######## block 1 ########
block_1/layer_met4.png
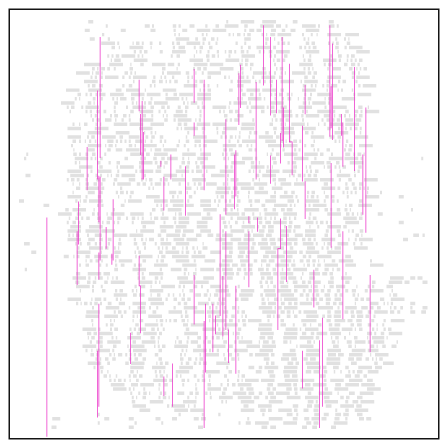

===== config.mk =====
export PLATFORM = sky130hd
export DESIGN_NAME = reorder_buffer
export DESIGN_NICKNAME = d
export VERILOG_FILES = /design/src/rtl/reorder_buffer.sv
export SDC_FILE = /design/constraint.sdc
export NUM_CORES = 1
export LEC_CHECK = 0
export CAP_MARGIN = 20
export CELL_PAD_IN_SITES_DETAIL_PLACEMENT = 1
export CELL_PAD_IN_SITES_GLOBAL_PLACEMENT = 1
export CORE_MARGIN = 5
export CORE_UTILIZATION = 26
export DETAILED_ROUTE_END_ITERATION = 8
export GPL_ROUTABILITY_DRIVEN = 0
export HOLD_SLACK_MARGIN = 0.15
export PLACE_DENSITY = 0.57
export SYNTH_ARGS = -nofsm -noshare
export SYNTH_HDL_FRONTEND = slang
export SYNTH_SLANG_ARGS = --single-unit

===== constraint.sdc =====
create_clock -name clk -period 2.8 [get_ports clk]
set_input_delay 0.42 -clock clk [delete_from_list [all_inputs] [get_ports clk]]
set_output_delay 0.42 -clock clk [all_outputs]
set_load 0.01 [all_outputs]

===== src/rtl/reorder_buffer.sv =====
// reorder_buffer: 8-entry circular ROB, in-order retire of CDB results.
// Ports: issue_* (alloc at tail), busy/full/empty, cdb_* (writeback), commit_* (head retire), flush.
module reorder_buffer #(
    parameter int DEPTH  = 8,
    parameter int DATA_W = 32,
    parameter int DEST_W = 5
) (
    input  logic              clk,
    input  logic              rst_n,
    input  logic              issue_valid,
    input  logic [DEST_W-1:0] issue_dest,
    input  logic              issue_is_store,
    output logic [2:0]        issue_idx,
    output logic [DEPTH-1:0]  busy,
    output logic              full,
    output logic              empty,
    input  logic              cdb_valid,
    input  logic [2:0]        cdb_tag,
    input  logic [DATA_W-1:0] cdb_data,
    output logic              commit_valid,
    input  logic              commit_ready,
    output logic [2:0]        commit_idx,
    output logic [DEST_W-1:0] commit_dest,
    output logic [DATA_W-1:0] commit_data,
    output logic              commit_is_store,
    input  logic              flush
);

    logic [DEPTH-1:0]  busy_q;
    logic [DEPTH-1:0]  ready_q;
    logic [DEPTH-1:0]  store_q;
    logic [DEST_W-1:0] dest_q [DEPTH];
    logic [DATA_W-1:0] data_q [DEPTH];
    logic [2:0]        head_q;
    logic [2:0]        tail_q;
    logic [3:0]        count_q;

    logic do_issue;
    logic do_commit;
    logic do_wb;

    assign full  = (count_q == 4'(DEPTH));
    assign empty = (count_q == 4'd0);

    assign issue_idx = tail_q;
    assign busy      = busy_q;

    assign commit_valid    = busy_q[head_q] && ready_q[head_q];
    assign commit_idx      = head_q;
    assign commit_dest     = dest_q[head_q];
    assign commit_data     = data_q[head_q];
    assign commit_is_store = store_q[head_q];

    assign do_issue  = issue_valid && !full;
    assign do_commit = commit_valid && commit_ready;
    // A result landing on the entry being retired this cycle is dropped.
    assign do_wb = cdb_valid && busy_q[cdb_tag]
                   && !(do_commit && (cdb_tag == head_q));

    always_ff @(posedge clk or negedge rst_n) begin
        if (!rst_n) begin
            busy_q  <= '0;
            ready_q <= '0;
            store_q <= '0;
            head_q  <= '0;
            tail_q  <= '0;
            count_q <= '0;
            for (int i = 0; i < DEPTH; i++) begin
                dest_q[i] <= '0;
                data_q[i] <= '0;
            end
        end else if (flush) begin
            busy_q  <= '0;
            ready_q <= '0;
            head_q  <= '0;
            tail_q  <= '0;
            count_q <= '0;
        end else begin
            // Tail is never busy when an issue is accepted, and head != tail
            // while committing, so these writes never collide.
            if (do_issue) begin
                busy_q[tail_q]  <= 1'b1;
                ready_q[tail_q] <= 1'b0;
                store_q[tail_q] <= issue_is_store;
                dest_q[tail_q]  <= issue_dest;
                data_q[tail_q]  <= '0;
                tail_q          <= tail_q + 3'd1;
            end
            if (do_wb) begin
                ready_q[cdb_tag] <= 1'b1;
                data_q[cdb_tag]  <= cdb_data;
            end
            if (do_commit) begin
                busy_q[head_q]  <= 1'b0;
                ready_q[head_q] <= 1'b0;
                head_q          <= head_q + 3'd1;
            end
            if (do_issue && !do_commit) begin
                count_q <= count_q + 4'd1;
            end else if (!do_issue && do_commit) begin
                count_q <= count_q - 4'd1;
            end
        end
    end

endmodule


######## block 2 ########
## config.mk

```make
export PLATFORM = sky130hd
export DESIGN_NAME = uart_rx
export DESIGN_NICKNAME = d
export VERILOG_FILES = /design/src/rtl/uart_rx.sv
export SDC_FILE = /design/constraint.sdc
export NUM_CORES = 1
export LEC_CHECK = 0
export CORE_MARGIN = 5
export CORE_UTILIZATION = 35
export DETAILED_ROUTE_END_ITERATION = 7
export GPL_ROUTABILITY_DRIVEN = 0
export RECOVER_POWER = 50
export SETUP_SLACK_MARGIN = 0.05
export SLEW_MARGIN = 40
export SYNTH_ARGS = -nofsm -noshare
export SYNTH_HDL_FRONTEND = slang
export SYNTH_SLANG_ARGS = --single-unit
```

## constraint.sdc

```tcl
create_clock -name clk -period 5.6 [get_ports clk]
set_input_delay 1.12 -clock clk [delete_from_list [all_inputs] [get_ports clk]]
set_output_delay 1.12 -clock clk [all_outputs]
set_load 0.01 [all_outputs]
```

## src/rtl/uart_rx.sv

```systemverilog
// UART receiver: 2-flop synchronises rx, counts 16x oversampling ticks,
// samples each bit at mid-bit, shifts LSB first and pulses rx_done_tick
// for one clk with the received word and the stop-bit framing error.
//
// Optional feature macro: UART_RX_PARITY_EN adds a PARITY state, the
// PAR_ODD parameter (0 = even) and the parity_err output.
//
// Ports:
//   clk          system clock
//   rst          asynchronous active-low reset
//   tick         one-clk oversampling strobe, OVS per bit period
//   rx           serial input, idle high, asynchronous to clk
//   dout         last received word, LSB = first bit on the wire
//   rx_done_tick one-clk pulse at frame completion (good or bad)
//   frame_err    1 if the stop bit sampled 0, held until next completion
//   parity_err   (UART_RX_PARITY_EN only) parity mismatch, held likewise
module uart_rx #(
   parameter int unsigned DBIT    = 8,
   parameter int unsigned SB_TICK = 16,
   parameter int unsigned OVS     = 16
`ifdef UART_RX_PARITY_EN
   ,
   parameter bit          PAR_ODD = 1'b0
`endif
) (
   input  logic            clk,
   input  logic            rst,
   input  logic            tick,
   input  logic            rx,
   output logic [DBIT-1:0] dout,
   output logic            rx_done_tick,
   output logic            frame_err
`ifdef UART_RX_PARITY_EN
   ,
   output logic            parity_err
`endif
);

   localparam int unsigned S_W = 5;
   localparam int unsigned N_W = $clog2(DBIT);

   localparam logic [S_W-1:0] S_MID  = S_W'(OVS / 2 - 1);
   localparam logic [S_W-1:0] S_BIT  = S_W'(OVS - 1);
   localparam logic [S_W-1:0] S_STOP = S_W'(SB_TICK - 1);
   localparam logic [N_W-1:0] N_LAST = N_W'(DBIT - 1);

   typedef enum logic [2:0] {
      IDLE   = 3'd0,
      START  = 3'd1,
      DATA   = 3'd2,
      STOP   = 3'd3
`ifdef UART_RX_PARITY_EN
      ,
      PARITY = 3'd4
`endif
   } state_t;

   state_t          state, state_n;
   logic [1:0]      sync_q;
   logic            rx_s;
   logic [S_W-1:0]  s_q, s_n;
   logic [N_W-1:0]  n_q, n_n;
   logic [DBIT-1:0] sh_q, sh_n;
   logic [DBIT-1:0] dout_n;
   logic            done_n;
   logic            ferr_n;
`ifdef UART_RX_PARITY_EN
   logic            pbad_q, pbad_n;
   logic            perr_n;
`endif

   assign rx_s = sync_q[1];

   // Metastability synchroniser; resets to the idle line level
   always_ff @(posedge clk or negedge rst) begin
      if (!rst) sync_q <= 2'b11;
      else      sync_q <= {sync_q[0], rx};
   end

   // State and datapath registers
   always_ff @(posedge clk or negedge rst) begin
      if (!rst) begin
         state        <= IDLE;
         s_q          <= '0;
         n_q          <= '0;
         sh_q         <= '0;
         dout         <= '0;
         rx_done_tick <= 1'b0;
         frame_err    <= 1'b0;
`ifdef UART_RX_PARITY_EN
         pbad_q       <= 1'b0;
         parity_err   <= 1'b0;
`endif
      end else begin
         state        <= state_n;
         s_q          <= s_n;
         n_q          <= n_n;
         sh_q         <= sh_n;
         dout         <= dout_n;
         rx_done_tick <= done_n;
         frame_err    <= ferr_n;
`ifdef UART_RX_PARITY_EN
         pbad_q       <= pbad_n;
         parity_err   <= perr_n;
`endif
      end
   end

   // Next-state and datapath update; counters move only on tick
   always_comb begin
      state_n = state;
      s_n     = s_q;
      n_n     = n_q;
      sh_n    = sh_q;
      dout_n  = dout;
      done_n  = 1'b0;
      ferr_n  = frame_err;
`ifdef UART_RX_PARITY_EN
      pbad_n  = pbad_q;
      perr_n  = parity_err;
`endif
      case (state)
         IDLE: begin
            if (!rx_s) begin
               state_n = START;
               s_n     = '0;
            end
         end
         START: begin
            if (tick) begin
               if (s_q == S_MID) begin
                  // Line back high at mid start bit: treat as a glitch
                  if (!rx_s) begin
                     state_n = DATA;
                     s_n     = '0;
                     n_n     = '0;
                  end else begin
                     state_n = IDLE;
                  end
               end else begin
                  s_n = s_q + S_W'(1);
               end
            end
         end
         DATA: begin
            if (tick) begin
               if (s_q == S_BIT) begin
                  s_n  = '0;
                  sh_n = {rx_s, sh_q[DBIT-1:1]};
                  if (n_q == N_LAST) begin
`ifdef UART_RX_PARITY_EN
                     state_n = PARITY;
`else
                     state_n = STOP;
`endif
                  end else begin
                     n_n = n_q + N_W'(1);
                  end
               end else begin
                  s_n = s_q + S_W'(1);
               end
            end
         end
`ifdef UART_RX_PARITY_EN
         PARITY: begin
            if (tick) begin
               if (s_q == S_BIT) begin
                  s_n     = '0;
                  pbad_n  = (^sh_q) ^ rx_s ^ PAR_ODD;
                  state_n = STOP;
               end else begin
                  s_n = s_q + S_W'(1);
               end
            end
         end
`endif
         STOP: begin
            if (tick) begin
               if (s_q == S_STOP) begin
                  dout_n  = sh_q;
                  ferr_n  = ~rx_s;
                  done_n  = 1'b1;
`ifdef UART_RX_PARITY_EN
                  perr_n  = pbad_q;
`endif
                  state_n = IDLE;
               end else begin
                  s_n = s_q + S_W'(1);
               end
            end
         end
         default: state_n = IDLE;
      endcase
   end

endmodule

```

block_1/flops_by_reg.png
Other sequential cells in the stronger gray, the rest of the logic in the fainter gray.
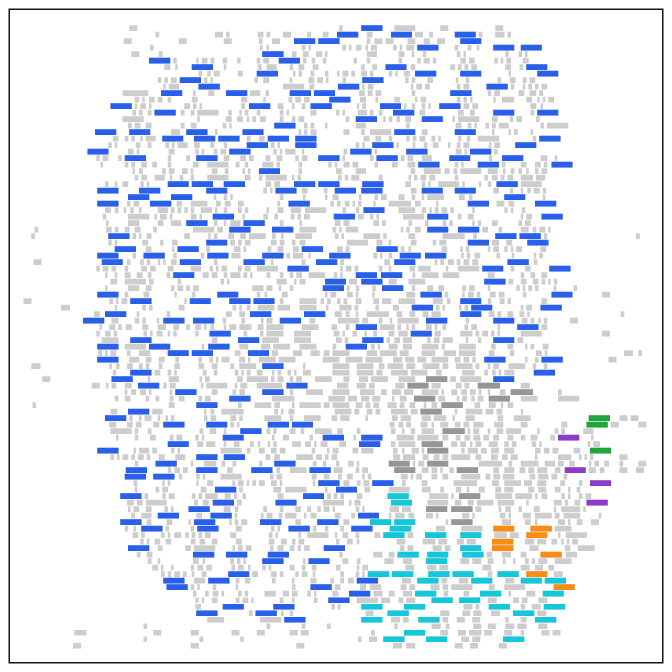
signal	color	sequential cells
`data_q`	blue	256
`count_q`	purple	4
`dest_q`	cyan	40
`issue_idx`	green	3
`store_q`	orange	8
not colored	19

block_1/congestion.png
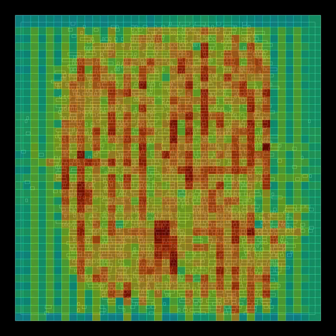
met3 GRT Util: 3.46%
met1 usage: 29.6%

Notes on block_1/layer_met4.png above:
nets with wire on the layer	43
main direction	vertical
wire length on this layer	2950 um

==> run_results.csv, block 1 <==
group,metric,value,unit
setup_path,crit_chain,"buf_6 > mux2i_1 > a21o_1 > a2111o_2 > buf_4 > buf_6 > nor2_4 > buf_6",
final_timing,setup_viol,6,
final_timing,grt_setup_unrepaired,"yes",
final_timing,min_period,2.87,ns
clock_tree,ctsHoldBuffers,1,
final_timing,fin_skew,0.0161,ns
yosys,synth-main-ff-cell,"dfrtp_1",
yosys,ys_area,17900,um2
placed_design,portBuffers,101,
yosys,top_cell_area_share,46.0,%
finish,n_fill_cell,7705,
final_timing,fin_crit_sh,102,%
floorplan,core_area,68600,um2
yosys,syn_area,17900,um2
yosys,synth-edff-count,0,
routing,avgRoutedWirePerCell,26.6,um
power_and_ir_drop,switching_share,30.0,%
floorplan,initial_core_util,26.2,%
yosys,syn_avg_cell_area,8.76,um2
setup_path,arrival,2.45,ns
final_timing,max_slew_margin,36.2,%
status,status,"finished with violations",
setup_path,critPathTopFamily,"AND-OR/OR-AND gates",
status,failed_checks,"negative setup slack",
final_timing,fin_tns_setup,-0.162,ns
setup_path,path_class,"reg2out",
finish,biggestCellCategory,"logic gates",
finish,nNonClkInverters,14,
grt,grt_max_degree,173,
finish,nets,2262,
yosys,most_common_cell,"a22oi_1",
yosys,ys_cells,2048,
final_timing,setup_slack,-0.0682,ns
==> block 1: cells by family after synthesis <==
group / after synthesis / synth area share, %
buffers and inverters: 225 / 4.90
AND-OR/OR-AND: 699 / 26.0
AND/OR/NAND/NOR: 722 / 18.6
multiplexers: 59 / 3.76
flip-flops: 330 / 46.0
XOR/XNOR: 8 / 0.390
adder cells (fa/ha/maj): 5 / 0.390
==> block 1: stage by stage <==
| stage | total power (W) | utilization (%) | hold slack, ns | instances |
|---|---|---|---|---|
| floorplan | 0.00714 | - | 0.124 | 2048 |
| global placement | 0.00857 | 31.2 | 0.472 | 3017 |
| detailed placement | 0.00868 | 31.2 | 0.470 | 3017 |
| CTS | 0.0142 | 34.4 | 0.221 | 3148 |
| global route | 0.0148 | 35.2 | 0.237 | 3169 |
| finish | 0.0142 | 35.2 | 0.241 | 3169 |
==> block 1: routing by layer <==
metal	part of all wire [%]	global-route usage (%)
met1	44	29.6
met2	48	36.2
met3	4.8	3.46
met4	3.5	7.24
met5	0	0
==> block 1: sequential cells by signal (all words and copies together) (netlist names) <==
signal / count
store_q: 8
dest_q: 40
busy: 8
commit_idx: 3
data_q: 256
ready_q: 8
issue_idx: 3
count_q: 4
block_2/io_placement.png
Pins as bars across the die edge, other pins in gray.
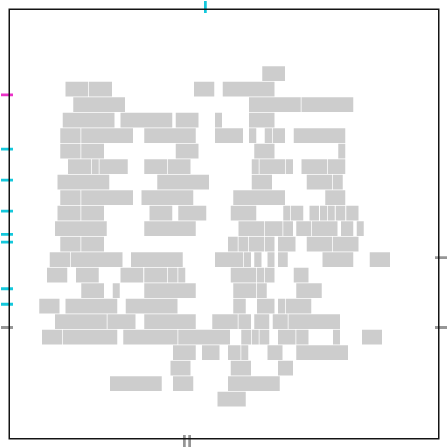
port	color	pins	direction	edge
`dout`	cyan	8	output	7 west, 1 north
`clk`	magenta	1	input	west
all pins by edge	9 west, 2 south, 2 east, 1 north

==> run_results.csv, block 2 <==
group,metric,value,unit
status,status,"finished with violations",
status,failed_checks,"max-capacitance violations, max-slew violations",
finish,num-multi-input-gates,80,
yosys,synthCells,121,
yosys,xor_area_share,0,%
setup_path,reg2reg_depth,7,
floorplan,initial_core_util,36.5,%
routing,num_vias,974,
run,cap_violations,1,
final_timing,drv_slew,31,
finish,nNonClkInverters,9,
setup_path,crit_chain,"dlygate4sd3_1 > clkbuf_1",
power_and_ir_drop,power_density,361,nW/um2
power_and_ir_drop,ir_drop,0.217,mV
finish,fin_util,43.4,%
yosys,ys_area,1480,um2
==> block 2: synthesized netlist by cell type (2+ instances only) <==
master     n  share of area (%)
a21oi_1    2               0.68
nand2b_1   2               0.84
dfrtp_1   28                 47
inv_1      9                2.3
nor2_1     4                1.0
nor3_1     3                1.0
nor2b_1    2               0.84
ha_1      12                 10
nand3_1    3                1.0
mux2i_1    2                1.4
dfstp_2    2                3.5
a22o_1     2                1.2
mux2_2    18                 14
o21ai_0    5                1.7
nand2_1    5                1.3
a21o_1     4                2.0
==> block 2: routing by layer <==
metal  vias up  track usage, %  share of wire, %
met5         -               0                 0
met4         0            7.11               2.4
met3         7            3.60               5.0
met2        23            15.8                47
met1       475            13.6                45
li1        469               -                 -
==> block 2: power breakdown <==
group	switching (W)	internal (W)	total [W]	leakage, nW
Clock	0.0000742	0.000100	0.000174	0.0455
Combinational	0.000113	0.0000821	0.000195	0.402
Sequential	0.0000242	0.000241	0.000266	0.406
==> block 2: flip-flops by register name, summed over array words and instances (netlist names) <==
name          cells
s_q               5
sh_q              8
rx_done_tick      1
dout              8
n_q               3
state             2
sync_q            2
frame_err         1

######## block 3 ########
<file path="src/rtl/rd_contrl.sv">
// Read-side pointer/flag controller of the asynchronous FIFO: read pointer,
// memory read address, empty/almost-empty flags, occupancy and sticky underflow.
module rd_contrl #(
   parameter int ADDR_WIDTH = 4,
   parameter int AE_LEVEL   = 2
) (
   input  logic                  r_clk,
   input  logic                  r_rst,
   input  logic                  rinc,
   output logic                  rempty,
   output logic                  ralmost_empty,
   output logic [ADDR_WIDTH:0]   rcount,
   output logic                  runderflow,
   input  logic                  runderflow_clr,
   output logic [ADDR_WIDTH:0]   r_ptr,
   input  logic [ADDR_WIDTH:0]   w_ptr_sync,
   output logic [ADDR_WIDTH-1:0] raddr
);

   localparam logic [ADDR_WIDTH:0] AE_THRESH = AE_LEVEL[ADDR_WIDTH:0];

   logic                pop;
   logic [ADDR_WIDTH:0] rbin;
   logic [ADDR_WIDTH:0] rbin_next;
   logic [ADDR_WIDTH:0] rgray_next;
   logic [ADDR_WIDTH:0] wbin_sync;
   logic [ADDR_WIDTH:0] count_next;

   assign pop        = rinc & ~rempty;
   assign rbin_next  = rbin + {{ADDR_WIDTH{1'b0}}, pop};
   assign rgray_next = (rbin_next >> 1) ^ rbin_next;
   assign raddr      = rbin[ADDR_WIDTH-1:0];

   // Gray-to-binary: bit i is the XOR of all Gray bits at or above i.
   always_comb begin
      wbin_sync = '0;
      for (int unsigned i = 0; i <= ADDR_WIDTH; i++) begin
         wbin_sync[i] = ^(w_ptr_sync >> i);
      end
   end

   assign count_next = wbin_sync - rbin_next;

   always_ff @(posedge r_clk) begin
      if (!r_rst) begin
         rbin          <= '0;
         r_ptr         <= '0;
         rempty        <= 1'b1;
         ralmost_empty <= 1'b1;
         rcount        <= '0;
         runderflow    <= 1'b0;
      end else begin
         rbin          <= rbin_next;
         r_ptr         <= rgray_next;
         rempty        <= (rgray_next == w_ptr_sync);
         ralmost_empty <= (count_next <= AE_THRESH);
         rcount        <= count_next;
         // A new underflow outranks a clear presented in the same cycle.
         if (rinc && rempty) begin
            runderflow <= 1'b1;
         end else if (runderflow_clr) begin
            runderflow <= 1'b0;
         end
      end
   end

endmodule

</file>
<file path="config.mk">
export PLATFORM = sky130hd
export DESIGN_NAME = rd_contrl
export DESIGN_NICKNAME = d
export VERILOG_FILES = /design/src/rtl/rd_contrl.sv
export SDC_FILE = /design/constraint.sdc
export NUM_CORES = 1
export LEC_CHECK = 0
export ABC_CLOCK_PERIOD_IN_PS = 3500
export CAP_MARGIN = 20
export CORE_UTILIZATION = 41
export CTS_CLUSTER_SIZE = 28
export DETAILED_ROUTE_END_ITERATION = 12
export GPL_ROUTABILITY_DRIVEN = 0
export GPL_TIMING_DRIVEN = 0
export PLACE_DENSITY = 0.74
export REMOVE_ABC_BUFFERS = 1
export SKIP_CTS_REPAIR_TIMING = 1
export SYNTH_ARGS = -nofsm -noshare
export SYNTH_HDL_FRONTEND = slang
export SYNTH_SLANG_ARGS = --single-unit
export TNS_END_PERCENT = 5
</file>
<file path="constraint.sdc">
create_clock -name r_clk -period 3.5 [get_ports r_clk]
set_input_delay 0.35 -clock r_clk [delete_from_list [all_inputs] [get_ports r_clk]]
set_output_delay 0.35 -clock r_clk [all_outputs]
set_load 0.01 [all_outputs]
</file>
######## block 4 ########
==> src/rtl/key_pkg.sv <==
// Shared definitions for the key path: one-hot FSM encodings, 50 MHz timing
// defaults and the event payload carried by the key decoders.
package key_pkg;

    localparam int unsigned KEY_ST_W = 5;

    localparam logic [KEY_ST_W-1:0] ST_IDLE   = 5'b00001;
    localparam logic [KEY_ST_W-1:0] ST_PRESS1 = 5'b00010;
    localparam logic [KEY_ST_W-1:0] ST_WAIT2  = 5'b00100;
    localparam logic [KEY_ST_W-1:0] ST_PRESS2 = 5'b01000;
    localparam logic [KEY_ST_W-1:0] ST_LONG   = 5'b10000;

    // Timing defaults in 50 MHz clock cycles.
    localparam int unsigned LONG_1S      = 50_000_000;
    localparam int unsigned DCLICK_250MS = 12_500_000;
    localparam int unsigned REPEAT_200MS = 10_000_000;
    localparam int unsigned KEY_CNT_W    = 26;

    typedef struct packed {
        logic single_click;
        logic double_click;
        logic long_press;
        logic key_repeat;
    } key_evt_t;

    localparam key_evt_t KEY_EVT_NONE = '{default: 1'b0};

endpackage : key_pkg

==> src/rtl/key_event_decoder_if.sv <==
// Key level in, gesture event pulses and busy out.
interface key_event_decoder_if;

    logic key_level;
    logic single_click;
    logic double_click;
    logic long_press;
    logic key_repeat;
    logic busy;

    // Decoder side.
    modport slave (
        input  key_level,
        output single_click,
        output double_click,
        output long_press,
        output key_repeat,
        output busy
    );

    // Key source / event consumer side.
    modport master (
        output key_level,
        input  single_click,
        input  double_click,
        input  long_press,
        input  key_repeat,
        input  busy
    );

endinterface : key_event_decoder_if

==> src/rtl/key_edge_det.sv <==
// One-cycle rise/fall strobes of a synchronous key level; key_dly resets low so a
// key held through reset shows up as a rise on the first cycle after release.
module key_edge_det (
    input  logic clk,
    input  logic rst,
    input  logic key_level,
    output logic rise,
    output logic fall
);

    logic key_dly_q;
    logic key_dly_d;

    always_comb begin
        key_dly_d = key_level;
    end

    always_ff @(posedge clk or posedge rst) begin
        if (rst) begin
            key_dly_q <= 1'b0;
        end else begin
            key_dly_q <= key_dly_d;
        end
    end

    assign rise = key_level & ~key_dly_q;
    assign fall = ~key_level & key_dly_q;

endmodule : key_edge_det

==> src/rtl/key_event_decoder.sv <==
// Classifies debounced key gestures into single/double click, long press and
// auto-repeat one-cycle pulses.
module key_event_decoder
    import key_pkg::*;
#(
    parameter int unsigned LONG_CNT   = LONG_1S,
    parameter int unsigned DCLICK_CNT = DCLICK_250MS,
    parameter int unsigned REPEAT_CNT = REPEAT_200MS,
    parameter int unsigned CNT_W      = KEY_CNT_W
) (
    input logic               clk,
    input logic               rst,
    key_event_decoder_if.slave bus
);

    localparam logic [CNT_W-1:0] LONG_TERM   = CNT_W'(LONG_CNT - 1);
    localparam logic [CNT_W-1:0] DCLICK_TERM = CNT_W'(DCLICK_CNT - 1);
    localparam logic [CNT_W-1:0] REPEAT_TERM = CNT_W'(REPEAT_CNT - 1);

    logic                rise;
    logic                fall;
    logic [KEY_ST_W-1:0] state_q;
    logic [KEY_ST_W-1:0] state_d;
    logic [CNT_W-1:0]    cnt_q;
    logic [CNT_W-1:0]    cnt_d;
    key_evt_t            evt_q;
    key_evt_t            evt_d;

    key_edge_det u_edge (
        .clk       (clk),
        .rst       (rst),
        .key_level (bus.key_level),
        .rise      (rise),
        .fall      (fall)
    );

    // Next state, counter and event decode; key edges take priority over terminals.
    always_comb begin
        state_d = state_q;
        cnt_d   = cnt_q + CNT_W'(1);
        evt_d   = KEY_EVT_NONE;
        unique case (state_q)
            ST_IDLE: begin
                cnt_d = '0;
                if (rise) begin
                    state_d = ST_PRESS1;
                end
            end
            ST_PRESS1: begin
                if (fall) begin
                    state_d = ST_WAIT2;
                    cnt_d   = '0;
                end else if (cnt_q == LONG_TERM) begin
                    state_d          = ST_LONG;
                    cnt_d            = '0;
                    evt_d.long_press = 1'b1;
                end
            end
            ST_WAIT2: begin
                if (rise) begin
                    state_d = ST_PRESS2;
                    cnt_d   = '0;
                end else if (cnt_q == DCLICK_TERM) begin
                    state_d            = ST_IDLE;
                    cnt_d              = '0;
                    evt_d.single_click = 1'b1;
                end
            end
            ST_PRESS2: begin
                cnt_d = '0;
                if (fall) begin
                    state_d            = ST_IDLE;
                    evt_d.double_click = 1'b1;
                end
            end
            ST_LONG: begin
                if (fall) begin
                    state_d = ST_IDLE;
                    cnt_d   = '0;
                end else if (cnt_q == REPEAT_TERM) begin
                    cnt_d            = '0;
                    evt_d.key_repeat = 1'b1;
                end
            end
            default: begin
                state_d = ST_IDLE;
                cnt_d   = '0;
            end
        endcase
    end

    always_ff @(posedge clk or posedge rst) begin
        if (rst) begin
            state_q <= ST_IDLE;
            cnt_q   <= '0;
            evt_q   <= KEY_EVT_NONE;
        end else begin
            state_q <= state_d;
            cnt_q   <= cnt_d;
            evt_q   <= evt_d;
        end
    end

    assign bus.single_click = evt_q.single_click;
    assign bus.double_click = evt_q.double_click;
    assign bus.long_press   = evt_q.long_press;
    assign bus.key_repeat   = evt_q.key_repeat;
    assign bus.busy         = (state_q != ST_IDLE);

endmodule : key_event_decoder

==> src/flat_wrapper.sv <==
// flat-port wrapper written by rule: the top's interface ports become plain ports
module key_event_decoder_flat import key_pkg::*;
#(
    parameter int unsigned LONG_CNT   = LONG_1S,
    parameter int unsigned DCLICK_CNT = DCLICK_250MS,
    parameter int unsigned REPEAT_CNT = REPEAT_200MS,
    parameter int unsigned CNT_W      = KEY_CNT_W
)
  (clk, rst, bus_key_level, bus_single_click, bus_double_click, bus_long_press, bus_key_repeat, bus_busy);
  key_event_decoder_if bus_i ();
  input logic clk;
  input logic rst;
  input wire logic [$bits(bus_i.key_level)-1:0] bus_key_level;
  output wire logic [$bits(bus_i.single_click)-1:0] bus_single_click;
  output wire logic [$bits(bus_i.double_click)-1:0] bus_double_click;
  output wire logic [$bits(bus_i.long_press)-1:0] bus_long_press;
  output wire logic [$bits(bus_i.key_repeat)-1:0] bus_key_repeat;
  output wire logic [$bits(bus_i.busy)-1:0] bus_busy;
  assign bus_i.key_level = bus_key_level;
  assign bus_single_click = bus_i.single_click;
  assign bus_double_click = bus_i.double_click;
  assign bus_long_press = bus_i.long_press;
  assign bus_key_repeat = bus_i.key_repeat;
  assign bus_busy = bus_i.busy;
  key_event_decoder #(.LONG_CNT(LONG_CNT), .DCLICK_CNT(DCLICK_CNT), .REPEAT_CNT(REPEAT_CNT), .CNT_W(CNT_W)) u_core (.clk(clk), .rst(rst), .bus(bus_i));
endmodule
==> config.mk <==
export PLATFORM = sky130hd
export DESIGN_NAME = key_event_decoder_flat
export DESIGN_NICKNAME = d
export VERILOG_FILES = /design/src/rtl/key_pkg.sv /design/src/rtl/key_event_decoder_if.sv /design/src/rtl/key_edge_det.sv /design/src/rtl/key_event_decoder.sv /design/src/flat_wrapper.sv
export SDC_FILE = /design/constraint.sdc
export NUM_CORES = 1
export LEC_CHECK = 0
export ABC_CLOCK_PERIOD_IN_PS = 2600
export CAP_MARGIN = 20
export CORE_MARGIN = 3
export CORE_UTILIZATION = 60
export CTS_CLUSTER_DIAMETER = 100
export DETAILED_ROUTE_END_ITERATION = 10
export GPL_TIMING_DRIVEN = 0
export PLACE_DENSITY = 0.79
export SYNTH_ARGS = -nofsm -noshare
export SYNTH_HDL_FRONTEND = slang
export SYNTH_HIERARCHICAL = 1
export SYNTH_SLANG_ARGS = --single-unit
==> constraint.sdc <==
create_clock -name clk -period 2.6 [get_ports clk]
set_clock_uncertainty 0.05 [all_clocks]
set_input_delay 0.52 -clock clk [delete_from_list [all_inputs] [get_ports clk]]
set_output_delay 0.52 -clock clk [all_outputs]
set_load 0.1 [all_outputs]
######## block 5 ########
--- src/rtl/panel_switch_debounce_if.sv ---
// rtl/panel_switch_debounce_if.sv - raw scan words in, debounced levels and event pulses out
interface panel_switch_debounce_if;
    logic [15:0] raw_0, raw_1, raw_2, raw_3, raw_4;
    logic [15:0] level_0, level_1, level_2, level_3, level_4;
    logic [15:0] press_0, press_1, press_2, press_3, press_4;
    logic [15:0] release_0, release_1, release_2, release_3, release_4;
    logic        any_event;
    logic        ready;
    logic        tick;

    modport master (
        output raw_0, raw_1, raw_2, raw_3, raw_4,
        input  level_0, level_1, level_2, level_3, level_4,
        input  press_0, press_1, press_2, press_3, press_4,
        input  release_0, release_1, release_2, release_3, release_4,
        input  any_event, ready, tick
    );

    modport slave (
        input  raw_0, raw_1, raw_2, raw_3, raw_4,
        output level_0, level_1, level_2, level_3, level_4,
        output press_0, press_1, press_2, press_3, press_4,
        output release_0, release_1, release_2, release_3, release_4,
        output any_event, ready, tick
    );
endinterface

--- src/rtl/panel_switch_debounce.sv ---
// rtl/panel_switch_debounce.sv - per-bit sampled stability filter for the five front-panel scan words
module panel_switch_debounce #(
    parameter int TICK_DIV   = 50000,
    parameter int STABLE_CNT = 4
) (
    input  logic                    clk,
    input  logic                    reset,
    panel_switch_debounce_if.slave  sw
);
    localparam int             TW        = (TICK_DIV > 2) ? $clog2(TICK_DIV) : 1;
    localparam logic [TW-1:0]  TICK_LAST = TW'(TICK_DIV - 1);
    localparam logic [3:0]     CNT_LAST  = 4'(STABLE_CNT - 1);

    logic [15:0]   raw       [5];
    logic [15:0]   level_q   [5];
    logic [15:0]   level_d   [5];
    logic [15:0]   press_q   [5];
    logic [15:0]   press_d   [5];
    logic [15:0]   release_q [5];
    logic [15:0]   release_d [5];
    logic [3:0]    cnt_q     [5][16];
    logic [3:0]    cnt_d     [5][16];
    logic [TW-1:0] tick_cnt_q, tick_cnt_d;
    logic          tick_q, tick_d;
    logic          primed_q, primed_d;
    logic          any_q, any_d;

    assign raw[0] = sw.raw_0;
    assign raw[1] = sw.raw_1;
    assign raw[2] = sw.raw_2;
    assign raw[3] = sw.raw_3;
    assign raw[4] = sw.raw_4;

    always_comb begin
        tick_cnt_d = (tick_cnt_q == TICK_LAST) ? '0 : tick_cnt_q + TW'(1);
        tick_d     = (tick_cnt_q == TICK_LAST);
    end

    // The first tick only captures the current switch positions so that
    // switches already on at power-up do not produce a press.
    always_comb begin
        primed_d = primed_q;
        any_d    = 1'b0;
        for (int w = 0; w < 5; w++) begin
            level_d[w]   = level_q[w];
            press_d[w]   = '0;
            release_d[w] = '0;
            for (int b = 0; b < 16; b++) begin
                cnt_d[w][b] = cnt_q[w][b];
            end
        end
        if (tick_q) begin
            if (!primed_q) begin
                primed_d = 1'b1;
                for (int w = 0; w < 5; w++) begin
                    level_d[w] = raw[w];
                end
            end else begin
                for (int w = 0; w < 5; w++) begin
                    for (int b = 0; b < 16; b++) begin
                        if (raw[w][b] == level_q[w][b]) begin
                            cnt_d[w][b] = '0;
                        end else if (cnt_q[w][b] == CNT_LAST) begin
                            cnt_d[w][b]      = '0;
                            level_d[w][b]    = raw[w][b];
                            press_d[w][b]    = raw[w][b];
                            release_d[w][b]  = ~raw[w][b];
                        end else begin
                            cnt_d[w][b] = cnt_q[w][b] + 4'd1;
                        end
                    end
                end
            end
        end
        for (int w = 0; w < 5; w++) begin
            any_d = any_d | (|press_d[w]) | (|release_d[w]);
        end
    end

    always_ff @(posedge clk) begin
        if (reset) begin
            tick_cnt_q <= '0;
            tick_q     <= 1'b0;
            primed_q   <= 1'b0;
            any_q      <= 1'b0;
            for (int w = 0; w < 5; w++) begin
                level_q[w]   <= '0;
                press_q[w]   <= '0;
                release_q[w] <= '0;
                for (int b = 0; b < 16; b++) begin
                    cnt_q[w][b] <= '0;
                end
            end
        end else begin
            tick_cnt_q <= tick_cnt_d;
            tick_q     <= tick_d;
            primed_q   <= primed_d;
            any_q      <= any_d;
            for (int w = 0; w < 5; w++) begin
                level_q[w]   <= level_d[w];
                press_q[w]   <= press_d[w];
                release_q[w] <= release_d[w];
                for (int b = 0; b < 16; b++) begin
                    cnt_q[w][b] <= cnt_d[w][b];
                end
            end
        end
    end

    assign sw.level_0   = level_q[0];
    assign sw.level_1   = level_q[1];
    assign sw.level_2   = level_q[2];
    assign sw.level_3   = level_q[3];
    assign sw.level_4   = level_q[4];
    assign sw.press_0   = press_q[0];
    assign sw.press_1   = press_q[1];
    assign sw.press_2   = press_q[2];
    assign sw.press_3   = press_q[3];
    assign sw.press_4   = press_q[4];
    assign sw.release_0 = release_q[0];
    assign sw.release_1 = release_q[1];
    assign sw.release_2 = release_q[2];
    assign sw.release_3 = release_q[3];
    assign sw.release_4 = release_q[4];
    assign sw.any_event = any_q;
    assign sw.ready     = primed_q;
    assign sw.tick      = tick_q;
endmodule

--- src/flat_wrapper.sv ---
// flat-port wrapper written by rule: the top's interface ports become plain ports
module panel_switch_debounce_flat 
#(
    parameter int TICK_DIV   = 50000,
    parameter int STABLE_CNT = 4
)
  (clk, reset, sw_raw_0, sw_raw_1, sw_raw_2, sw_raw_3, sw_raw_4, sw_level_0, sw_level_1, sw_level_2, sw_level_3, sw_level_4, sw_press_0, sw_press_1, sw_press_2, sw_press_3, sw_press_4, sw_release_0, sw_release_1, sw_release_2, sw_release_3, sw_release_4, sw_any_event, sw_ready, sw_tick);
  panel_switch_debounce_if sw_i ();
  input  logic clk;
  input  logic reset;
  input wire logic [$bits(sw_i.raw_0)-1:0] sw_raw_0;
  input wire logic [$bits(sw_i.raw_1)-1:0] sw_raw_1;
  input wire logic [$bits(sw_i.raw_2)-1:0] sw_raw_2;
  input wire logic [$bits(sw_i.raw_3)-1:0] sw_raw_3;
  input wire logic [$bits(sw_i.raw_4)-1:0] sw_raw_4;
  output wire logic [$bits(sw_i.level_0)-1:0] sw_level_0;
  output wire logic [$bits(sw_i.level_1)-1:0] sw_level_1;
  output wire logic [$bits(sw_i.level_2)-1:0] sw_level_2;
  output wire logic [$bits(sw_i.level_3)-1:0] sw_level_3;
  output wire logic [$bits(sw_i.level_4)-1:0] sw_level_4;
  output wire logic [$bits(sw_i.press_0)-1:0] sw_press_0;
  output wire logic [$bits(sw_i.press_1)-1:0] sw_press_1;
  output wire logic [$bits(sw_i.press_2)-1:0] sw_press_2;
  output wire logic [$bits(sw_i.press_3)-1:0] sw_press_3;
  output wire logic [$bits(sw_i.press_4)-1:0] sw_press_4;
  output wire logic [$bits(sw_i.release_0)-1:0] sw_release_0;
  output wire logic [$bits(sw_i.release_1)-1:0] sw_release_1;
  output wire logic [$bits(sw_i.release_2)-1:0] sw_release_2;
  output wire logic [$bits(sw_i.release_3)-1:0] sw_release_3;
  output wire logic [$bits(sw_i.release_4)-1:0] sw_release_4;
  output wire logic [$bits(sw_i.any_event)-1:0] sw_any_event;
  output wire logic [$bits(sw_i.ready)-1:0] sw_ready;
  output wire logic [$bits(sw_i.tick)-1:0] sw_tick;
  assign sw_i.raw_0 = sw_raw_0;
  assign sw_i.raw_1 = sw_raw_1;
  assign sw_i.raw_2 = sw_raw_2;
  assign sw_i.raw_3 = sw_raw_3;
  assign sw_i.raw_4 = sw_raw_4;
  assign sw_level_0 = sw_i.level_0;
  assign sw_level_1 = sw_i.level_1;
  assign sw_level_2 = sw_i.level_2;
  assign sw_level_3 = sw_i.level_3;
  assign sw_level_4 = sw_i.level_4;
  assign sw_press_0 = sw_i.press_0;
  assign sw_press_1 = sw_i.press_1;
  assign sw_press_2 = sw_i.press_2;
  assign sw_press_3 = sw_i.press_3;
  assign sw_press_4 = sw_i.press_4;
  assign sw_release_0 = sw_i.release_0;
  assign sw_release_1 = sw_i.release_1;
  assign sw_release_2 = sw_i.release_2;
  assign sw_release_3 = sw_i.release_3;
  assign sw_release_4 = sw_i.release_4;
  assign sw_any_event = sw_i.any_event;
  assign sw_ready = sw_i.ready;
  assign sw_tick = sw_i.tick;
  panel_switch_debounce #(.TICK_DIV(TICK_DIV), .STABLE_CNT(STABLE_CNT)) u_core (.clk(clk), .reset(reset), .sw(sw_i));
endmodule
--- config.mk ---
export PLATFORM = sky130hd
export DESIGN_NAME = panel_switch_debounce_flat
export DESIGN_NICKNAME = d
export VERILOG_FILES = /design/src/rtl/panel_switch_debounce_if.sv /design/src/rtl/panel_switch_debounce.sv /design/src/flat_wrapper.sv
export SDC_FILE = /design/constraint.sdc
export NUM_CORES = 1
export LEC_CHECK = 0
export ABC_AREA = 1
export CORE_UTILIZATION = 45
export CTS_CLUSTER_SIZE = 24
export DETAILED_ROUTE_END_ITERATION = 12
export HOLD_SLACK_MARGIN = 0.08
export PLACE_DENSITY_LB_ADDON = 0.3
export SYNTH_ARGS = -nofsm -noshare
export SYNTH_HDL_FRONTEND = slang
export SYNTH_SLANG_ARGS = --single-unit
--- constraint.sdc ---
create_clock -name clk -period 2.45 [get_ports clk]
set_clock_uncertainty 0.2 [all_clocks]
set_input_delay 0.245 -clock clk [delete_from_list [all_inputs] [get_ports clk]]
set_output_delay 0.245 -clock clk [all_outputs]
set_load 0.05 [all_outputs]
######## block 6 ########
$ cat src/rtl/seq_alu_pkg.sv
`default_nettype none
// ============================================================================
// Module  : seq_alu_pkg
// Purpose : Shared definitions for the sequential Hack ALU / multiplier.
//           Holds the FSM state encoding and the bit positions of the six
//           Hack control bits inside the packed control vector
//           {za, na, zb, nb, f, no}.
// Ports   : none (package)
// Revision: 1.0 - initial release
// ============================================================================
package seq_alu_pkg;

    typedef enum logic [1:0] {
        ST_IDLE = 2'd0,
        ST_MUL  = 2'd1,
        ST_DONE = 2'd2
    } state_t;

    localparam int C_NCTRL = 6;

    // Control vector is written MSB-first in the usual Hack notation,
    // so "010011" means za=0 na=1 zb=0 nb=0 f=1 no=1.
    localparam int C_ZA = 5;
    localparam int C_NA = 4;
    localparam int C_ZB = 3;
    localparam int C_NB = 2;
    localparam int C_F  = 1;
    localparam int C_NO = 0;

endpackage
`default_nettype wire

$ cat src/rtl/seq_alu_alu_core.sv
`default_nettype none
// ============================================================================
// Module  : alu_core
// Purpose : Purely combinational Hack ALU function.
//           x = za ? 0 : a ; x = na ? ~x : x   (same for y with zb/nb)
//           r = f ? x + y : x & y ; res = no ? ~r : r
// Ports   : a, b  - operands (WIDTH)
//           ctrl  - packed {za, na, zb, nb, f, no}
//           res   - result (WIDTH)
// Revision: 1.0 - initial release
// ============================================================================
module alu_core
    import seq_alu_pkg::*;
#(
    parameter int WIDTH = 16
) (
    input  logic [WIDTH-1:0]   a,
    input  logic [WIDTH-1:0]   b,
    input  logic [C_NCTRL-1:0] ctrl,
    output logic [WIDTH-1:0]   res
);

    logic [WIDTH-1:0] w_x;
    logic [WIDTH-1:0] w_y;
    logic [WIDTH-1:0] w_r;

    always_comb begin
        w_x = ctrl[C_ZA] ? '0 : a;
        w_x = ctrl[C_NA] ? ~w_x : w_x;
        w_y = ctrl[C_ZB] ? '0 : b;
        w_y = ctrl[C_NB] ? ~w_y : w_y;
        // Sum wraps naturally at WIDTH bits.
        w_r = ctrl[C_F] ? (w_x + w_y) : (w_x & w_y);
        res = ctrl[C_NO] ? ~w_r : w_r;
    end

endmodule
`default_nettype wire

$ cat src/rtl/seq_alu.sv
`default_nettype none
// ============================================================================
// Module  : seq_alu
// Purpose : Sequential ALU with valid/ready handshakes. ALU mode (mul=0)
//           computes the Hack function in one cycle; multiply mode (mul=1)
//           runs an unsigned shift-add multiply, one multiplier bit per
//           clock, returning the low WIDTH bits of a*b.
// Ports   : clk, reset            - clock, asynchronous active-high reset
//           in_valid / in_ready   - operation handshake
//           a, b                  - operands (WIDTH)
//           za,na,zb,nb,f,no      - Hack control bits
//           mul                   - multiply mode select
//           out, zr, ng           - registered result and flags
//           out_valid / out_ready - result handshake
//           busy                  - multiply in progress
// Revision: 1.0 - initial release
// ============================================================================
module seq_alu
    import seq_alu_pkg::*;
#(
    parameter int WIDTH = 16
) (
    input  logic             clk,
    input  logic             reset,
    input  logic             in_valid,
    output logic             in_ready,
    input  logic [WIDTH-1:0] a,
    input  logic [WIDTH-1:0] b,
    input  logic             za,
    input  logic             na,
    input  logic             zb,
    input  logic             nb,
    input  logic             f,
    input  logic             no,
    input  logic             mul,
    output logic [WIDTH-1:0] out,
    output logic             zr,
    output logic             ng,
    output logic             out_valid,
    input  logic             out_ready,
    output logic             busy
);

    localparam int CW = (WIDTH > 2) ? $clog2(WIDTH) : 1;
    localparam logic [CW-1:0] C_LAST = CW'(WIDTH - 1);

    state_t             r_state;
    logic [WIDTH-1:0]   r_mcand;   // multiplicand, shifted left each step
    logic [WIDTH-1:0]   r_mplier;  // multiplier, shifted right each step
    logic [WIDTH-1:0]   r_acc;
    logic [CW-1:0]      r_cnt;

    logic [C_NCTRL-1:0] w_ctrl;
    logic [WIDTH-1:0]   w_alu_res;
    logic [WIDTH-1:0]   w_acc_next;
    logic               w_accept;

    assign w_ctrl = {za, na, zb, nb, f, no};

    alu_core #(
        .WIDTH (WIDTH)
    ) u_alu_core (
        .a    (a),
        .b    (b),
        .ctrl (w_ctrl),
        .res  (w_alu_res)
    );

    // A result sitting in DONE may be replaced on the same edge it is
    // consumed, which is what gives back-to-back ALU ops full throughput.
    assign in_ready  = (r_state == ST_IDLE) ||
                       ((r_state == ST_DONE) && out_ready);
    assign w_accept  = in_valid && in_ready;
    assign busy      = (r_state == ST_MUL);
    assign out_valid = (r_state == ST_DONE);

    assign w_acc_next = r_acc + (r_mplier[0] ? r_mcand : '0);

    always_ff @(posedge clk or posedge reset) begin
        if (reset) begin
            r_state  <= ST_IDLE;
            r_mcand  <= '0;
            r_mplier <= '0;
            r_acc    <= '0;
            r_cnt    <= '0;
            out      <= '0;
            zr       <= 1'b1;
            ng       <= 1'b0;
        end else begin
            case (r_state)
                ST_IDLE, ST_DONE: begin
                    if (w_accept) begin
                        if (mul) begin
                            r_mcand  <= a;
                            r_mplier <= b;
                            r_acc    <= '0;
                            r_cnt    <= '0;
                            r_state  <= ST_MUL;
                        end else begin
                            out     <= w_alu_res;
                            zr      <= (w_alu_res == '0);
                            ng      <= w_alu_res[WIDTH-1];
                            r_state <= ST_DONE;
                        end
                    end else if ((r_state == ST_DONE) && out_ready) begin
                        r_state <= ST_IDLE;
                    end
                end
                ST_MUL: begin
                    r_acc    <= w_acc_next;
                    r_mcand  <= r_mcand << 1;
                    r_mplier <= r_mplier >> 1;
                    r_cnt    <= r_cnt + CW'(1);
                    if (r_cnt == C_LAST) begin
                        out     <= w_acc_next;
                        zr      <= (w_acc_next == '0);
                        ng      <= w_acc_next[WIDTH-1];
                        r_state <= ST_DONE;
                    end
                end
                default: r_state <= ST_IDLE;
            endcase
        end
    end

endmodule
`default_nettype wire

$ cat config.mk
export PLATFORM = sky130hd
export DESIGN_NAME = seq_alu
export DESIGN_NICKNAME = d
export VERILOG_FILES = /design/src/rtl/seq_alu_pkg.sv /design/src/rtl/seq_alu_alu_core.sv /design/src/rtl/seq_alu.sv
export SDC_FILE = /design/constraint.sdc
export NUM_CORES = 1
export LEC_CHECK = 0
export ABC_CLOCK_PERIOD_IN_PS = 7940
export CORE_MARGIN = 2
export CORE_UTILIZATION = 61
export DETAILED_ROUTE_END_ITERATION = 6
export GPL_ROUTABILITY_DRIVEN = 1
export MAX_ROUTING_LAYER = met4
export PLACE_DENSITY = 0.93
export SYNTH_ARGS = -nofsm -noshare
export SYNTH_HDL_FRONTEND = slang
export SYNTH_SLANG_ARGS = --single-unit
$ cat constraint.sdc
create_clock -name clk -period 7.94 [get_ports clk]
set_input_delay 2.382 -clock clk [delete_from_list [all_inputs] [get_ports clk]]
set_output_delay 2.382 -clock clk [all_outputs]
set_load 0.005 [all_outputs]
block_5/congestion.png
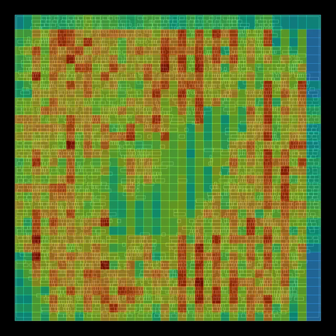
met3 GRT Util: 3.81%
fin util: 57.4%

==> run_results.csv, block 5 <==
group,metric,value,unit
routing,drt-met1-wl,33400,um
floorplan,die_x,246,um
power_and_ir_drop,switching_share,21.4,%
placed_design,dpl.hpwl,48000,um
routing,drcViolationCount,0,
clock_tree,ctsHoldBuffers,24,
finish,biggestCellCategory,"logic gates",
yosys,logic_family,"simple AND/OR/NAND/NOR gates",
yosys,yosysTopAreaCell,"dfxtp_1",
finish,seq_share,34.3,%
clock_tree,tritoncts,"done",
finish,layout_top_cells,"nand2_1 (757), dfxtp_1 (577), nor2_1 (505)",
yosys,simple_gate_share,27.6,%
clock_tree,post_cts_buffers,0,
power_and_ir_drop,finalPower,0.0201,W
status,status,"finished, final reports clean",
setup_path,endpoint,"sw_level_2[8]",
finish,num-clock-buffers,88,
setup_path,arrival,1.92,ns
final_timing,grt_setup_unrepaired,"no",
yosys,syn_avg_cell_area,7.29,um2
finish,comb_share,39.1,%
==> block 5: worst reg2reg max path, stage by stage, from the launching register on <==
cell	delay [ns]
dfxtp_2	0.41
nand2_8	0.12
buf_4	0.18
clkbuf_16	0.21
buf_4	0.16
nor4_2	0.39
nor2_1	0.11
nand2_1	0.07
nor2_1	0.05
buf_4	0.13
nand3_1	0.07
nor2_1	0.05
nor2_1	0.08
==> block 5: sequential cells by signal, indices dropped and copies added, names as in the netlist <==
register,count
u_core.sw.ready,1
u_core.level_q,80
u_core.release_q,80
u_core.sw.any_event,1
u_core.tick_cnt_q,16
u_core.press_q,80
u_core.sw.tick,1
u_core.cnt_q,320
==> block 5: power by group through the flow <==
stage               Clock [W]  Sequential (W)  Combinational (W)
floorplan                   0         0.00963           0.000310
global placement            0         0.00963           0.000596
detailed placement          0         0.00963           0.000599
CTS                    0.0103         0.00942           0.000640
global route           0.0106         0.00941           0.000707
finish                 0.0100         0.00942           0.000641
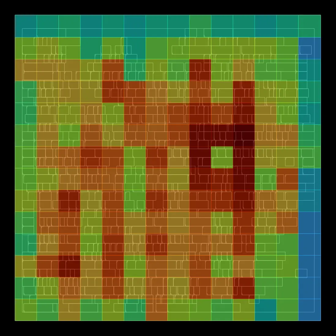
block_6/congestion.png
GRT busiest layer: met2
fin util: 73.8%
GR Layer Usage met2: 50.2%

block_6/clk_routes.png
Bar = 20 um.
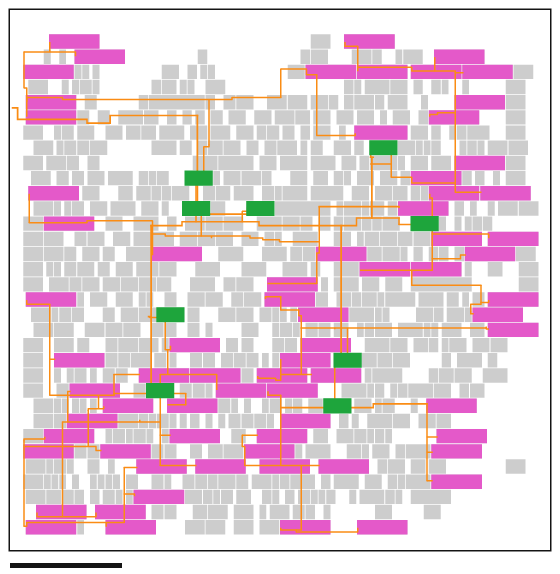
[flip-flops] magenta | count: 71
[clock wires] orange | length: 1020 um
[clock drivers] green | count: 9
routed clock nets	10

==> run_results.csv, block 6 <==
group,metric,value,unit
yosys,syn-num-nets,676,
floorplan,rows,33,
placed_design,dpl_worst_slack,1.61,ns
routing,firstDrtPassIters,5,
final_timing,fin_crit_sh,77.1,%
final_timing,final_hold_viol_count,0,
placed_design,portBuffers,63,
setup_path,cp-end-kind,"output port",
grt,grt_pass1_wl,22600,um
status,status,"finished, final reports clean",
finish,final-clk-cell-share,3.21,%
clock_tree,htreeDepth,3,
yosys,ys_top_cells_by_area,"dfrtp_1 (33%), xnor2_1 (9.8%), ha_1 (7.6%)",
finish,comb_share,54.4,%
final_timing,grt_setup_unrepaired,"no",
clock_tree,clock_sinks,71,
finish,seq_cells,71,
routing,postRouteAntennaNets,0,
power_and_ir_drop,power_density,366,nW/um2
grt,grt_pass1_vias,4710,
final_timing,worstMarginPinSlew,1.17,ns
setup_path,crit_path_top_delay_cell,"clkdlybuf4s50_1",
setup_path,critPathTopFamily,"buffers and inverters",
yosys,yosysTopAreaCell,"dfrtp_1",
yosys,syn_area,5250,um2
finish,num-multi-input-gates,491,
final_timing,fin_tns_setup,0,ns
yosys,synth-main-ff-cell,"dfrtp_1",
[block 6: final timing paths]
path                        startpoint  slack [ns]  cells after the start           end
max                          out_ready        1.82                      4      in_ready
min                             out[7]        0.49                      2        out[7]
max reg2reg                r_mplier[0]        4.43                     12            zr
min reg2reg                     out[7]        0.49                      2        out[7]
max in group asynchronous        reset        4.73                      3        out[0]
min in group asynchronous        reset        2.60                      3  r_mplier[15]
[block 6: metal layers]
| metal | routed length (um) | vias to the layer above | global-route usage [%] |
|---|---|---|---|
| met5 | 0 | - | - |
| met4 | 506 | 0 | 13.7 |
| met3 | 762 | 40 | 3.83 |
| met2 | 6710 | 201 | 50.2 |
| met1 | 5750 | 2241 | 38.2 |
| li1 | - | 2203 | - |
[block 6: flip-flops by register name, summed over array words and instances (netlist names)]
| name | flops |
|---|---|
| out | 16 |
| r_mcand | 16 |
| r_mplier | 16 |
| r_acc | 16 |
| zr | 1 |
| r_cnt | 4 |
| r_state | 2 |
[block 6: power by group]
part | internal, W | switching [W] | leakage, nW
logic | 0.000564 | 0.000737 | 1.71
registers | 0.000525 | 0.000115 | 0.846
clock network | 0.000152 | 0.000151 | 0.0944
total | 0.00124 | 0.00100 | 2.65
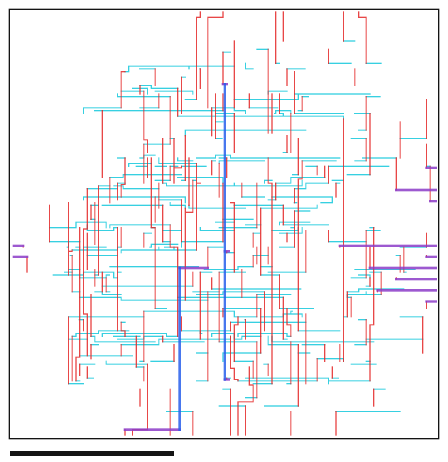
block_3/wires.png
Bar = 20 um.
layer	color	wire length
metal 2	red	831 um
metal 3	purple	54.3 um
metal 1	cyan	885 um
metal 4	blue	55.8 um

==> run_results.csv, block 3 <==
group,metric,value,unit
status,status,"finished, final reports clean",
power_and_ir_drop,power_density,395,nW/um2
clock_tree,clock_sinks,17,
placed_design,portBuffers,25,
yosys,most_common_cell,"dfxtp_1",
placed_design,dpl_cell_area,1300,um2
setup_path,cpPeakStageDelay,0.49,ns
finish,n_fill_cell,207,
setup_path,critPathRequiredTime,3.70,ns
finish,fin_util,57.6,%
routing,topRoutingLayerUsed,"met4",
finish,final_cells,158,
setup_path,cp_common_cell,"ha_1",
grt,grt_max_degree,18,
yosys,syn_area,1030,um2
finish,final_area,1320,um2
routing,avgRoutedWirePerCell,11.6,um
clock_tree,htreeDepth,1,
setup_path,startpoint_type,"primary input",
==> block 3: area by class of cell <==
class	count	area, um2	area share [%]
timing repair buffer	25	250	18.9
multi-input combinational	80	656	49.6
sequential	17	340	25.7
inverter	4	15.0	1.14
clock buffer	4	26.3	1.99
tap	28	35.0	2.65
==> block 3: metal layers <==
metal | up-vias | GRT usage, %
met3 | 5 | 1.16
met1 | 375 | 19.6
met5 | - | 0
li1 | 412 | -
met2 | 16 | 25.0
met4 | 0 | 10.5
==> block 3: state kept, by name, indices dropped and copies added, names as in the netlist <==
register,flops
rcount,5
r_ptr,5
rempty,1
runderflow,1
rbin,4
ralmost_empty,1
==> block 3: logic make-up after synthesis <==
| family | after synthesis | share of synthesized area, % |
|---|---|---|
| muxes | 2 | 2.06 |
| buffers and inverters | 8 | 3.75 |
| xor gates and xnor gates | 22 | 21.4 |
| DFF | 17 | 32.9 |
| AOI/OAI and AO/OA | 22 | 18.6 |
| and+or+nand+nor | 29 | 15.2 |
| adders and majority gates | 5 | 6.05 |
==> block 3: power by group <==
part	switching, W	internal [W]	leakage [nW]
logic	0.0000883	0.000106	0.357
clock network	0.0000632	0.0000444	0.0150
registers	0.00000575	0.000214	0.140
block_4/clk_routes.png
Bar = 20 um.
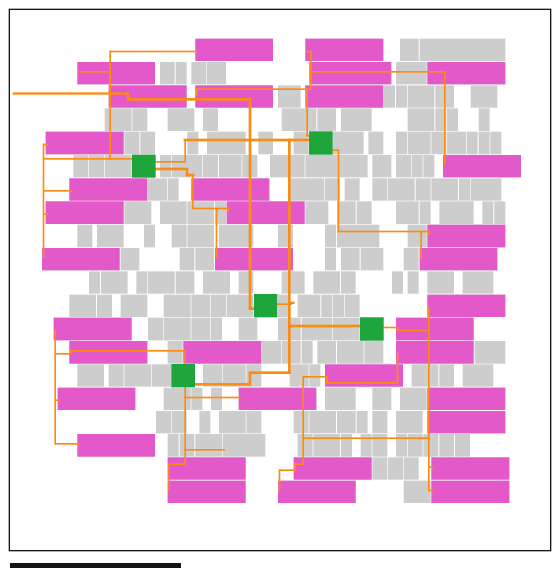
[clock drivers] green | count: 5
[clock wires] orange | length: 421 um
[flip-flops] magenta | count: 36
flops lie	all over the die
Clock power frac: 27.7%
Latency at later pin: 0.33 ns
clock group total power: 0.000329 W

==> run_results.csv, block 4 <==
group,metric,value,unit
floorplan,die-area,3990,um2
run,cap_violations,0,
setup_path,reg2reg_to,"u_core/cnt_q[14]",
yosys,top_cell_area_share,44.7,%
yosys,ys_area,1960,um2
finish,fin_util,71.1,%
grt,grt_overflow,0,
placed_design,gp_congestion,0.841,
final_timing,max_clock_freq,404,MHz
finish,reg_top3,"u_core/cnt_q (26), u_core/state_q (5)",
routing,drt-met1-wl,1790,um
grt,gr-usage-all-layers,23.3,%
clock_tree,ctsHoldBuffers,0,
setup_path,startpoint_type,"flop",
clock_tree,clock_sinks,36,
final_timing,setup_slack,0.125,ns
final_timing,max_slew_margin,34.4,%
status,status,"finished, final reports clean",
routing,postRouteAntennaNets,0,
setup_path,crit_start,"u_core/cnt_q[14]",
routing,drtIter0Drc,146,
placed_design,dpl_worst_slack,-0.0418,ns
finish,regMostFlops,"u_core/cnt_q",
final_timing,whs,0.289,ns
setup_path,endpoint,"u_core/cnt_q[14]",
power_and_ir_drop,ir_drop,0.337,mV
grt,met1_usage,29.2,%
grt,use_met3,6.06,%
finish,nets,227,
routing,drcViolationCount,0,
yosys,xor_area_share,11.2,%
setup_path,path_class,"reg2reg",
yosys,ys_top_cells_by_area,"dfrtp_1 (45%), a21oi_1 (7.2%), xnor2_1 (6.3%)",
routing,topRoutingLayerUsed,"met4",
floorplan,core_area,3080,um2
-- block 4: cells in the final DEF (no fill, tap or decap), types with 3 or more instances in the layout --
master | synthesis | final
dfrtp_1 | 35 | 35
a21oi_1 | 28 | 28
nor2_1 | 14 | 14
nand2_1 | 14 | 14
xnor2_1 | 14 | 14
nand3_1 | 11 | 11
xor2_1 | 11 | 11
nor4_1 | 9 | 9
clkbuf_1 | 8 | 7
nor3_1 | 7 | 7
clkdlybuf4s50_1 | 0 | 6
inv_1 | 6 | 6
clkbuf_4 | 0 | 5
nand4_1 | 5 | 5
and4_1 | 4 | 4
nand4b_1 | 3 | 3
nand3b_1 | 3 | 3
or4_1 | 3 | 3
-- block 4: worst max-delay path, stage by stage, from the launching register on --
cell and delay, ns:
dfrtp_1 0.42, nand2_1 0.16, or4b_2 0.62, or4_1 0.44, nand2b_1 0.09, clkbuf_2 0.19, buf_2 0.28, a21oi_1 0.11
-- block 4: report_power, final --
group / switching (W) / leakage [nW] / internal, W
logic: 0.000185 / 0.279 / 0.0000837
clock network: 0.000176 / 0.0374 / 0.000153
registers: 0.00000813 / 0.496 / 0.000582

==> notes/layouts.md <==
Pictures saved along the way, in no particular order.

Pin placement.
Pins as bars across the die edge, other pins in gray.
shot_01.png
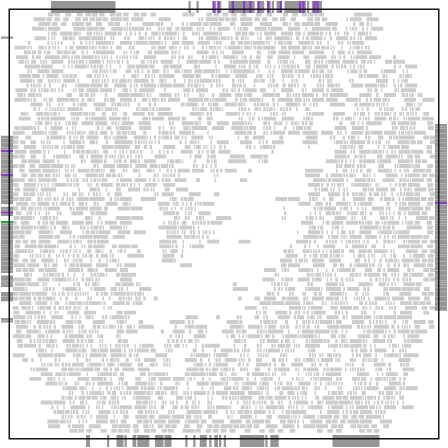
shot_02.png
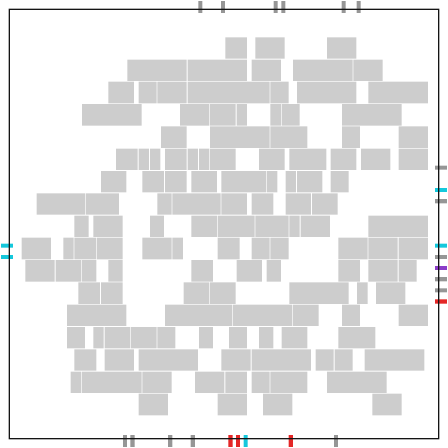
shot_03.png
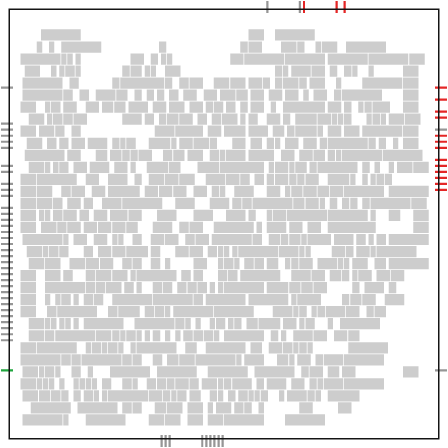
Block 6 is shot_03.png.
Block 5 is shot_01.png.
Block 3 is shot_02.png.


######## block 7 ########
block_7/flops_by_reg.png
Other sequential cells in the stronger gray, the rest of the logic in the fainter gray.
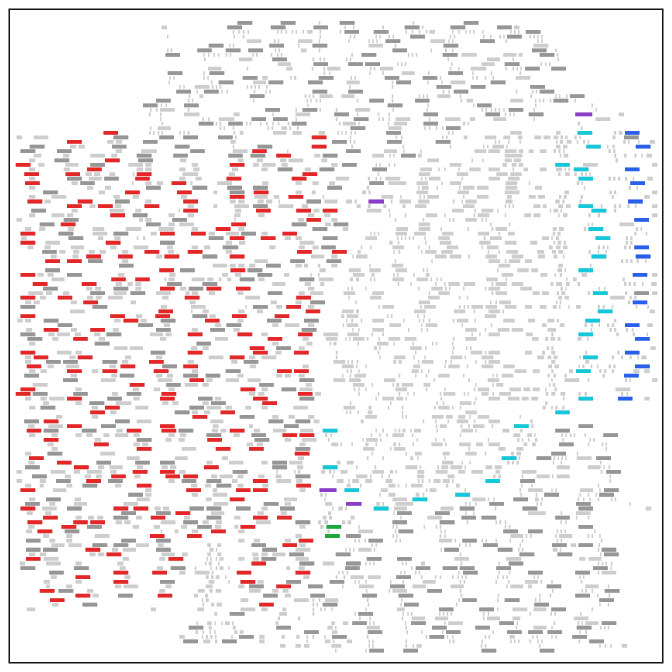

==> config.mk <==
export PLATFORM = sky130hd
export DESIGN_NAME = fir_mac_param
export DESIGN_NICKNAME = d
export VERILOG_FILES = /design/src/rtl/fir_mac_param.sv
export SDC_FILE = /design/constraint.sdc
export NUM_CORES = 2
export LEC_CHECK = 0
export CELL_PAD_IN_SITES_DETAIL_PLACEMENT = 1
export CELL_PAD_IN_SITES_GLOBAL_PLACEMENT = 2
export CORE_MARGIN = 2
export CORE_UTILIZATION = 23
export CTS_CLUSTER_SIZE = 8
export DETAILED_ROUTE_END_ITERATION = 16
export PLACE_DENSITY_LB_ADDON = 0.05
export REMOVE_ABC_BUFFERS = 1
export SYNTH_ARGS = -nofsm -noshare
export SYNTH_HDL_FRONTEND = slang
export SYNTH_SLANG_ARGS = --single-unit
==> constraint.sdc <==
create_clock -name clk_i -period 21.2 [get_ports clk_i]
set_input_delay 4.24 -clock clk_i [delete_from_list [all_inputs] [get_ports clk_i]]
set_output_delay 4.24 -clock clk_i [all_outputs]
set_load 0.01 [all_outputs]
==> src/rtl/fir_mac_param.sv <==
// fir_mac_param: runtime-reloadable FIR filter built around one shared MAC.
// Samples are accepted into a delay line, then TAPS products are accumulated
// one per clock. Coefficients are loaded serially into a shadow bank and
// copied to the active bank only while the MAC is idle. That way no output
// ever mixes coefficients from the old bank and the new bank.
module fir_mac_param #(
    parameter int TAPS   = 16,
    parameter int DATA_W = 12,
    parameter int COEF_W = 12,
    parameter int OUT_W  = 16,
    parameter int SHIFT  = 10
) (
    input  logic                     clk_i,
    input  logic                     rst_n_i,
    input  logic                     en_fir_i,
    input  logic signed [DATA_W-1:0] sample_i,
    input  logic                     sample_valid_i,
    output logic                     overrun_o,
    output logic signed [OUT_W-1:0]  data_o,
    output logic                     data_valid_o,
    output logic                     sat_o,
    input  logic                     load_start_i,
    input  logic signed [COEF_W-1:0] coef_i,
    input  logic                     coef_valid_i,
    output logic                     load_active_o,
    output logic                     load_done_o
);

    localparam int IDX_W  = $clog2(TAPS);
    localparam int PROD_W = DATA_W + COEF_W;
    localparam int ACC_W  = DATA_W + COEF_W + $clog2(TAPS);
    localparam int EXT_W  = ACC_W + OUT_W;
    localparam logic [IDX_W-1:0] LAST_IDX = IDX_W'(TAPS - 1);
    localparam logic signed [EXT_W-1:0] MAX_V =
        $signed({{(EXT_W-OUT_W+1){1'b0}}, {(OUT_W-1){1'b1}}});
    localparam logic signed [EXT_W-1:0] MIN_V =
        $signed({{(EXT_W-OUT_W+1){1'b1}}, {(OUT_W-1){1'b0}}});
    localparam logic signed [COEF_W-1:0] UNITY = COEF_W'(1) << SHIFT;

    typedef enum logic [1:0] {S_IDLE, S_MAC, S_OUT} mac_state_t;
    typedef enum logic [1:0] {L_IDLE, L_LOAD, L_COMMIT} load_state_t;

    // Apply the arithmetic scale-down, then clamp into the output range.
    // The result is packed as {sat, data}.
    function automatic logic [OUT_W:0] shift_sat(input logic signed [ACC_W-1:0] acc);
        logic signed [ACC_W-1:0] sh;
        logic signed [EXT_W-1:0] ext;
        sh  = acc >>> SHIFT;
        ext = EXT_W'(sh);
        if (ext > MAX_V) begin
            return {1'b1, MAX_V[OUT_W-1:0]};
        end else if (ext < MIN_V) begin
            return {1'b1, MIN_V[OUT_W-1:0]};
        end
        return {1'b0, ext[OUT_W-1:0]};
    endfunction

    mac_state_t                 state_q, state_d;
    load_state_t                lstate_q, lstate_d;
    logic [IDX_W-1:0]           idx_q;
    logic [IDX_W-1:0]           ptr_q, ptr_d;
    logic signed [ACC_W-1:0]    acc_q;
    logic signed [DATA_W-1:0]   x_q      [TAPS];
    logic signed [COEF_W-1:0]   act_q    [TAPS];
    logic signed [COEF_W-1:0]   shadow_q [TAPS];
    logic signed [OUT_W-1:0]    data_q;
    logic                       sat_q;
    logic                       dv_q;
    logic                       ovr_q;
    logic                       ldone_q;
    logic                       shadow_we;
    logic                       commit;
    logic                       strobe;
    logic signed [PROD_W-1:0]   prod;

    assign strobe        = sample_valid_i && en_fir_i;
    assign commit        = (lstate_q == L_COMMIT) && !load_start_i && (state_q == S_IDLE);
    assign data_o        = data_q;
    assign sat_o         = sat_q;
    assign data_valid_o  = dv_q;
    assign overrun_o     = ovr_q;
    assign load_done_o   = ldone_q;
    assign load_active_o = (lstate_q != L_IDLE);

    // Product of the current tap, sign-extended before multiplication.
    always_comb begin
        prod = '0;
        prod = PROD_W'(x_q[idx_q]) * PROD_W'(act_q[idx_q]);
    end

    // MAC sequencer state register.
    always_ff @(posedge clk_i or negedge rst_n_i) begin
        if (!rst_n_i) state_q <= S_IDLE;
        else          state_q <= state_d;
    end

    // MAC sequencer: accept a sample, run TAPS products, then emit one result.
    always_comb begin
        state_d = state_q;
        case (state_q)
            S_IDLE:  if (strobe) state_d = S_MAC;
            S_MAC:   if (idx_q == LAST_IDX) state_d = S_OUT;
            S_OUT:   state_d = S_IDLE;
            default: state_d = S_IDLE;
        endcase
    end

    // Datapath: delay line, accumulator, tap index and registered outputs.
    always_ff @(posedge clk_i or negedge rst_n_i) begin
        if (!rst_n_i) begin
            for (int k = 0; k < TAPS; k++) x_q[k] <= '0;
            acc_q  <= '0;
            idx_q  <= '0;
            data_q <= '0;
            sat_q  <= 1'b0;
            dv_q   <= 1'b0;
            ovr_q  <= 1'b0;
        end else begin
            dv_q  <= 1'b0;
            ovr_q <= strobe && (state_q != S_IDLE);
            case (state_q)
                S_IDLE: begin
                    if (strobe) begin
                        for (int k = TAPS - 1; k > 0; k--) x_q[k] <= x_q[k-1];
                        x_q[0] <= sample_i;
                        acc_q  <= '0;
                        idx_q  <= '0;
                    end
                end
                S_MAC: begin
                    acc_q <= acc_q + ACC_W'(prod);
                    idx_q <= idx_q + 1'b1;
                end
                S_OUT: begin
                    {sat_q, data_q} <= shift_sat(acc_q);
                    dv_q            <= 1'b1;
                end
                default: ;
            endcase
        end
    end

    // Coefficient loader state and write-pointer registers.
    always_ff @(posedge clk_i or negedge rst_n_i) begin
        if (!rst_n_i) begin
            lstate_q <= L_IDLE;
            ptr_q    <= '0;
        end else begin
            lstate_q <= lstate_d;
            ptr_q    <= ptr_d;
        end
    end

    // Coefficient loader: a start pulse always restarts at index 0 and cancels
    // any pending commit. A complete bank waits for the MAC to go idle.
    always_comb begin
        lstate_d  = lstate_q;
        ptr_d     = ptr_q;
        shadow_we = 1'b0;
        if (load_start_i) begin
            lstate_d = L_LOAD;
            ptr_d    = '0;
        end else begin
            case (lstate_q)
                L_LOAD: begin
                    if (coef_valid_i) begin
                        shadow_we = 1'b1;
                        if (ptr_q == LAST_IDX) begin
                            lstate_d = L_COMMIT;
                            ptr_d    = '0;
                        end else begin
                            ptr_d = ptr_q + 1'b1;
                        end
                    end
                end
                L_COMMIT: if (state_q == S_IDLE) lstate_d = L_IDLE;
                default: ;
            endcase
        end
    end

    // Shadow and active coefficient banks. The active bank resets to pass-through.
    always_ff @(posedge clk_i or negedge rst_n_i) begin
        if (!rst_n_i) begin
            for (int k = 0; k < TAPS; k++) begin
                shadow_q[k] <= '0;
                act_q[k]    <= (k == 0) ? UNITY : '0;
            end
            ldone_q <= 1'b0;
        end else begin
            ldone_q <= commit;
            if (shadow_we) shadow_q[ptr_q] <= coef_i;
            if (commit) begin
                for (int k = 0; k < TAPS; k++) act_q[k] <= shadow_q[k];
            end
        end
    end

endmodule

######## block 8 ########
### src/rtl/cla_serial_adder_ctrl.sv
// cla_serial_adder_ctrl
// Serial adder that reuses one 4-bit carry-lookahead slice per clock. An
// accepted operand pair is summed one nibble per cycle, LSB nibble first. The
// result is then held in DONE until the consumer takes it.
module cla_serial_adder_ctrl #(
  parameter int WIDTH = 16
) (
  input  logic             clk,
  input  logic             rst,
  input  logic             in_valid,
  output logic             in_ready,
  input  logic [WIDTH-1:0] a,
  input  logic [WIDTH-1:0] b,
  input  logic             cin,
  output logic             out_valid,
  input  logic             out_ready,
  output logic [WIDTH-1:0] sum,
  output logic             cout,
  output logic             busy
);

  localparam int NIB = WIDTH / 4;
  localparam int KW  = (NIB > 1) ? $clog2(NIB) : 1;
  localparam logic [KW-1:0] K_LAST = KW'(NIB - 1);

  typedef enum logic [1:0] {
    IDLE = 2'd0,
    RUN  = 2'd1,
    DONE = 2'd2
  } state_t;

  // 4-bit carry-lookahead slice: returns {carry_out, sum[3:0]}
  function automatic logic [4:0] cla4(input logic [3:0] x, input logic [3:0] y, input logic ci);
    logic [3:0] g;
    logic [3:0] p;
    logic [4:0] c;
    logic [3:0] s;
    g    = x & y;
    p    = x ^ y;
    c[0] = ci;
    c[1] = g[0] | (p[0] & c[0]);
    c[2] = g[1] | (p[1] & g[0]) | (p[1] & p[0] & c[0]);
    c[3] = g[2] | (p[2] & g[1]) | (p[2] & p[1] & g[0]) | (p[2] & p[1] & p[0] & c[0]);
    c[4] = g[3] | (p[3] & g[2]) | (p[3] & p[2] & g[1]) | (p[3] & p[2] & p[1] & g[0])
         | (p[3] & p[2] & p[1] & p[0] & c[0]);
    s    = p ^ c[3:0];
    return {c[4], s};
  endfunction

  state_t          state_r;
  state_t          state_s;
  logic [WIDTH-1:0] a_r;
  logic [WIDTH-1:0] b_r;
  logic             carry_r;
  logic [KW-1:0]    k_r;
  logic [WIDTH-1:0] sum_r;
  logic             cout_r;

  logic [KW+1:0]    nib_base_s;
  logic [4:0]       slice_s;

  // Select the current nibble of the latched operands and run it through the slice
  always_comb begin
    nib_base_s = {k_r, 2'b00};
    slice_s    = cla4(a_r[nib_base_s +: 4], b_r[nib_base_s +: 4], carry_r);
  end

  // Next-state decode; out_ready only matters in DONE, in_valid only in IDLE
  always_comb begin
    state_s = state_r;
    case (state_r)
      IDLE: begin
        if (in_valid) begin
          state_s = RUN;
        end else begin
          state_s = IDLE;
        end
      end
      RUN: begin
        if (k_r == K_LAST) begin
          state_s = DONE;
        end else begin
          state_s = RUN;
        end
      end
      DONE: begin
        if (out_ready) begin
          state_s = IDLE;
        end else begin
          state_s = DONE;
        end
      end
      default: state_s = IDLE;
    endcase
  end

  // State register, operand latch, carry chain and nibble-wise result write
  always_ff @(posedge clk) begin
    if (rst) begin
      state_r <= IDLE;
      a_r     <= '0;
      b_r     <= '0;
      carry_r <= 1'b0;
      k_r     <= '0;
      sum_r   <= '0;
      cout_r  <= 1'b0;
    end else begin
      state_r <= state_s;
      case (state_r)
        IDLE: begin
          if (in_valid) begin
            a_r     <= a;
            b_r     <= b;
            carry_r <= cin;
            k_r     <= '0;
          end
        end
        RUN: begin
          sum_r[nib_base_s +: 4] <= slice_s[3:0];
          carry_r                <= slice_s[4];
          k_r                    <= k_r + KW'(1);
          if (k_r == K_LAST) begin
            cout_r <= slice_s[4];
          end
        end
        DONE: begin
          // result held until the consumer handshakes
        end
        default: begin
          // unreachable encoding; next-state logic returns to IDLE
        end
      endcase
    end
  end

  // Handshake and status flags decode directly from the state register
  always_comb begin
    in_ready  = (state_r == IDLE);
    out_valid = (state_r == DONE);
    busy      = (state_r == RUN) || (state_r == DONE);
    sum       = sum_r;
    cout      = cout_r;
  end

endmodule

### config.mk
export PLATFORM = sky130hd
export DESIGN_NAME = cla_serial_adder_ctrl
export DESIGN_NICKNAME = d
export VERILOG_FILES = /design/src/rtl/cla_serial_adder_ctrl.sv
export SDC_FILE = /design/constraint.sdc
export NUM_CORES = 1
export LEC_CHECK = 0
export CORE_MARGIN = 5
export CORE_UTILIZATION = 24
export CTS_CLUSTER_SIZE = 30
export DETAILED_ROUTE_END_ITERATION = 10
export HOLD_SLACK_MARGIN = 0.08
export PLACE_DENSITY = 0.47
export SLEW_MARGIN = 5
export SYNTH_ARGS = -nofsm -noshare
export SYNTH_HDL_FRONTEND = slang
export SYNTH_SLANG_ARGS = --single-unit
export TNS_END_PERCENT = 100
### constraint.sdc
create_clock -name clk -period 2.3 [get_ports clk]
set_input_delay 0.23 -clock clk [delete_from_list [all_inputs] [get_ports clk]]
set_output_delay 0.23 -clock clk [all_outputs]
set_load 0.005 [all_outputs]

==> gallery <==
Clock wires, drivers and flops.
picture 1
Bar = 100 um.
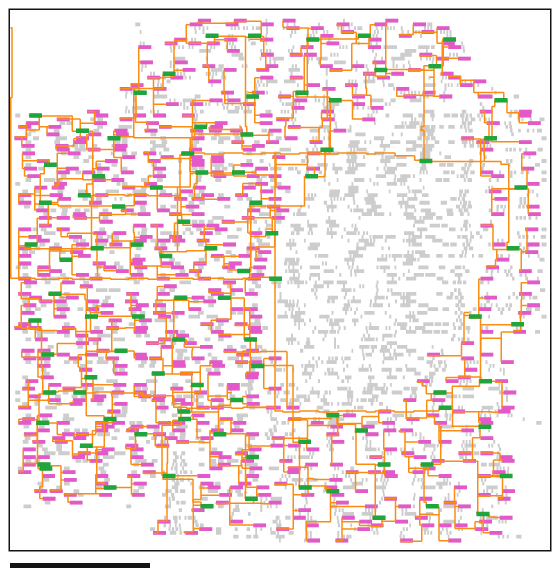
picture 2
Bar = 20 um.
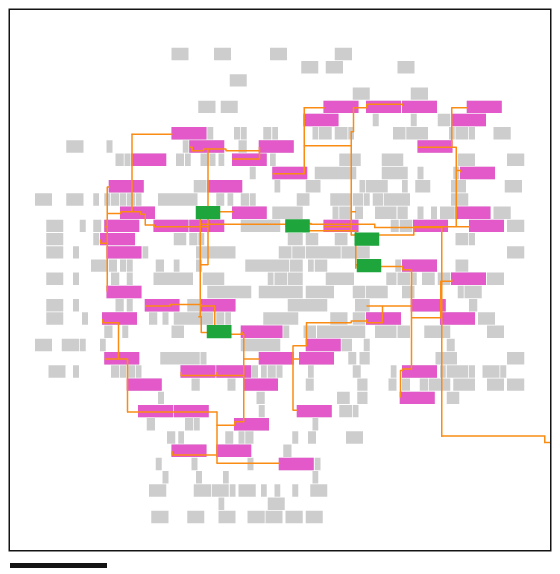
- picture 2 = block 8
- picture 1 = block 7

Key to picture 2:
[flip-flops] magenta | count: 54
[clock wires] orange | length: 690 um
[clock drivers] green | count: 5
routed clock nets	6

block_7/layer_met4.png
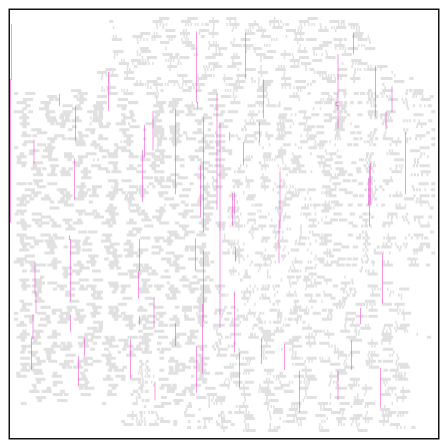
share of all routed wire	2.6%
longest straight run	185 um
nets with wire on the layer	23
main direction	vertical
wire length on this layer	2530 um

Notes on block_7/flops_by_reg.png above:
signal	color	sequential cells
`data_o`	blue	16
`state_q`	green	2
`acc_q`	cyan	28
`idx_q`	purple	4
`shadow_q`	red	192
not colored	394
fin util: 26.7%
sequential group power: 0.00154 W

==> run_results.csv, block 7 <==
group,metric,value,unit
clock_tree,clock_sinks,636,
routing,postRouteAntennaNets,0,
status,status,"finished, final reports clean",
yosys,synth_cell_types,54,
clock_tree,htreeDepth,3,
finish,layout_top_cells,"nand2_1 (704), dfrtp_1 (631), mux2_2 (396)",
setup_path,r2r_start,"idx_q[1]",
floorplan,io_pins,51,
setup_path,crit_buf_inv,5,
setup_path,crit_path_top_delay_cell,"fa_1",
yosys,ys_top_cells_by_area,"dfrtp_1 (47%), mux2_2 (13%), fa_1 (11%)",
routing,topRoutingLayerUsed,"met4",
floorplan,initial_core_util,23.2,%
yosys,yosysTopAreaCell,"dfrtp_1",
finish,num-multi-input-gates,1836,
finish,comb_share,42.0,%
finish,n_fill_cell,15900,
yosys,logic_family,"multiplexers",
setup_path,reg2reg_depth,22,
power_and_ir_drop,finalPower,0.00537,W
floorplan,rows,140,
routing,firstDrtPassIters,4,
setup_path,critPathTopFamily,"adder cells",
routing,avgRoutedWirePerCell,20.1,um
power_and_ir_drop,power_clock,0.00138,W
worst_hold_path,hp-start,"x_q[9]",
final_timing,fin_crit_sh,43.7,%
yosys,async_flop_share,100,%
routing,drcViolationCount,0,
yosys,synth_compound_gate_area_share,2.87,%
final_timing,final_hold_viol_count,0,
clock_tree,cts_root_buf,"clkbuf_16",
floorplan,tap_cells,1917,
grt,grt_pass1_vias,23700,
clock_tree,cts_resized,0,
final_timing,drv_slew,0,
grt,met1_usage,17.8,%
finish,combGateArea,16400,um2
-- block 7: metrics by stage --
| stage | setup slack [ns] | instances | cell area [um2] | hold WS (ns) | util [%] |
|---|---|---|---|---|---|
| detailed placement | 11.80 | 4695 | 36300 | 0.464 | 24.9 |
| global placement | 11.91 | 4695 | 36300 | 0.453 | 24.9 |
| finish | 11.93 | 4824 | 39000 | 0.472 | 26.7 |
| floorplan | 4.31 | 2684 | 33000 | 0.438 | - |
| CTS | 11.75 | 4824 | 39000 | 0.477 | 26.7 |
| global route | 11.44 | 4824 | 39000 | 0.490 | 26.7 |
-- block 7: worst max-delay path by stage --
stage                               from   endpoint  slack (ns)  cells past startpoint
after global placement          idx_q[1]  acc_q[26]       11.91                     22
after detailed placement        idx_q[1]  acc_q[26]       11.80                     22
after global routing            idx_q[1]  acc_q[27]       11.44                     24
final                           idx_q[1]  acc_q[26]       11.93                     22
after CTS                       idx_q[1]  acc_q[26]       11.75                     22
after floorplan           sample_valid_i  acc_q[26]        4.31                      6
-- block 7: cells by family after synthesis --
kind of cell	count (synthesis)
simple gates	868
flops	636
mux	516
buf+inv	371
fa+ha+maj	259
compound gates	164
xor+xnor	29
block_8/congestion.png
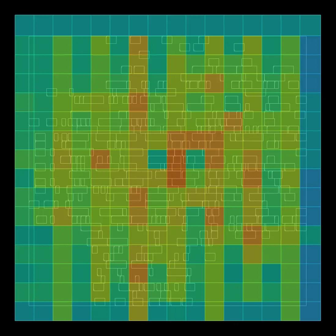
fin util: 34.5%
wire per inst: 13.3 um
GRT busiest layer: met2

==> run_results.csv, block 8 <==
group,metric,value,unit
status,status,"finished, final reports clean",
placed_design,dpl.hpwl,4590,um
clock_tree,htreeDepth,2,
routing,wl_met2,3090,um
yosys,adder_share,7.97,%
power_and_ir_drop,p_leak,1.24,nW
setup_path,reg2reg_depth,7,
grt,grt_pass1_vias,2180,
power_and_ir_drop,p_int,0.00138,W
grt,use_met2,17.8,%
power_and_ir_drop,pwr-share-clk,27.6,%
finish,drive_gt1_share,15.1,%
power_and_ir_drop,maxPowerGroup,"registers",
routing,via_per_inst,4.40,
finish,num-clock-buffers,6,
finish,final_cells,464,
grt,use_met3,2.51,%
finish,nets,382,
routing,topRoutingLayerUsed,"met4",
[block 8: cell usage after synthesis (all sizes together) (2+ instances only)]
cell    count
a211o       2
a21oi      35
a22oi      10
a32oi       4
and2        2
buf         5
clkbuf     11
dfxtp      54
ha         14
inv        10
mux4        8
nand2      71
nand2b      2
nand3b      4
nor2       14
nor3        3
nor4b       3
o21ai       2
o31ai       3
[block 8: layout by cell type (no fill, tap or decap), types with 2 or more instances in the layout]
cell type,netlist,routed
nor3_1,3,3
nand2_1,68,68
ha_1,14,11
a22oi_1,10,9
inv_1,9,9
clkdlybuf4s50_1,0,55
and2_1,2,2
nand2_2,3,3
a32oi_1,4,4
a21oi_1,34,34
nand2b_1,2,2
dfxtp_1,54,53
buf_4,2,14
nor4b_2,2,2
clkbuf_8,0,5
ha_4,0,3
o31ai_1,3,3
nor2_1,14,14
nand3b_1,4,4
mux4_2,8,8
[block 8: timing repair]
| action | CTS | global route |
|---|---|---|
| pin swaps | 0 | 8 |
| gates resized | 2 | 9 |
| endpoints found under the setup margin | 13 | 12 |
| setup buffers | 0 | 3 |

######## block 9 ########
block_9/clk_routes.png
Bar = 20 um.
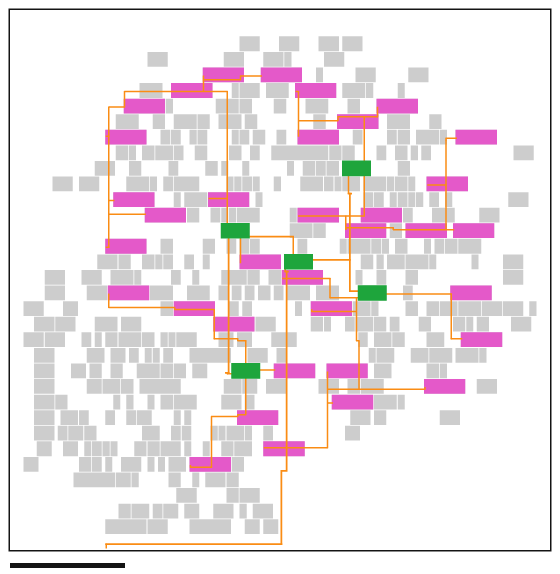

--- config.mk ---
export PLATFORM = sky130hd
export DESIGN_NAME = mc_ctrl
export DESIGN_NICKNAME = d
export VERILOG_FILES = /design/src/rtl/mc_ctrl.sv
export SDC_FILE = /design/constraint.sdc
export NUM_CORES = 1
export LEC_CHECK = 0
export ABC_AREA = 0
export CAP_MARGIN = 10
export CORE_MARGIN = 2
export CORE_UTILIZATION = 31
export DETAILED_ROUTE_END_ITERATION = 16
export PLACE_DENSITY = 0.63
export SLEW_MARGIN = 20
export SYNTH_ARGS = -nofsm -noshare
export SYNTH_HDL_FRONTEND = slang
export SYNTH_SLANG_ARGS = --single-unit
--- constraint.sdc ---
create_clock -name clk -period 4.95 [get_ports clk]
set_clock_uncertainty 0.2 [all_clocks]
set_input_delay 0.99 -clock clk [delete_from_list [all_inputs] [get_ports clk]]
set_output_delay 0.99 -clock clk [all_outputs]
set_load 0.05 [all_outputs]
--- src/rtl/mc_ctrl.sv ---
// Multi-cycle MIPS-subset control unit: FETCH/DECODE/EXEC/MEM/WB sequencer
// with combinational control decode and a retired-instruction counter.
module mc_ctrl (
    input  logic        clk,
    input  logic        reset,
    input  logic [5:0]  opCode,
    input  logic [5:0]  func,
    input  logic        zero,
    output logic        PCWrite,
    output logic        IRWrite,
    output logic        RegWrite,
    output logic        MemWrite,
    output logic [1:0]  RegDst,
    output logic        ALUSrc,
    output logic [2:0]  ALUOp,
    output logic        ExtOp,
    output logic [1:0]  MemtoReg,
    output logic [1:0]  NPCSel,
    output logic [2:0]  state,
    output logic        instr_done,
    output logic [31:0] instr_cnt
);

    typedef enum logic [2:0] {
        FETCH  = 3'd0,
        DECODE = 3'd1,
        EXEC   = 3'd2,
        MEM    = 3'd3,
        WB     = 3'd4
    } state_t;

    typedef enum logic [3:0] {
        C_NOP, C_RCAL, C_JR, C_ORI, C_LUI, C_LW, C_SW, C_BEQ, C_J, C_JAL
    } class_t;

    state_t      r_state;
    logic [31:0] r_instr_cnt;

    class_t      w_class;
    state_t      w_next;
    logic        w_pcwrite, w_irwrite, w_regwrite, w_memwrite, w_done;

    always_comb begin
        w_class = C_NOP;
        case (opCode)
            6'b000000: begin
                if (func == 6'b100001 || func == 6'b100011) w_class = C_RCAL;
                else if (func == 6'b001000)                 w_class = C_JR;
            end
            6'b001101: w_class = C_ORI;
            6'b001111: w_class = C_LUI;
            6'b100011: w_class = C_LW;
            6'b101011: w_class = C_SW;
            6'b000100: w_class = C_BEQ;
            6'b000010: w_class = C_J;
            6'b000011: w_class = C_JAL;
            default:   w_class = C_NOP;
        endcase
    end

    always_comb begin
        w_next     = FETCH;
        w_pcwrite  = 1'b0;
        w_irwrite  = 1'b0;
        w_regwrite = 1'b0;
        w_memwrite = 1'b0;
        w_done     = 1'b0;
        RegDst     = 2'b00;
        ALUSrc     = 1'b0;
        ALUOp      = 3'b000;
        ExtOp      = 1'b0;
        MemtoReg   = 2'b00;
        NPCSel     = 2'b00;
        case (r_state)
            FETCH: begin
                w_irwrite = 1'b1;
                w_pcwrite = 1'b1;
                w_next    = DECODE;
            end
            DECODE: begin
                case (w_class)
                    C_J: begin
                        w_pcwrite = 1'b1;
                        NPCSel    = 2'b10;
                    end
                    C_JAL: begin
                        w_pcwrite  = 1'b1;
                        NPCSel     = 2'b10;
                        w_regwrite = 1'b1;
                        RegDst     = 2'b10;
                        MemtoReg   = 2'b10;
                    end
                    C_JR: begin
                        w_pcwrite = 1'b1;
                        NPCSel    = 2'b11;
                    end
                    default: ;
                endcase
                if (w_class == C_J || w_class == C_JAL || w_class == C_JR || w_class == C_NOP)
                    w_next = FETCH;
                else
                    w_next = EXEC;
                w_done = (w_next == FETCH);
            end
            EXEC: begin
                case (w_class)
                    C_RCAL: begin
                        ALUOp  = (func == 6'b100011) ? 3'b001 : 3'b000;
                        w_next = WB;
                    end
                    C_ORI: begin
                        ALUSrc = 1'b1;
                        ALUOp  = 3'b010;
                        w_next = WB;
                    end
                    C_LUI: begin
                        ALUSrc = 1'b1;
                        ALUOp  = 3'b011;
                        w_next = WB;
                    end
                    C_LW, C_SW: begin
                        ALUSrc = 1'b1;
                        ExtOp  = 1'b1;
                        w_next = MEM;
                    end
                    C_BEQ: begin
                        ALUOp     = 3'b001;
                        NPCSel    = 2'b01;
                        w_pcwrite = zero;
                    end
                    default: ;
                endcase
                w_done = (w_next == FETCH);
            end
            MEM: begin
                if (w_class == C_SW) w_memwrite = 1'b1;
                if (w_class == C_LW) w_next = WB;
                w_done = (w_next == FETCH);
            end
            WB: begin
                case (w_class)
                    C_RCAL: begin
                        w_regwrite = 1'b1;
                        RegDst     = 2'b01;
                    end
                    C_ORI, C_LUI: w_regwrite = 1'b1;
                    C_LW: begin
                        w_regwrite = 1'b1;
                        MemtoReg   = 2'b01;
                    end
                    default: ;
                endcase
                w_done = 1'b1;
            end
            // Unused encodings recover to FETCH silently and are not counted.
            default: w_next = FETCH;
        endcase
    end

    assign PCWrite    = w_pcwrite  & ~reset;
    assign IRWrite    = w_irwrite  & ~reset;
    assign RegWrite   = w_regwrite & ~reset;
    assign MemWrite   = w_memwrite & ~reset;
    assign instr_done = w_done     & ~reset;
    assign state      = r_state;
    assign instr_cnt  = r_instr_cnt;

    always_ff @(posedge clk) begin
        if (reset) begin
            r_state     <= FETCH;
            r_instr_cnt <= '0;
        end else begin
            r_state <= w_next;
            if (w_done) r_instr_cnt <= r_instr_cnt + 32'd1;
        end
    end

endmodule
######## block 10 ########
[config.mk]
export PLATFORM = sky130hd
export DESIGN_NAME = secded_stream_decoder
export DESIGN_NICKNAME = d
export VERILOG_FILES = /design/src/rtl/secded_stream_decoder.sv
export SDC_FILE = /design/constraint.sdc
export NUM_CORES = 1
export LEC_CHECK = 0
export CELL_PAD_IN_SITES_DETAIL_PLACEMENT = 0
export CELL_PAD_IN_SITES_GLOBAL_PLACEMENT = 1
export CORE_MARGIN = 3
export CORE_UTILIZATION = 41
export CTS_BUF_LIST = sky130_fd_sc_hd__clkbuf_4
export CTS_CLUSTER_SIZE = 30
export DETAILED_ROUTE_END_ITERATION = 16
export PLACE_DENSITY_LB_ADDON = 0.1
export SLEW_MARGIN = 10
export SYNTH_ARGS = -nofsm -noshare
export SYNTH_HDL_FRONTEND = slang
export SYNTH_SLANG_ARGS = --single-unit
export TNS_END_PERCENT = 10
[constraint.sdc]
create_clock -name clk -period 3.2 [get_ports clk]
set_input_delay 0.96 -clock clk [delete_from_list [all_inputs] [get_ports clk]]
set_output_delay 0.96 -clock clk [all_outputs]
set_load 0.01 [all_outputs]
[src/rtl/secded_stream_decoder.sv]
// secded_stream_decoder: pipelined SECDED decoder with a valid/ready stream and saturating error counters.
// Optional fault injection on the input is compiled in with SECDED_INJECT_EN.
module secded_stream_decoder #(
    parameter int DATA_W = 11,
    parameter int CNT_W = 16,
    localparam int PAR_W = (DATA_W <= 1) ? 2 : (DATA_W <= 4) ? 3 : (DATA_W <= 11) ? 4 :
                           (DATA_W <= 26) ? 5 : (DATA_W <= 57) ? 6 : (DATA_W <= 120) ? 7 : 8,
    localparam int CODE_W = DATA_W + PAR_W + 1
) (
    input  logic              clk,
    input  logic              rst,
    input  logic              in_valid,
    output logic              in_ready,
    input  logic [CODE_W-1:0] in_code,
    output logic              out_valid,
    input  logic              out_ready,
    output logic [DATA_W-1:0] out_data,
    output logic              out_sed,
    output logic              out_ded,
    input  logic              cnt_clr,
    output logic [CNT_W-1:0]  cnt_sec,
    output logic [CNT_W-1:0]  cnt_ded
`ifdef SECDED_INJECT_EN
   ,input  logic [CODE_W-1:0] inj_mask
`endif
);

    // XOR of the indices of all set bits in the Hamming part of the codeword
    function automatic logic [PAR_W-1:0] syndrome(input logic [CODE_W-1:0] c);
        logic [PAR_W-1:0] s;
        s = '0;
        for (int i = 1; i < CODE_W; i++)
            if (c[i]) s = s ^ PAR_W'(i);
        return s;
    endfunction

    // data bits occupy the non-power-of-two positions, shifted in so the lowest lands at bit 0
    function automatic logic [DATA_W-1:0] extract(input logic [CODE_W-1:0] c);
        logic [DATA_W-1:0] d;
        d = '0;
        for (int i = 3; i < CODE_W; i++)
            if ((i & (i - 1)) != 0) d = (d >> 1) | (DATA_W'(c[i]) << (DATA_W - 1));
        return d;
    endfunction

    logic              s1_valid;
    logic [CODE_W-1:0] s1_code;
    logic [PAR_W-1:0]  s1_syn;
    logic              s1_par;
    logic [CODE_W-1:0] cap;
    logic [CODE_W-1:0] corr;
    logic              fits;
    logic              sed;
    logic              ded;
    logic              s1_load;
    logic              s2_load;
    logic              xfer;

`ifdef SECDED_INJECT_EN
    assign cap = in_code ^ inj_mask;
`else
    assign cap = in_code;
`endif

    assign s2_load  = !out_valid || out_ready;
    assign s1_load  = !s1_valid || s2_load;
    assign in_ready = s1_load;
    assign xfer     = out_valid && out_ready;

    // classify the staged word and flip the erroneous bit when it is correctable
    always_comb begin
        fits = 32'(s1_syn) < CODE_W;
        sed  = s1_par && fits;
        ded  = s1_par ? !fits : (s1_syn != '0);
        corr = sed ? s1_code ^ (CODE_W'(1) << s1_syn) : s1_code;
    end

    // stage 1: capture codeword with its syndrome and overall parity
    always_ff @(posedge clk or posedge rst) begin
        if (rst) begin
            s1_valid <= 1'b0;
            s1_code  <= '0;
            s1_syn   <= '0;
            s1_par   <= 1'b0;
        end else if (s1_load) begin
            s1_valid <= in_valid;
            s1_code  <= cap;
            s1_syn   <= syndrome(cap);
            s1_par   <= ^cap;
        end
    end

    // stage 2: register corrected data and flags, holding them under backpressure
    always_ff @(posedge clk or posedge rst) begin
        if (rst) begin
            out_valid <= 1'b0;
            out_data  <= '0;
            out_sed   <= 1'b0;
            out_ded   <= 1'b0;
        end else if (s2_load) begin
            out_valid <= s1_valid;
            out_data  <= extract(corr);
            out_sed   <= s1_valid && sed;
            out_ded   <= s1_valid && ded;
        end
    end

    // saturating error counters bumped on delivered words; clear has priority
    always_ff @(posedge clk or posedge rst) begin
        if (rst) begin
            cnt_sec <= '0;
            cnt_ded <= '0;
        end else begin
            cnt_sec <= cnt_clr ? '0 : (xfer && out_sed && cnt_sec != '1) ? cnt_sec + CNT_W'(1) : cnt_sec;
            cnt_ded <= cnt_clr ? '0 : (xfer && out_ded && cnt_ded != '1) ? cnt_ded + CNT_W'(1) : cnt_ded;
        end
    end

endmodule

######## block 11 ########
--- src/rtl/aileron_valve_ctrl.sv ---
// aileron_valve_ctrl: rate-limited, side-interlocked thermometer valve driver for one aileron.
// Define AILERON_DEADTIME_EN to insert an all-off dead time of DEAD_CYCLES between side changes.
module aileron_valve_ctrl #(
   parameter int ANG_W       = 4,
   parameter int LEVELS      = 2,
   parameter int STEP_CYCLES = 4,
   parameter int DEAD_CYCLES = 2
) (
   input  logic              clk,
   input  logic              rst,
   input  logic              ang_valid,
   input  logic [ANG_W-1:0]  ang,
   output logic [LEVELS-1:0] valve_e,
   output logic [LEVELS-1:0] valve_d,
   output logic              busy
);
   localparam int MAG_W = ANG_W - 1;
   localparam int LVL_W = $clog2(LEVELS + 1);
   localparam int PRD_W = MAG_W + LVL_W;
   localparam int STP_W = $clog2(STEP_CYCLES + 1);

   localparam logic [LVL_W-1:0]  LVL_ZERO  = {LVL_W{1'b0}};
   localparam logic [LVL_W-1:0]  LVL_ONE   = LVL_W'(1);
   localparam logic [STP_W-1:0]  STEP_ZERO = {STP_W{1'b0}};
   localparam logic [STP_W-1:0]  STEP_ONE  = STP_W'(1);
   localparam logic [STP_W-1:0]  STEP_LAST = STP_W'(STEP_CYCLES - 1);
   localparam logic [LEVELS-1:0] VALVES_OFF = {LEVELS{1'b0}};

   localparam logic [1:0] ST_HOLD = 2'd0;
   localparam logic [1:0] ST_RAMP = 2'd1;
`ifdef AILERON_DEADTIME_EN
   localparam logic [1:0] ST_DEAD = 2'd2;
   localparam int DED_W = $clog2(DEAD_CYCLES + 1);
   localparam logic [DED_W-1:0] DEAD_ZERO = {DED_W{1'b0}};
   localparam logic [DED_W-1:0] DEAD_ONE  = DED_W'(1);
   localparam logic [DED_W-1:0] DEAD_LAST = DED_W'(DEAD_CYCLES - 1);
`endif

   // Level 0 for zero magnitude, else 1 + floor(m*LEVELS / 2^MAG_W); never exceeds LEVELS.
   function automatic logic [LVL_W-1:0] mag_to_level(input logic [MAG_W-1:0] mag);
      logic [PRD_W-1:0] prod;
      logic [PRD_W-1:0] lvl;
      prod = PRD_W'(mag) * PRD_W'(LEVELS);
      lvl  = (prod >> MAG_W) + PRD_W'(1);
      return (mag == {MAG_W{1'b0}}) ? LVL_ZERO : LVL_W'(lvl);
   endfunction

   function automatic logic [LEVELS-1:0] thermo(input logic [LVL_W-1:0] lvl);
      logic [LEVELS-1:0] v;
      v = VALVES_OFF;
      for (int i = 0; i < LEVELS; i++) begin
         v[i] = (LVL_W'(i) < lvl);
      end
      return v;
   endfunction

   logic              r_tgt_side;
   logic [LVL_W-1:0]  r_tgt_lvl;
   logic              r_cur_side;
   logic [LVL_W-1:0]  r_cur_lvl;
   logic [1:0]        r_state;
   logic [STP_W-1:0]  r_step_cnt;
   logic [LEVELS-1:0] r_valve_e;
   logic [LEVELS-1:0] r_valve_d;
   logic              r_busy;

   logic [LVL_W-1:0]  w_cmd_lvl;
   logic              w_match;
   logic              w_eff_side;
   logic              w_eff_switch;
   logic              w_go_down;
   logic              w_step_done;
   logic [LVL_W-1:0]  w_step_lvl;
   logic [1:0]        w_nxt_state;
   logic              w_nxt_side;
   logic [LVL_W-1:0]  w_nxt_lvl;
   logic [STP_W-1:0]  w_nxt_step;
`ifdef AILERON_DEADTIME_EN
   logic [DED_W-1:0]  r_dead_cnt;
   logic [DED_W-1:0]  w_nxt_dead;
`else
   logic              w_unused_dead;
   // DEAD_CYCLES has no effect in this build.
   assign w_unused_dead = (DEAD_CYCLES > 0);
`endif

   assign w_cmd_lvl = mag_to_level(ang[MAG_W-1:0]);

   // A zero target carries no side, so it matches the current level 0 on either side.
   assign w_match = (r_tgt_lvl == r_cur_lvl) &&
                    ((r_tgt_lvl == LVL_ZERO) || (r_tgt_side == r_cur_side));

`ifdef AILERON_DEADTIME_EN
   assign w_eff_side = r_cur_side;
`else
   assign w_eff_side = ((r_cur_lvl == LVL_ZERO) && (r_tgt_lvl != LVL_ZERO)) ? r_tgt_side : r_cur_side;
`endif

   assign w_eff_switch = (r_tgt_lvl != LVL_ZERO) && (r_tgt_side != w_eff_side);
   assign w_go_down    = w_eff_switch || (r_tgt_lvl < r_cur_lvl);
   assign w_step_lvl   = w_go_down ? (r_cur_lvl - LVL_ONE) : (r_cur_lvl + LVL_ONE);
   assign w_step_done  = (r_step_cnt == STEP_LAST);

   // Command capture: the last strobed command wins.
   always_ff @(posedge clk) begin
      if (rst) begin
         r_tgt_side <= 1'b0;
         r_tgt_lvl  <= LVL_ZERO;
      end else if (ang_valid) begin
         r_tgt_side <= ang[ANG_W-1] & (w_cmd_lvl != LVL_ZERO);
         r_tgt_lvl  <= w_cmd_lvl;
      end
   end

   // Slew controller: next state, side, level and timers.
   always_comb begin
      w_nxt_state = r_state;
      w_nxt_side  = r_cur_side;
      w_nxt_lvl   = r_cur_lvl;
      w_nxt_step  = r_step_cnt;
`ifdef AILERON_DEADTIME_EN
      w_nxt_dead  = r_dead_cnt;
`endif
      case (r_state)
         ST_HOLD, ST_RAMP: begin
            if (w_match) begin
               w_nxt_state = ST_HOLD;
               w_nxt_step  = STEP_ZERO;
`ifdef AILERON_DEADTIME_EN
            end else if (w_eff_switch && (r_cur_lvl == LVL_ZERO)) begin
               // From HOLD the accepting edge already counts as the first dead cycle.
               w_nxt_step = STEP_ZERO;
               if ((r_state == ST_HOLD) && (DEAD_LAST == DEAD_ZERO)) begin
                  w_nxt_state = ST_RAMP;
                  w_nxt_side  = r_tgt_side;
               end else if (r_state == ST_HOLD) begin
                  w_nxt_state = ST_DEAD;
                  w_nxt_dead  = DEAD_ONE;
               end else begin
                  w_nxt_state = ST_DEAD;
                  w_nxt_dead  = DEAD_ZERO;
               end
`endif
            end else if (w_step_done) begin
               w_nxt_step = STEP_ZERO;
               w_nxt_lvl  = w_step_lvl;
               w_nxt_side = w_eff_side;
               if ((w_step_lvl == r_tgt_lvl) &&
                   ((r_tgt_lvl == LVL_ZERO) || (r_tgt_side == w_eff_side))) begin
                  w_nxt_state = ST_HOLD;
               end else if ((w_step_lvl == LVL_ZERO) && w_eff_switch) begin
`ifdef AILERON_DEADTIME_EN
                  w_nxt_state = ST_DEAD;
                  w_nxt_dead  = DEAD_ZERO;
`else
                  w_nxt_state = ST_RAMP;
                  w_nxt_side  = r_tgt_side;
`endif
               end else begin
                  w_nxt_state = ST_RAMP;
               end
            end else begin
               w_nxt_state = ST_RAMP;
               w_nxt_side  = w_eff_side;
               w_nxt_step  = r_step_cnt + STEP_ONE;
            end
         end
`ifdef AILERON_DEADTIME_EN
         ST_DEAD: begin
            if (w_match) begin
               w_nxt_state = ST_HOLD;
               w_nxt_step  = STEP_ZERO;
               w_nxt_dead  = DEAD_ZERO;
            end else if (r_dead_cnt == DEAD_LAST) begin
               w_nxt_state = ST_RAMP;
               w_nxt_side  = r_tgt_side;
               w_nxt_step  = STEP_ZERO;
               w_nxt_dead  = DEAD_ZERO;
            end else begin
               w_nxt_dead  = r_dead_cnt + DEAD_ONE;
            end
         end
`endif
         default: begin
            w_nxt_state = ST_HOLD;
            w_nxt_lvl   = LVL_ZERO;
            w_nxt_step  = STEP_ZERO;
         end
      endcase
   end

   // State and output registers; outputs decode the next level so they change on the step edge.
   always_ff @(posedge clk) begin
      if (rst) begin
         r_state    <= ST_HOLD;
         r_cur_side <= 1'b0;
         r_cur_lvl  <= LVL_ZERO;
         r_step_cnt <= STEP_ZERO;
`ifdef AILERON_DEADTIME_EN
         r_dead_cnt <= DEAD_ZERO;
`endif
         r_valve_e  <= VALVES_OFF;
         r_valve_d  <= VALVES_OFF;
         r_busy     <= 1'b0;
      end else begin
         r_state    <= w_nxt_state;
         r_cur_side <= w_nxt_side;
         r_cur_lvl  <= w_nxt_lvl;
         r_step_cnt <= w_nxt_step;
`ifdef AILERON_DEADTIME_EN
         r_dead_cnt <= w_nxt_dead;
`endif
         r_valve_e  <= w_nxt_side ? thermo(w_nxt_lvl) : VALVES_OFF;
         r_valve_d  <= w_nxt_side ? VALVES_OFF : thermo(w_nxt_lvl);
         r_busy     <= (w_nxt_state != ST_HOLD);
      end
   end

   assign valve_e = r_valve_e;
   assign valve_d = r_valve_d;
   assign busy    = r_busy;

endmodule

--- config.mk ---
export PLATFORM = sky130hd
export DESIGN_NAME = aileron_valve_ctrl
export DESIGN_NICKNAME = d
export VERILOG_FILES = /design/src/rtl/aileron_valve_ctrl.sv
export SDC_FILE = /design/constraint.sdc
export NUM_CORES = 1
export LEC_CHECK = 0
export ABC_AREA = 1
export CAP_MARGIN = 20
export CORE_UTILIZATION = 53
export CTS_BUF_LIST = sky130_fd_sc_hd__clkbuf_2 sky130_fd_sc_hd__clkbuf_4 sky130_fd_sc_hd__clkbuf_8
export DETAILED_ROUTE_END_ITERATION = 7
export GPL_ROUTABILITY_DRIVEN = 0
export GPL_TIMING_DRIVEN = 0
export HOLD_SLACK_MARGIN = 0.08
export PLACE_DENSITY = 0.9
export RECOVER_POWER = 100
export REMOVE_ABC_BUFFERS = 1
export SYNTH_ARGS = -nofsm -noshare
export SYNTH_HDL_FRONTEND = slang
export SYNTH_SLANG_ARGS = --single-unit
--- constraint.sdc ---
create_clock -name clk -period 2.3 [get_ports clk]
set_clock_uncertainty 0.1 [all_clocks]
set_input_delay 0.46 -clock clk [delete_from_list [all_inputs] [get_ports clk]]
set_output_delay 0.46 -clock clk [all_outputs]
set_load 0.01 [all_outputs]
######## block 12 ########
$ cat src/rtl/button_decoder.sv
// Debounced push-button decoder: synchronizes sw_n and emits press, short-press and long-press pulses.
// Define BUTTON_DECODER_LONG_PRESS_EN to build the hold counter and long_press output.
module button_decoder #(
    parameter int DEBOUNCE_CYCLES = 270000,
    parameter int LONG_CYCLES     = 27000000
) (
    input  logic clk,
    input  logic rst,
    input  logic sw_n,
    output logic pressed,
    output logic press_pulse,
    output logic short_press,
    output logic long_press
);

    localparam int DW = $clog2(DEBOUNCE_CYCLES + 1);
    localparam logic [DW-1:0] DEB_LAST = DW'(DEBOUNCE_CYCLES - 1);

    typedef enum logic [1:0] {
        IDLE      = 2'd0,
        DEB_PRESS = 2'd1,
        HELD      = 2'd2,
        DEB_REL   = 2'd3
    } state_t;

    state_t        state_reg, state_next;
    logic [DW-1:0] cnt_reg, cnt_next;
    logic [1:0]    sync_reg;
    logic          sw_s;
    logic          pressed_reg, pressed_next;
    logic          press_pulse_reg, press_pulse_next;
    logic          short_press_reg, short_press_next;
    logic          rel_done;
    logic          suppress_short;

    // Synchronizer resets to the released level so reset never looks like a press.
    always_ff @(posedge clk or posedge rst) begin
        if (rst) begin
            sync_reg <= 2'b11;
        end else begin
            sync_reg <= {sync_reg[0], sw_n};
        end
    end

    assign sw_s = sync_reg[1];

    always_ff @(posedge clk or posedge rst) begin
        if (rst) begin
            state_reg       <= IDLE;
            cnt_reg         <= '0;
            pressed_reg     <= 1'b0;
            press_pulse_reg <= 1'b0;
            short_press_reg <= 1'b0;
        end else begin
            state_reg       <= state_next;
            cnt_reg         <= cnt_next;
            pressed_reg     <= pressed_next;
            press_pulse_reg <= press_pulse_next;
            short_press_reg <= short_press_next;
        end
    end

    always_comb begin
        state_next       = state_reg;
        cnt_next         = cnt_reg;
        pressed_next     = pressed_reg;
        press_pulse_next = 1'b0;
        rel_done         = 1'b0;
        case (state_reg)
            IDLE: begin
                if (!sw_s) begin
                    state_next = DEB_PRESS;
                    cnt_next   = '0;
                end
            end
            DEB_PRESS: begin
                if (sw_s) begin
                    state_next = IDLE;
                end else if (cnt_reg == DEB_LAST) begin
                    state_next       = HELD;
                    pressed_next     = 1'b1;
                    press_pulse_next = 1'b1;
                end else begin
                    cnt_next = cnt_reg + 1'b1;
                end
            end
            HELD: begin
                if (sw_s) begin
                    state_next = DEB_REL;
                    cnt_next   = '0;
                end
            end
            DEB_REL: begin
                if (!sw_s) begin
                    state_next = HELD;
                end else if (cnt_reg == DEB_LAST) begin
                    state_next   = IDLE;
                    pressed_next = 1'b0;
                    rel_done     = 1'b1;
                end else begin
                    cnt_next = cnt_reg + 1'b1;
                end
            end
            default: begin
                state_next = IDLE;
            end
        endcase
    end

    assign short_press_next = rel_done && !suppress_short;

`ifdef BUTTON_DECODER_LONG_PRESS_EN
    localparam int HW = $clog2(LONG_CYCLES + 1);
    localparam logic [HW-1:0] HOLD_LAST = HW'(LONG_CYCLES - 1);
    localparam logic [HW-1:0] HOLD_MAX  = HW'(LONG_CYCLES);

    logic [HW-1:0] hold_reg;
    logic          long_flag_reg;
    logic          long_press_reg;
    logic          long_fire;

    // A release completing on the same edge wins: long_press is only for a button still held.
    assign long_fire = pressed_reg && !long_flag_reg && (hold_reg == HOLD_LAST) && !rel_done;

    always_ff @(posedge clk or posedge rst) begin
        if (rst) begin
            hold_reg       <= '0;
            long_flag_reg  <= 1'b0;
            long_press_reg <= 1'b0;
        end else begin
            if (press_pulse_next) begin
                hold_reg <= '0;
            end else if (pressed_reg && (hold_reg != HOLD_MAX)) begin
                hold_reg <= hold_reg + 1'b1;
            end
            if (state_next == IDLE) begin
                long_flag_reg <= 1'b0;
            end else if (long_fire) begin
                long_flag_reg <= 1'b1;
            end
            long_press_reg <= long_fire;
        end
    end

    assign suppress_short = long_flag_reg;
    assign long_press     = long_press_reg;
`else
    assign suppress_short = 1'b0;
    // LONG_CYCLES has no effect in this build; the term folds to a constant 0.
    assign long_press     = 1'b0 & (LONG_CYCLES != 0);
`endif

    assign pressed     = pressed_reg;
    assign press_pulse = press_pulse_reg;
    assign short_press = short_press_reg;

endmodule

$ cat config.mk
export PLATFORM = sky130hd
export DESIGN_NAME = button_decoder
export DESIGN_NICKNAME = d
export VERILOG_FILES = /design/src/rtl/button_decoder.sv
export SDC_FILE = /design/constraint.sdc
export NUM_CORES = 1
export LEC_CHECK = 0
export CAP_MARGIN = 0
export CORE_AREA = 2 2 63 65
export DETAILED_ROUTE_END_ITERATION = 6
export DIE_AREA = 0 0 65 67
export GPL_ROUTABILITY_DRIVEN = 1
export PLACE_DENSITY = 0.58
export SLEW_MARGIN = 20
export SYNTH_ARGS = -nofsm -noshare
export SYNTH_HDL_FRONTEND = slang
export SYNTH_SLANG_ARGS = --single-unit
$ cat constraint.sdc
create_clock -name clk -period 1.8 [get_ports clk]
set_input_delay 0.36 -clock clk [delete_from_list [all_inputs] [get_ports clk]]
set_output_delay 0.36 -clock clk [all_outputs]
set_load 0.02 [all_outputs]
block_12/flops_by_reg.png
Other sequential cells in the stronger gray, the rest of the logic in the fainter gray.
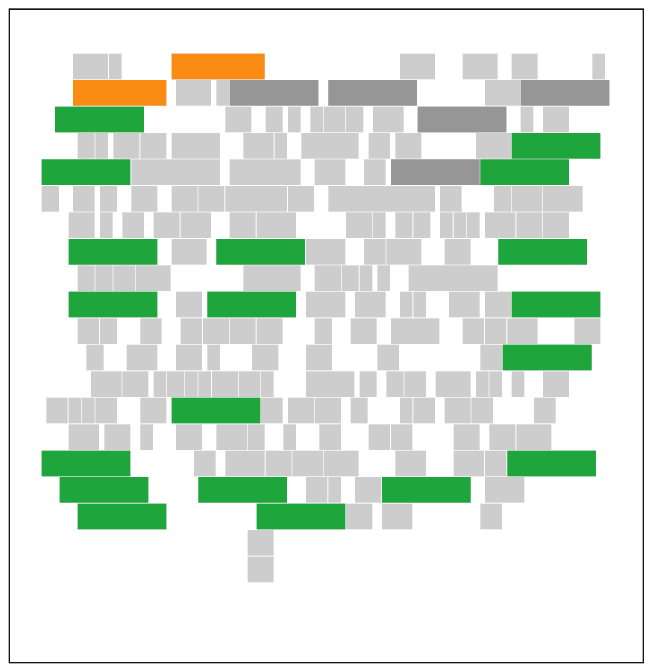
signal	color	sequential cells
`cnt_reg`	green	19
`sync_reg`	orange	2

==> run_results.csv, block 12 <==
group,metric,value,unit
finish,combGateArea,798,um2
yosys,top_cell_area_share,41.9,%
clock_tree,cts_max_path_buffers,2,
yosys,ys_ff,26,
yosys,ys_cells,155,
finish,seq_cells,26,
run,cap_violations,0,
placed_design,gp_congestion,0.856,
finish,comb_share,40.5,%
setup_path,rrSetupSlack,0.02,ns
finish,layout_top_cells,"buf_4 (35), dfrtp_1 (24), nand2_1 (15)",
final_timing,fin_skew,0.00344,ns
yosys,async_flop_share,100,%
yosys,synth-edff-count,0,
setup_path,arrival,1.95,ns
finish,seqCellArea,653,um2
power_and_ir_drop,ir_drop,0.495,mV
clock_tree,cts_buffers,3,
setup_path,reg2reg_depth,5,
power_and_ir_drop,p_leak,0.844,nW
setup_path,critPathRequiredTime,1.96,ns
yosys,yosysTopAreaCell,"dfrtp_1",
finish,num_antenna_cells,0,
final_timing,grt_setup_unrepaired,"yes",
yosys,yosysWarningCount,0,
placed_design,dpl_cell_area,1760,um2
finish,buffer_area_share,18.2,%
routing,wirelength,3780,um
yosys,syn_avg_cell_area,9.24,um2
finish,biggestCellCategory,"logic gates",
final_timing,min_period,1.78,ns
finish,drive_gt1_share,34.9,%
grt,gr-usage-all-layers,18.9,%
finish,buffers,42,
finish,nNonClkInverters,8,
finish,n_fill_cell,328,
grt,grt_overflow,0,
setup_path,worstPathMaxFanout,6,
finish,seq_share,33.1,%
status,status,"finished, final reports clean",
grt,antenna_found_initial,0,
[block 12: logic make-up (layout without fill, tap and decap cells)]
kind of cell,count (synthesis),in the layout,share of synthesized area [%]
simple gates,69,70,27.1
xor+xnor,2,2,1.22
buf+inv,15,54,4.89
mux,2,2,1.40
compound gates,39,39,18.7
other cells,1,1,0.262
flops,26,26,45.6
fa+ha+maj,1,1,0.873
[block 12: power breakdown]
group,leakage [nW],switching (W),internal [W]
clock,0.0357,0.000193,0.000298
combinational,0.456,0.0000701,0.0000550
sequential,0.352,0.0000106,0.000597
[block 12: critical path, stage by stage, from the launching register on]
cell and delay (ns):
dfrtp_1 0.39, nand3b_1 0.19, or4_4 0.58, or2_4 0.30, nand3_4 0.13, o22ai_1 0.09
[block 12: per-layer routing]
layer / share of wire [%] / vias up
met5: 0 / -
met4: 1.1 / 0
met3: 5.4 / 4
met2: 47 / 38
met1: 46 / 632
li1: - / 647
[block 12: repair_timing]
action | 4_1_cts | 5_1_grt
resized | 5 | 21
pin swaps | 3 | 5
endpoints found under the setup margin | 11 | 20
cloned | 1 | 1
hold buffers | 0 | 0
buffers inserted | 0 | 4
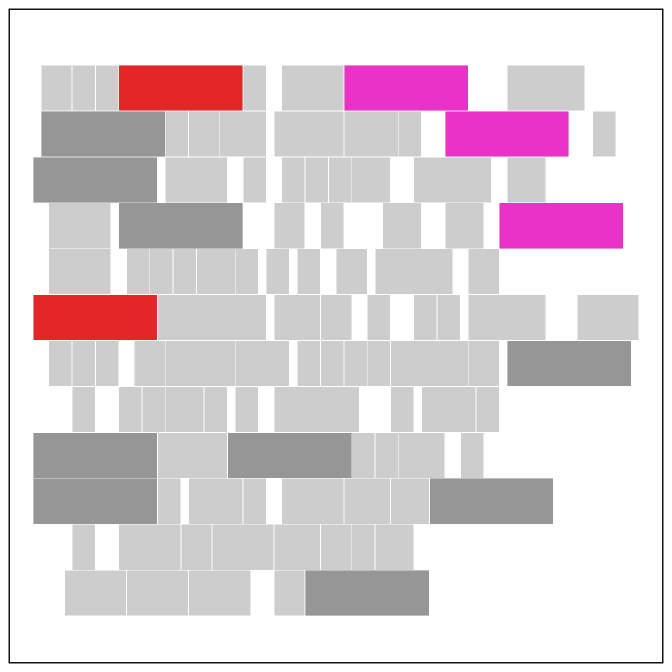
block_11/flops_by_reg.png
Other sequential cells in the stronger gray, the rest of the logic in the fainter gray.
signal	color	sequential cells
`r_step_cnt`	magenta	3
`valve_e`	red	2
not colored	9
fin util: 74.0%
sequential group power: 0.000255 W
Seq area share: 32.3%
Reg area: 280 um2

==> run_results.csv, block 11 <==
group,metric,value,unit
status,status,"finished, final reports clean",
final_timing,max_slew_margin,82.6,%
worst_hold_path,hold_end,"r_step_cnt[0]",
final_timing,setup_slack,0.189,ns
power_and_ir_drop,p_int,0.000377,W
setup_path,crit_chain,"inv_2 > ha_1 > a21oi_1 > nor2_1 > xor2_1 > ha_1 > nand2_1 > o21ai_0 > nand2_1 > nand2_1 > nand2_2 > nand2_1 > nand2_1 > inv_1",
routing,firstDrtPassIters,4,
grt,use_met2,36.3,%
floorplan,die_x,38.6,um
grt,met1_usage,25.2,%
setup_path,startpoint_type,"flop",
setup_path,arrival,2.21,ns
setup_path,cpPeakStageDelay,0.35,ns
power_and_ir_drop,power_frac_seq,50.5,%
routing,met3_length,45,um
setup_path,reg2reg_to,"valve_e[0]",
routing,drt-met1-wl,599,um
placed_design,dpl_worst_slack,0.177,ns
finish,largest_reg_flops,3,
final_timing,whs,0.346,ns
yosys,synth_compound_gate_area_share,10.7,%
clock_tree,clkTransAtPathRegs,0.08,ns
finish,final_area,867,um2
floorplan,rows,12,
yosys,logic_family,"simple AND/OR/NAND/NOR gates",
final_timing,final_hold_viol_count,0,
block 11: timing repair:
action,CTS,global route
gates resized,0,1
setup buffers,0,0
setup endpoints to repair,0,1
block 11: cells in the mapped netlist, types with 2 or more instances:
master	instances	area [um2]
nand2_1	16	60.1
dfxtp_1	14	280
inv_1	9	33.8
inv_2	7	26.3
nor2_1	7	26.3
a21oi_1	5	25.0
ha_1	5	62.6
nand2_2	5	31.3
nand3_1	3	15.0
nor2_2	3	18.8
nand2_4	2	22.5
o21ai_0	2	10.0
xor2_1	2	17.5
block 11: cell usage in the layout (no fill, tap or decap):
cell	n
a211oi_1	1
a21boi_2	1
a21oi_1	5
a221oi_1	1
clkbuf_4	3
clkbuf_8	1
clkdlybuf4s50_1	5
dfxtp_1	14
dlygate4sd3_1	6
ha_1	5
inv_1	10
inv_2	6
nand2_1	18
nand2_2	3
nand2_4	2
nand3_1	3
nand3_4	1
nand3b_1	1
nor2_1	7
nor2_2	3
o21ai_0	2
o21ai_1	1
o21ai_2	1
or2_0	1
or2_1	1
xor2_1	2
block 11: area by class of cell:
type	count	area, um2
flip-flops and latches	14	280
inverters	16	60.1
multi-input cells	59	363
clock buffers	4	36.3
repair buffers	11	110
fillers	89	304
well taps	14	17.5
block_10/clk_routes.png
Bar = 20 um.
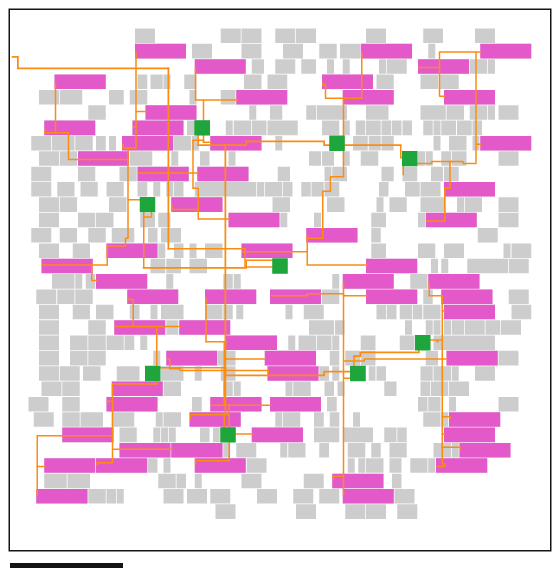
[clock drivers] green | count: 9
[flip-flops] magenta | count: 63
[clock wires] orange | length: 885 um
routed clock nets	10
flops lie	all over the die

block_10/congestion.png
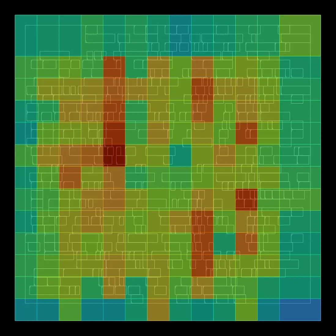
GR Layer Usage met2: 29.9%
met1 usage: 21.3%

==> run_results.csv, block 10 <==
group,metric,value,unit
placed_design,dpl_cell_area,4120,um2
finish,seq_cells,63,
yosys,synth_cell_types,40,
finish,nNonClkInverters,4,
yosys,yosysWarningCount,0,
finish,seq_share,36.8,%
finish,nets,429,
clock_tree,ctsHoldBuffers,0,
final_timing,fin_tns_setup,0,ns
floorplan,core_area,7770,um2
finish,biggestCellCategory,"logic gates",
placed_design,dpl_worst_slack,0.0735,ns
power_and_ir_drop,power_density,486,nW/um2
routing,wirelength,7190,um
status,status,"finished, final reports clean",
yosys,syn_avg_cell_area,9.93,um2
## block 10: worst paths after layout
kind / start / end / slack [ns] / depth (start not counted)
worst max-delay path: out_ready / in_ready / 0.08 / 4
worst min-delay path: out_data[5] / out_data[5] / 0.50 / 2
worst max register to register: cnt_sec[0] / cnt_sec[1] / 0.98 / 6
worst min register to register: out_data[5] / out_data[5] / 0.50 / 2
max in group asynchronous: rst / out_valid / 1.84 / 3
min in group asynchronous: rst / cnt_ded[7] / 0.79 / 2
## block 10: power by group
part	switching, W	internal, W	leakage, nW	total, W
logic	0.000217	0.000255	0.753	0.000472
clock network	0.000298	0.000334	0.0793	0.000633
registers	0.0000944	0.000885	0.812	0.000980
total	0.000610	0.00147	1.64	0.00208
## block 10: kinds of logic after synthesis
| logic type | Yosys count | share of synthesized area [%] |
|---|---|---|
| AOI/OAI and AO/OA | 38 | 6.94 |
| xor gates and xnor gates | 66 | 17.5 |
| adders and majority gates | 2 | 0.759 |
| buffers and inverters | 16 | 1.90 |
| DFF | 63 | 47.8 |
| muxes | 14 | 4.70 |
| and+or+nand+nor | 133 | 20.4 |
block_9/io_placement.png
Pins as bars across the die edge, other pins in gray.
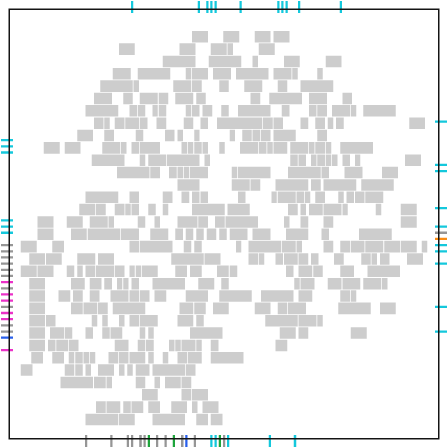
port	color	pins	direction	edge
`NPCSel`	blue	2	output	1 west, 1 south
`state`	green	3	output	south
`opCode`	magenta	6	input	west
`instr_cnt`	cyan	32	output	11 north, 10 east, 6 west, 5 south
`reset`	orange	1	input	east
Die Y: 94.3 um
die width: 94.3 um
port bufs: 64

block_9/flops_by_reg.png
Other cells in gray.
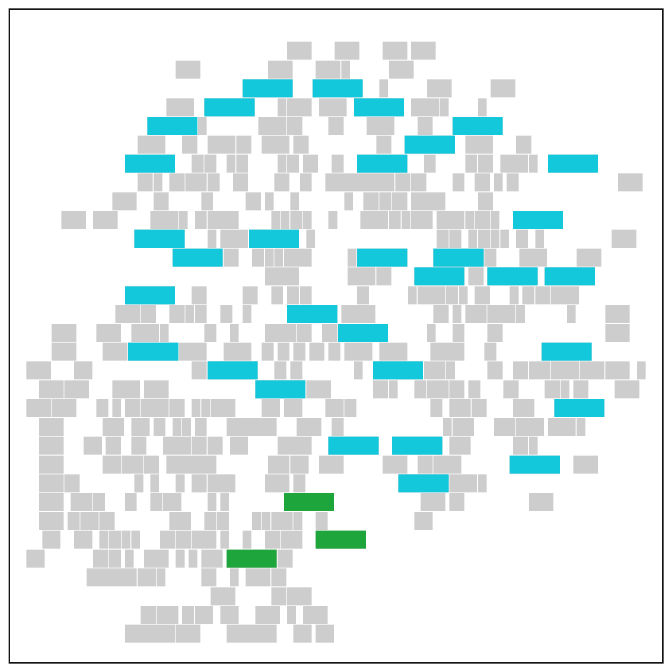
signal	color	sequential cells
`state`	green	3
`instr_cnt`	cyan	32

Notes on block_9/clk_routes.png above:
[clock drivers] green | count: 5
[flip-flops] magenta | count: 35
[clock wires] orange | length: 543 um
routed clock nets	6
clock group total power: 0.000206 W
Clock power frac: 34.5%
Latency at later pin: 0.29 ns

==> run_results.csv, block 9 <==
group,metric,value,unit
yosys,async_flop_share,0,%
setup_path,path_class,"in2out",
placed_design,dpl_worst_slack,0.340,ns
grt,grt_overflow,0,
finish,largest_reg_flops,32,
finish,final_area,3320,um2
power_and_ir_drop,comb_power_share,16.9,%
worst_hold_path,hold_class,"reg2reg",
yosys,top_cell_area_share,27.7,%
yosys,logic_family,"simple AND/OR/NAND/NOR gates",
yosys,synth_cell_types,51,
final_timing,final_hold_viol_count,0,
final_timing,grt_setup_unrepaired,"no",
yosys,ys_sh_mux,13.4,%
clock_tree,cts_resized,0,
power_and_ir_drop,ir_drop,0.0901,mV
floorplan,io_pins,66,
power_and_ir_drop,power_frac_seq,48.5,%
grt,gr-usage-all-layers,15.0,%
power_and_ir_drop,p_int,0.000419,W
finish,final_cells,481,
floorplan,rows,32,
worst_hold_path,min_path_cells,2,
yosys,ys_top_cells_by_area,"dfxtp_1 (28%), nor2_1 (7.9%), nor2b_1 (7.2%)",
placed_design,dpl.hpwl,4720,um
power_and_ir_drop,p_sw,0.000177,W
status,status,"finished, final reports clean",
final_timing,worstMarginPinSlew,0.960,ns
grt,grt_pass1_wl,10900,um
final_timing,min_period,4.63,ns
power_and_ir_drop,finalPower,0.000595,W
clock_tree,tritoncts,"done",
-- block 9: how the worst max path moves through the flow --
stage,startpoint,endpoint,slack (ns)
3_5_place_dp,opCode[2],RegWrite,0.34
3_3_place_gp,opCode[2],RegWrite,0.40
6_report,opCode[2],RegWrite,0.32
2_1_floorplan,opCode[1],ALUSrc,0.19
5_1_grt,opCode[2],RegWrite,0.19
4_1_cts,opCode[2],RegWrite,0.32
-- block 9: cell type report --
cell class	instances	area, um2	share of cell area [%]
flip-flops and latches	35	701	21.1
clock inverters	2	12.5	0.377
repair buffers	70	716	21.6
clock buffers	6	72.6	2.19
well taps	102	128	3.85
inverters	4	15.0	0.453
multi-input cells	262	1670	50.4
-- block 9: critical path, cell delays in order --
cell	delay (ns)
clkdlybuf4s50_1	0.57
or4_1	0.66
nor3_2	0.29
or3_4	0.18
and3_1	0.30
nor2_1	0.09
nor2_1	0.19
buf_12	0.17
-- block 9: power groups by stage --
stage	clock, W	combinational [W]	sequential (W)
detailed placement	0	0.000101	0.000295
finish	0.000206	0.000101	0.000289
global placement	0	0.0000995	0.000295
CTS	0.000216	0.000101	0.000289
global route	0.000223	0.000109	0.000290
floorplan	0	0.0000642	0.000303


## Gallery

Register map, names as in the netlist.
Other sequential cells in the stronger gray, the rest of the logic in the fainter gray.
Plate I
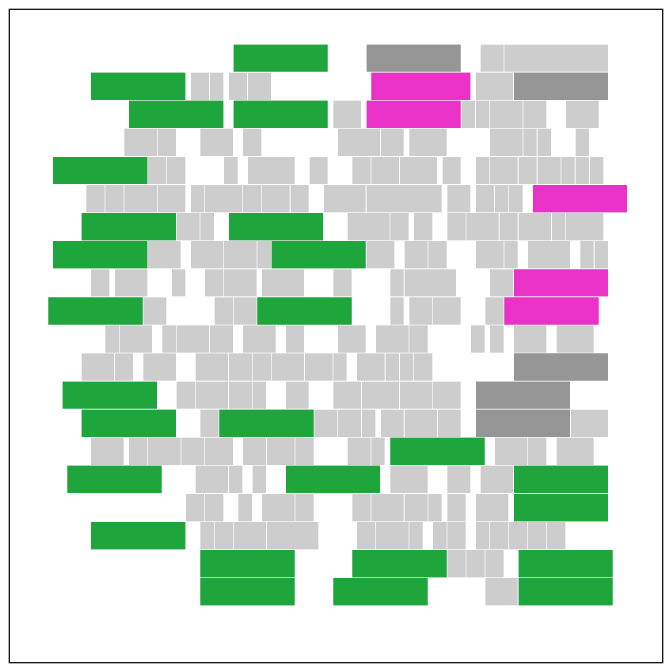
Plate II
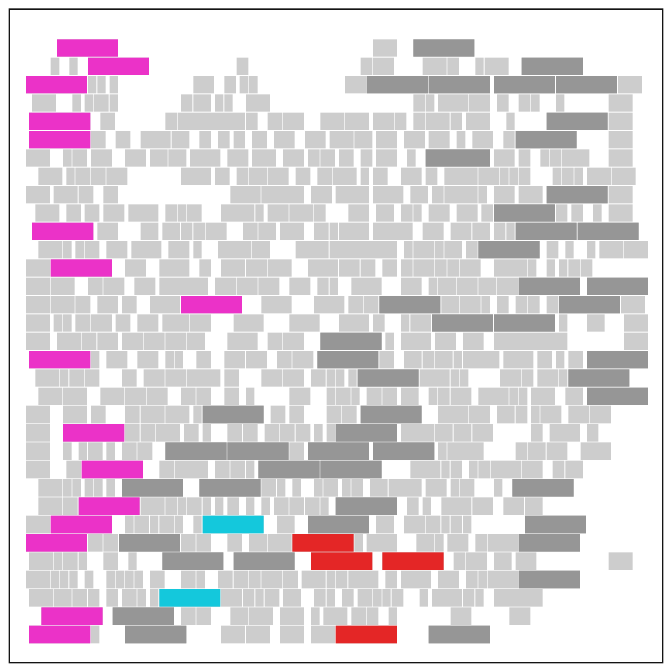
Plate III
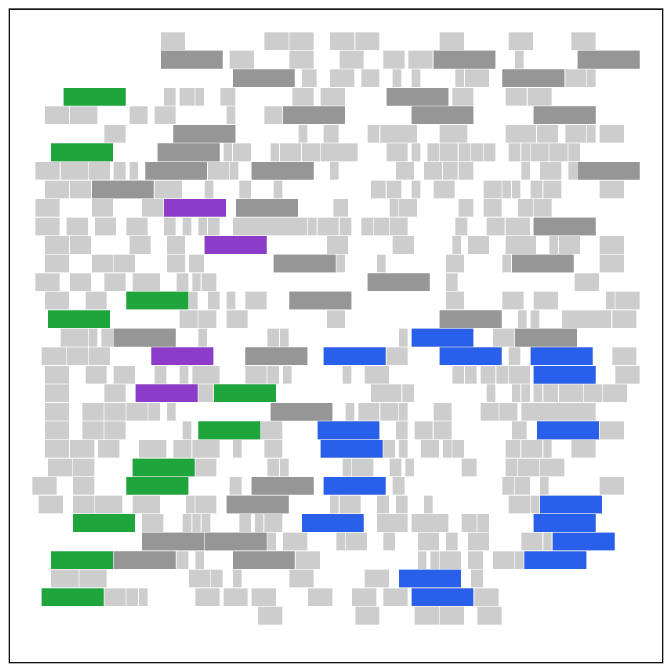
Plate IV
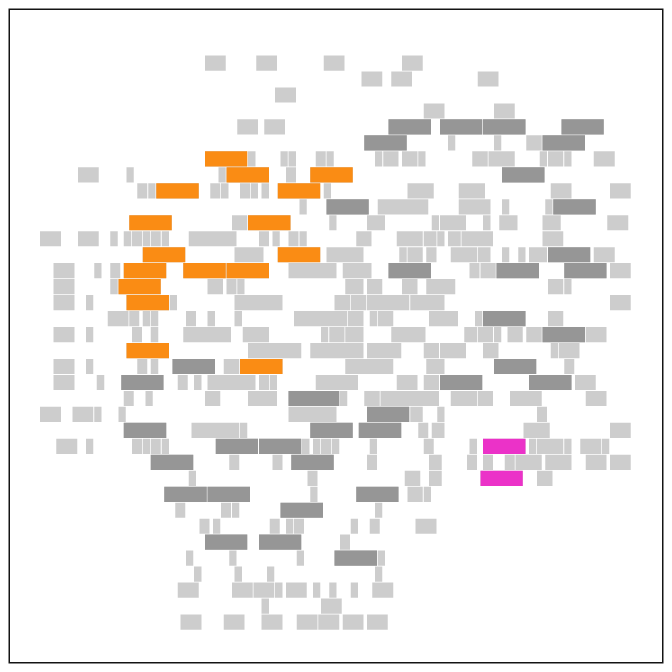
Plate V
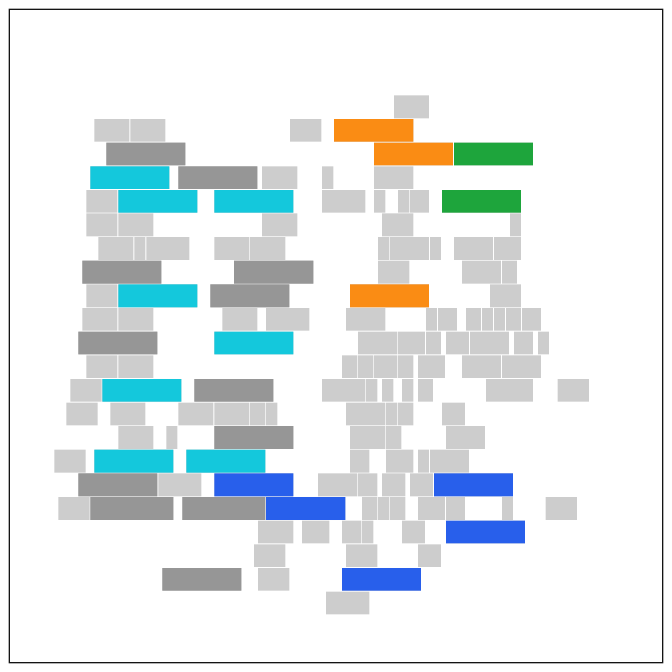
Plate VI
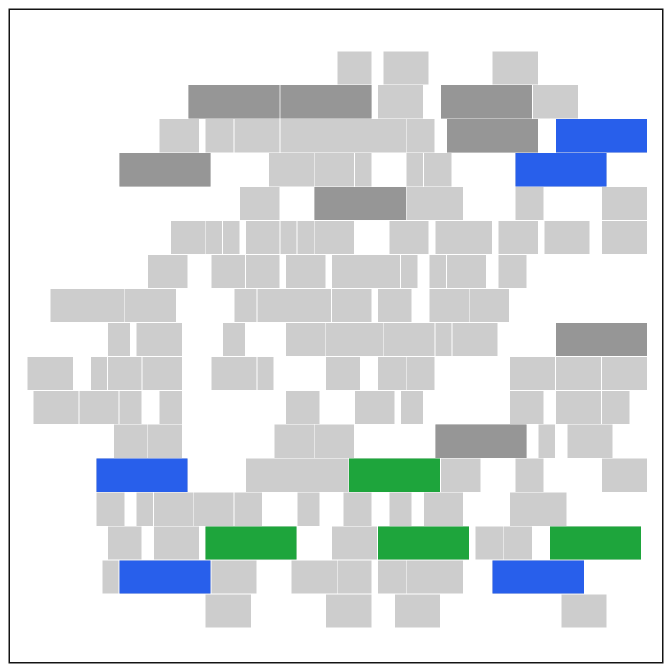
Of these, most cells: Plate II
Of these, fewest sequential cells: Plate VI
Plate II: block 6
Plate III: block 10
Plate IV: block 8
Plate VI: block 3
Plate I: block 4
Plate V: block 2

Key to Plate I:
signal	color	sequential cells
`u_core/state_q`	magenta	5
`u_core/cnt_q`	green	26
not colored	5


==> screenshots <==
Pin placement.
Pins as bars across the die edge, other pins in gray.
panel A
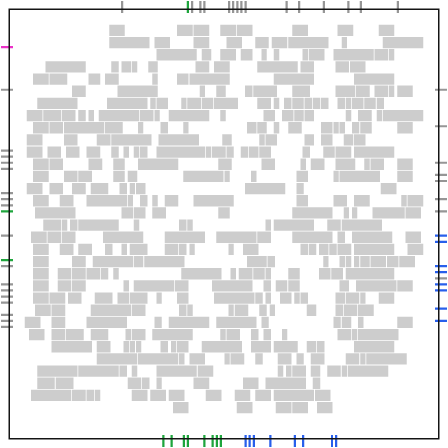
panel B
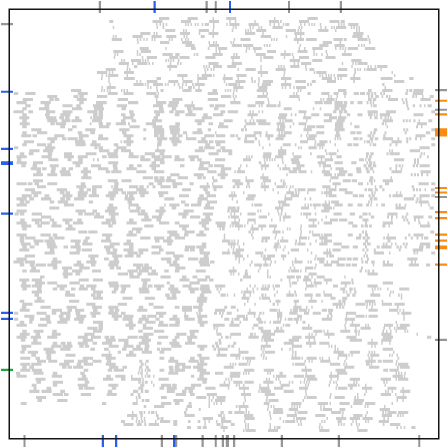
panel C
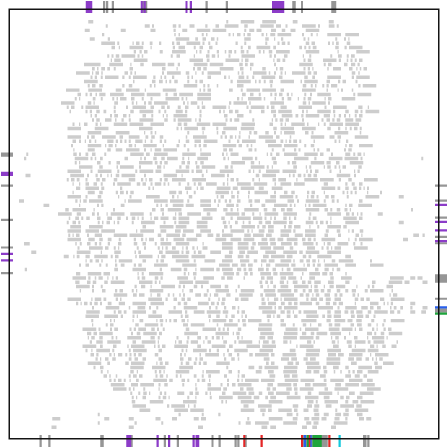
panel C -> block 1
panel B -> block 7
panel A -> block 10

Key to panel B:
port	color	pins	direction	edge
`coef_i`	blue	12	input	7 west, 3 south, 2 north
`data_o`	orange	16	output	east
`load_done_o`	green	1	output	west
all pins by edge	20 east, 15 south, 9 west, 7 north

Power and IR drop assume default switching activity.
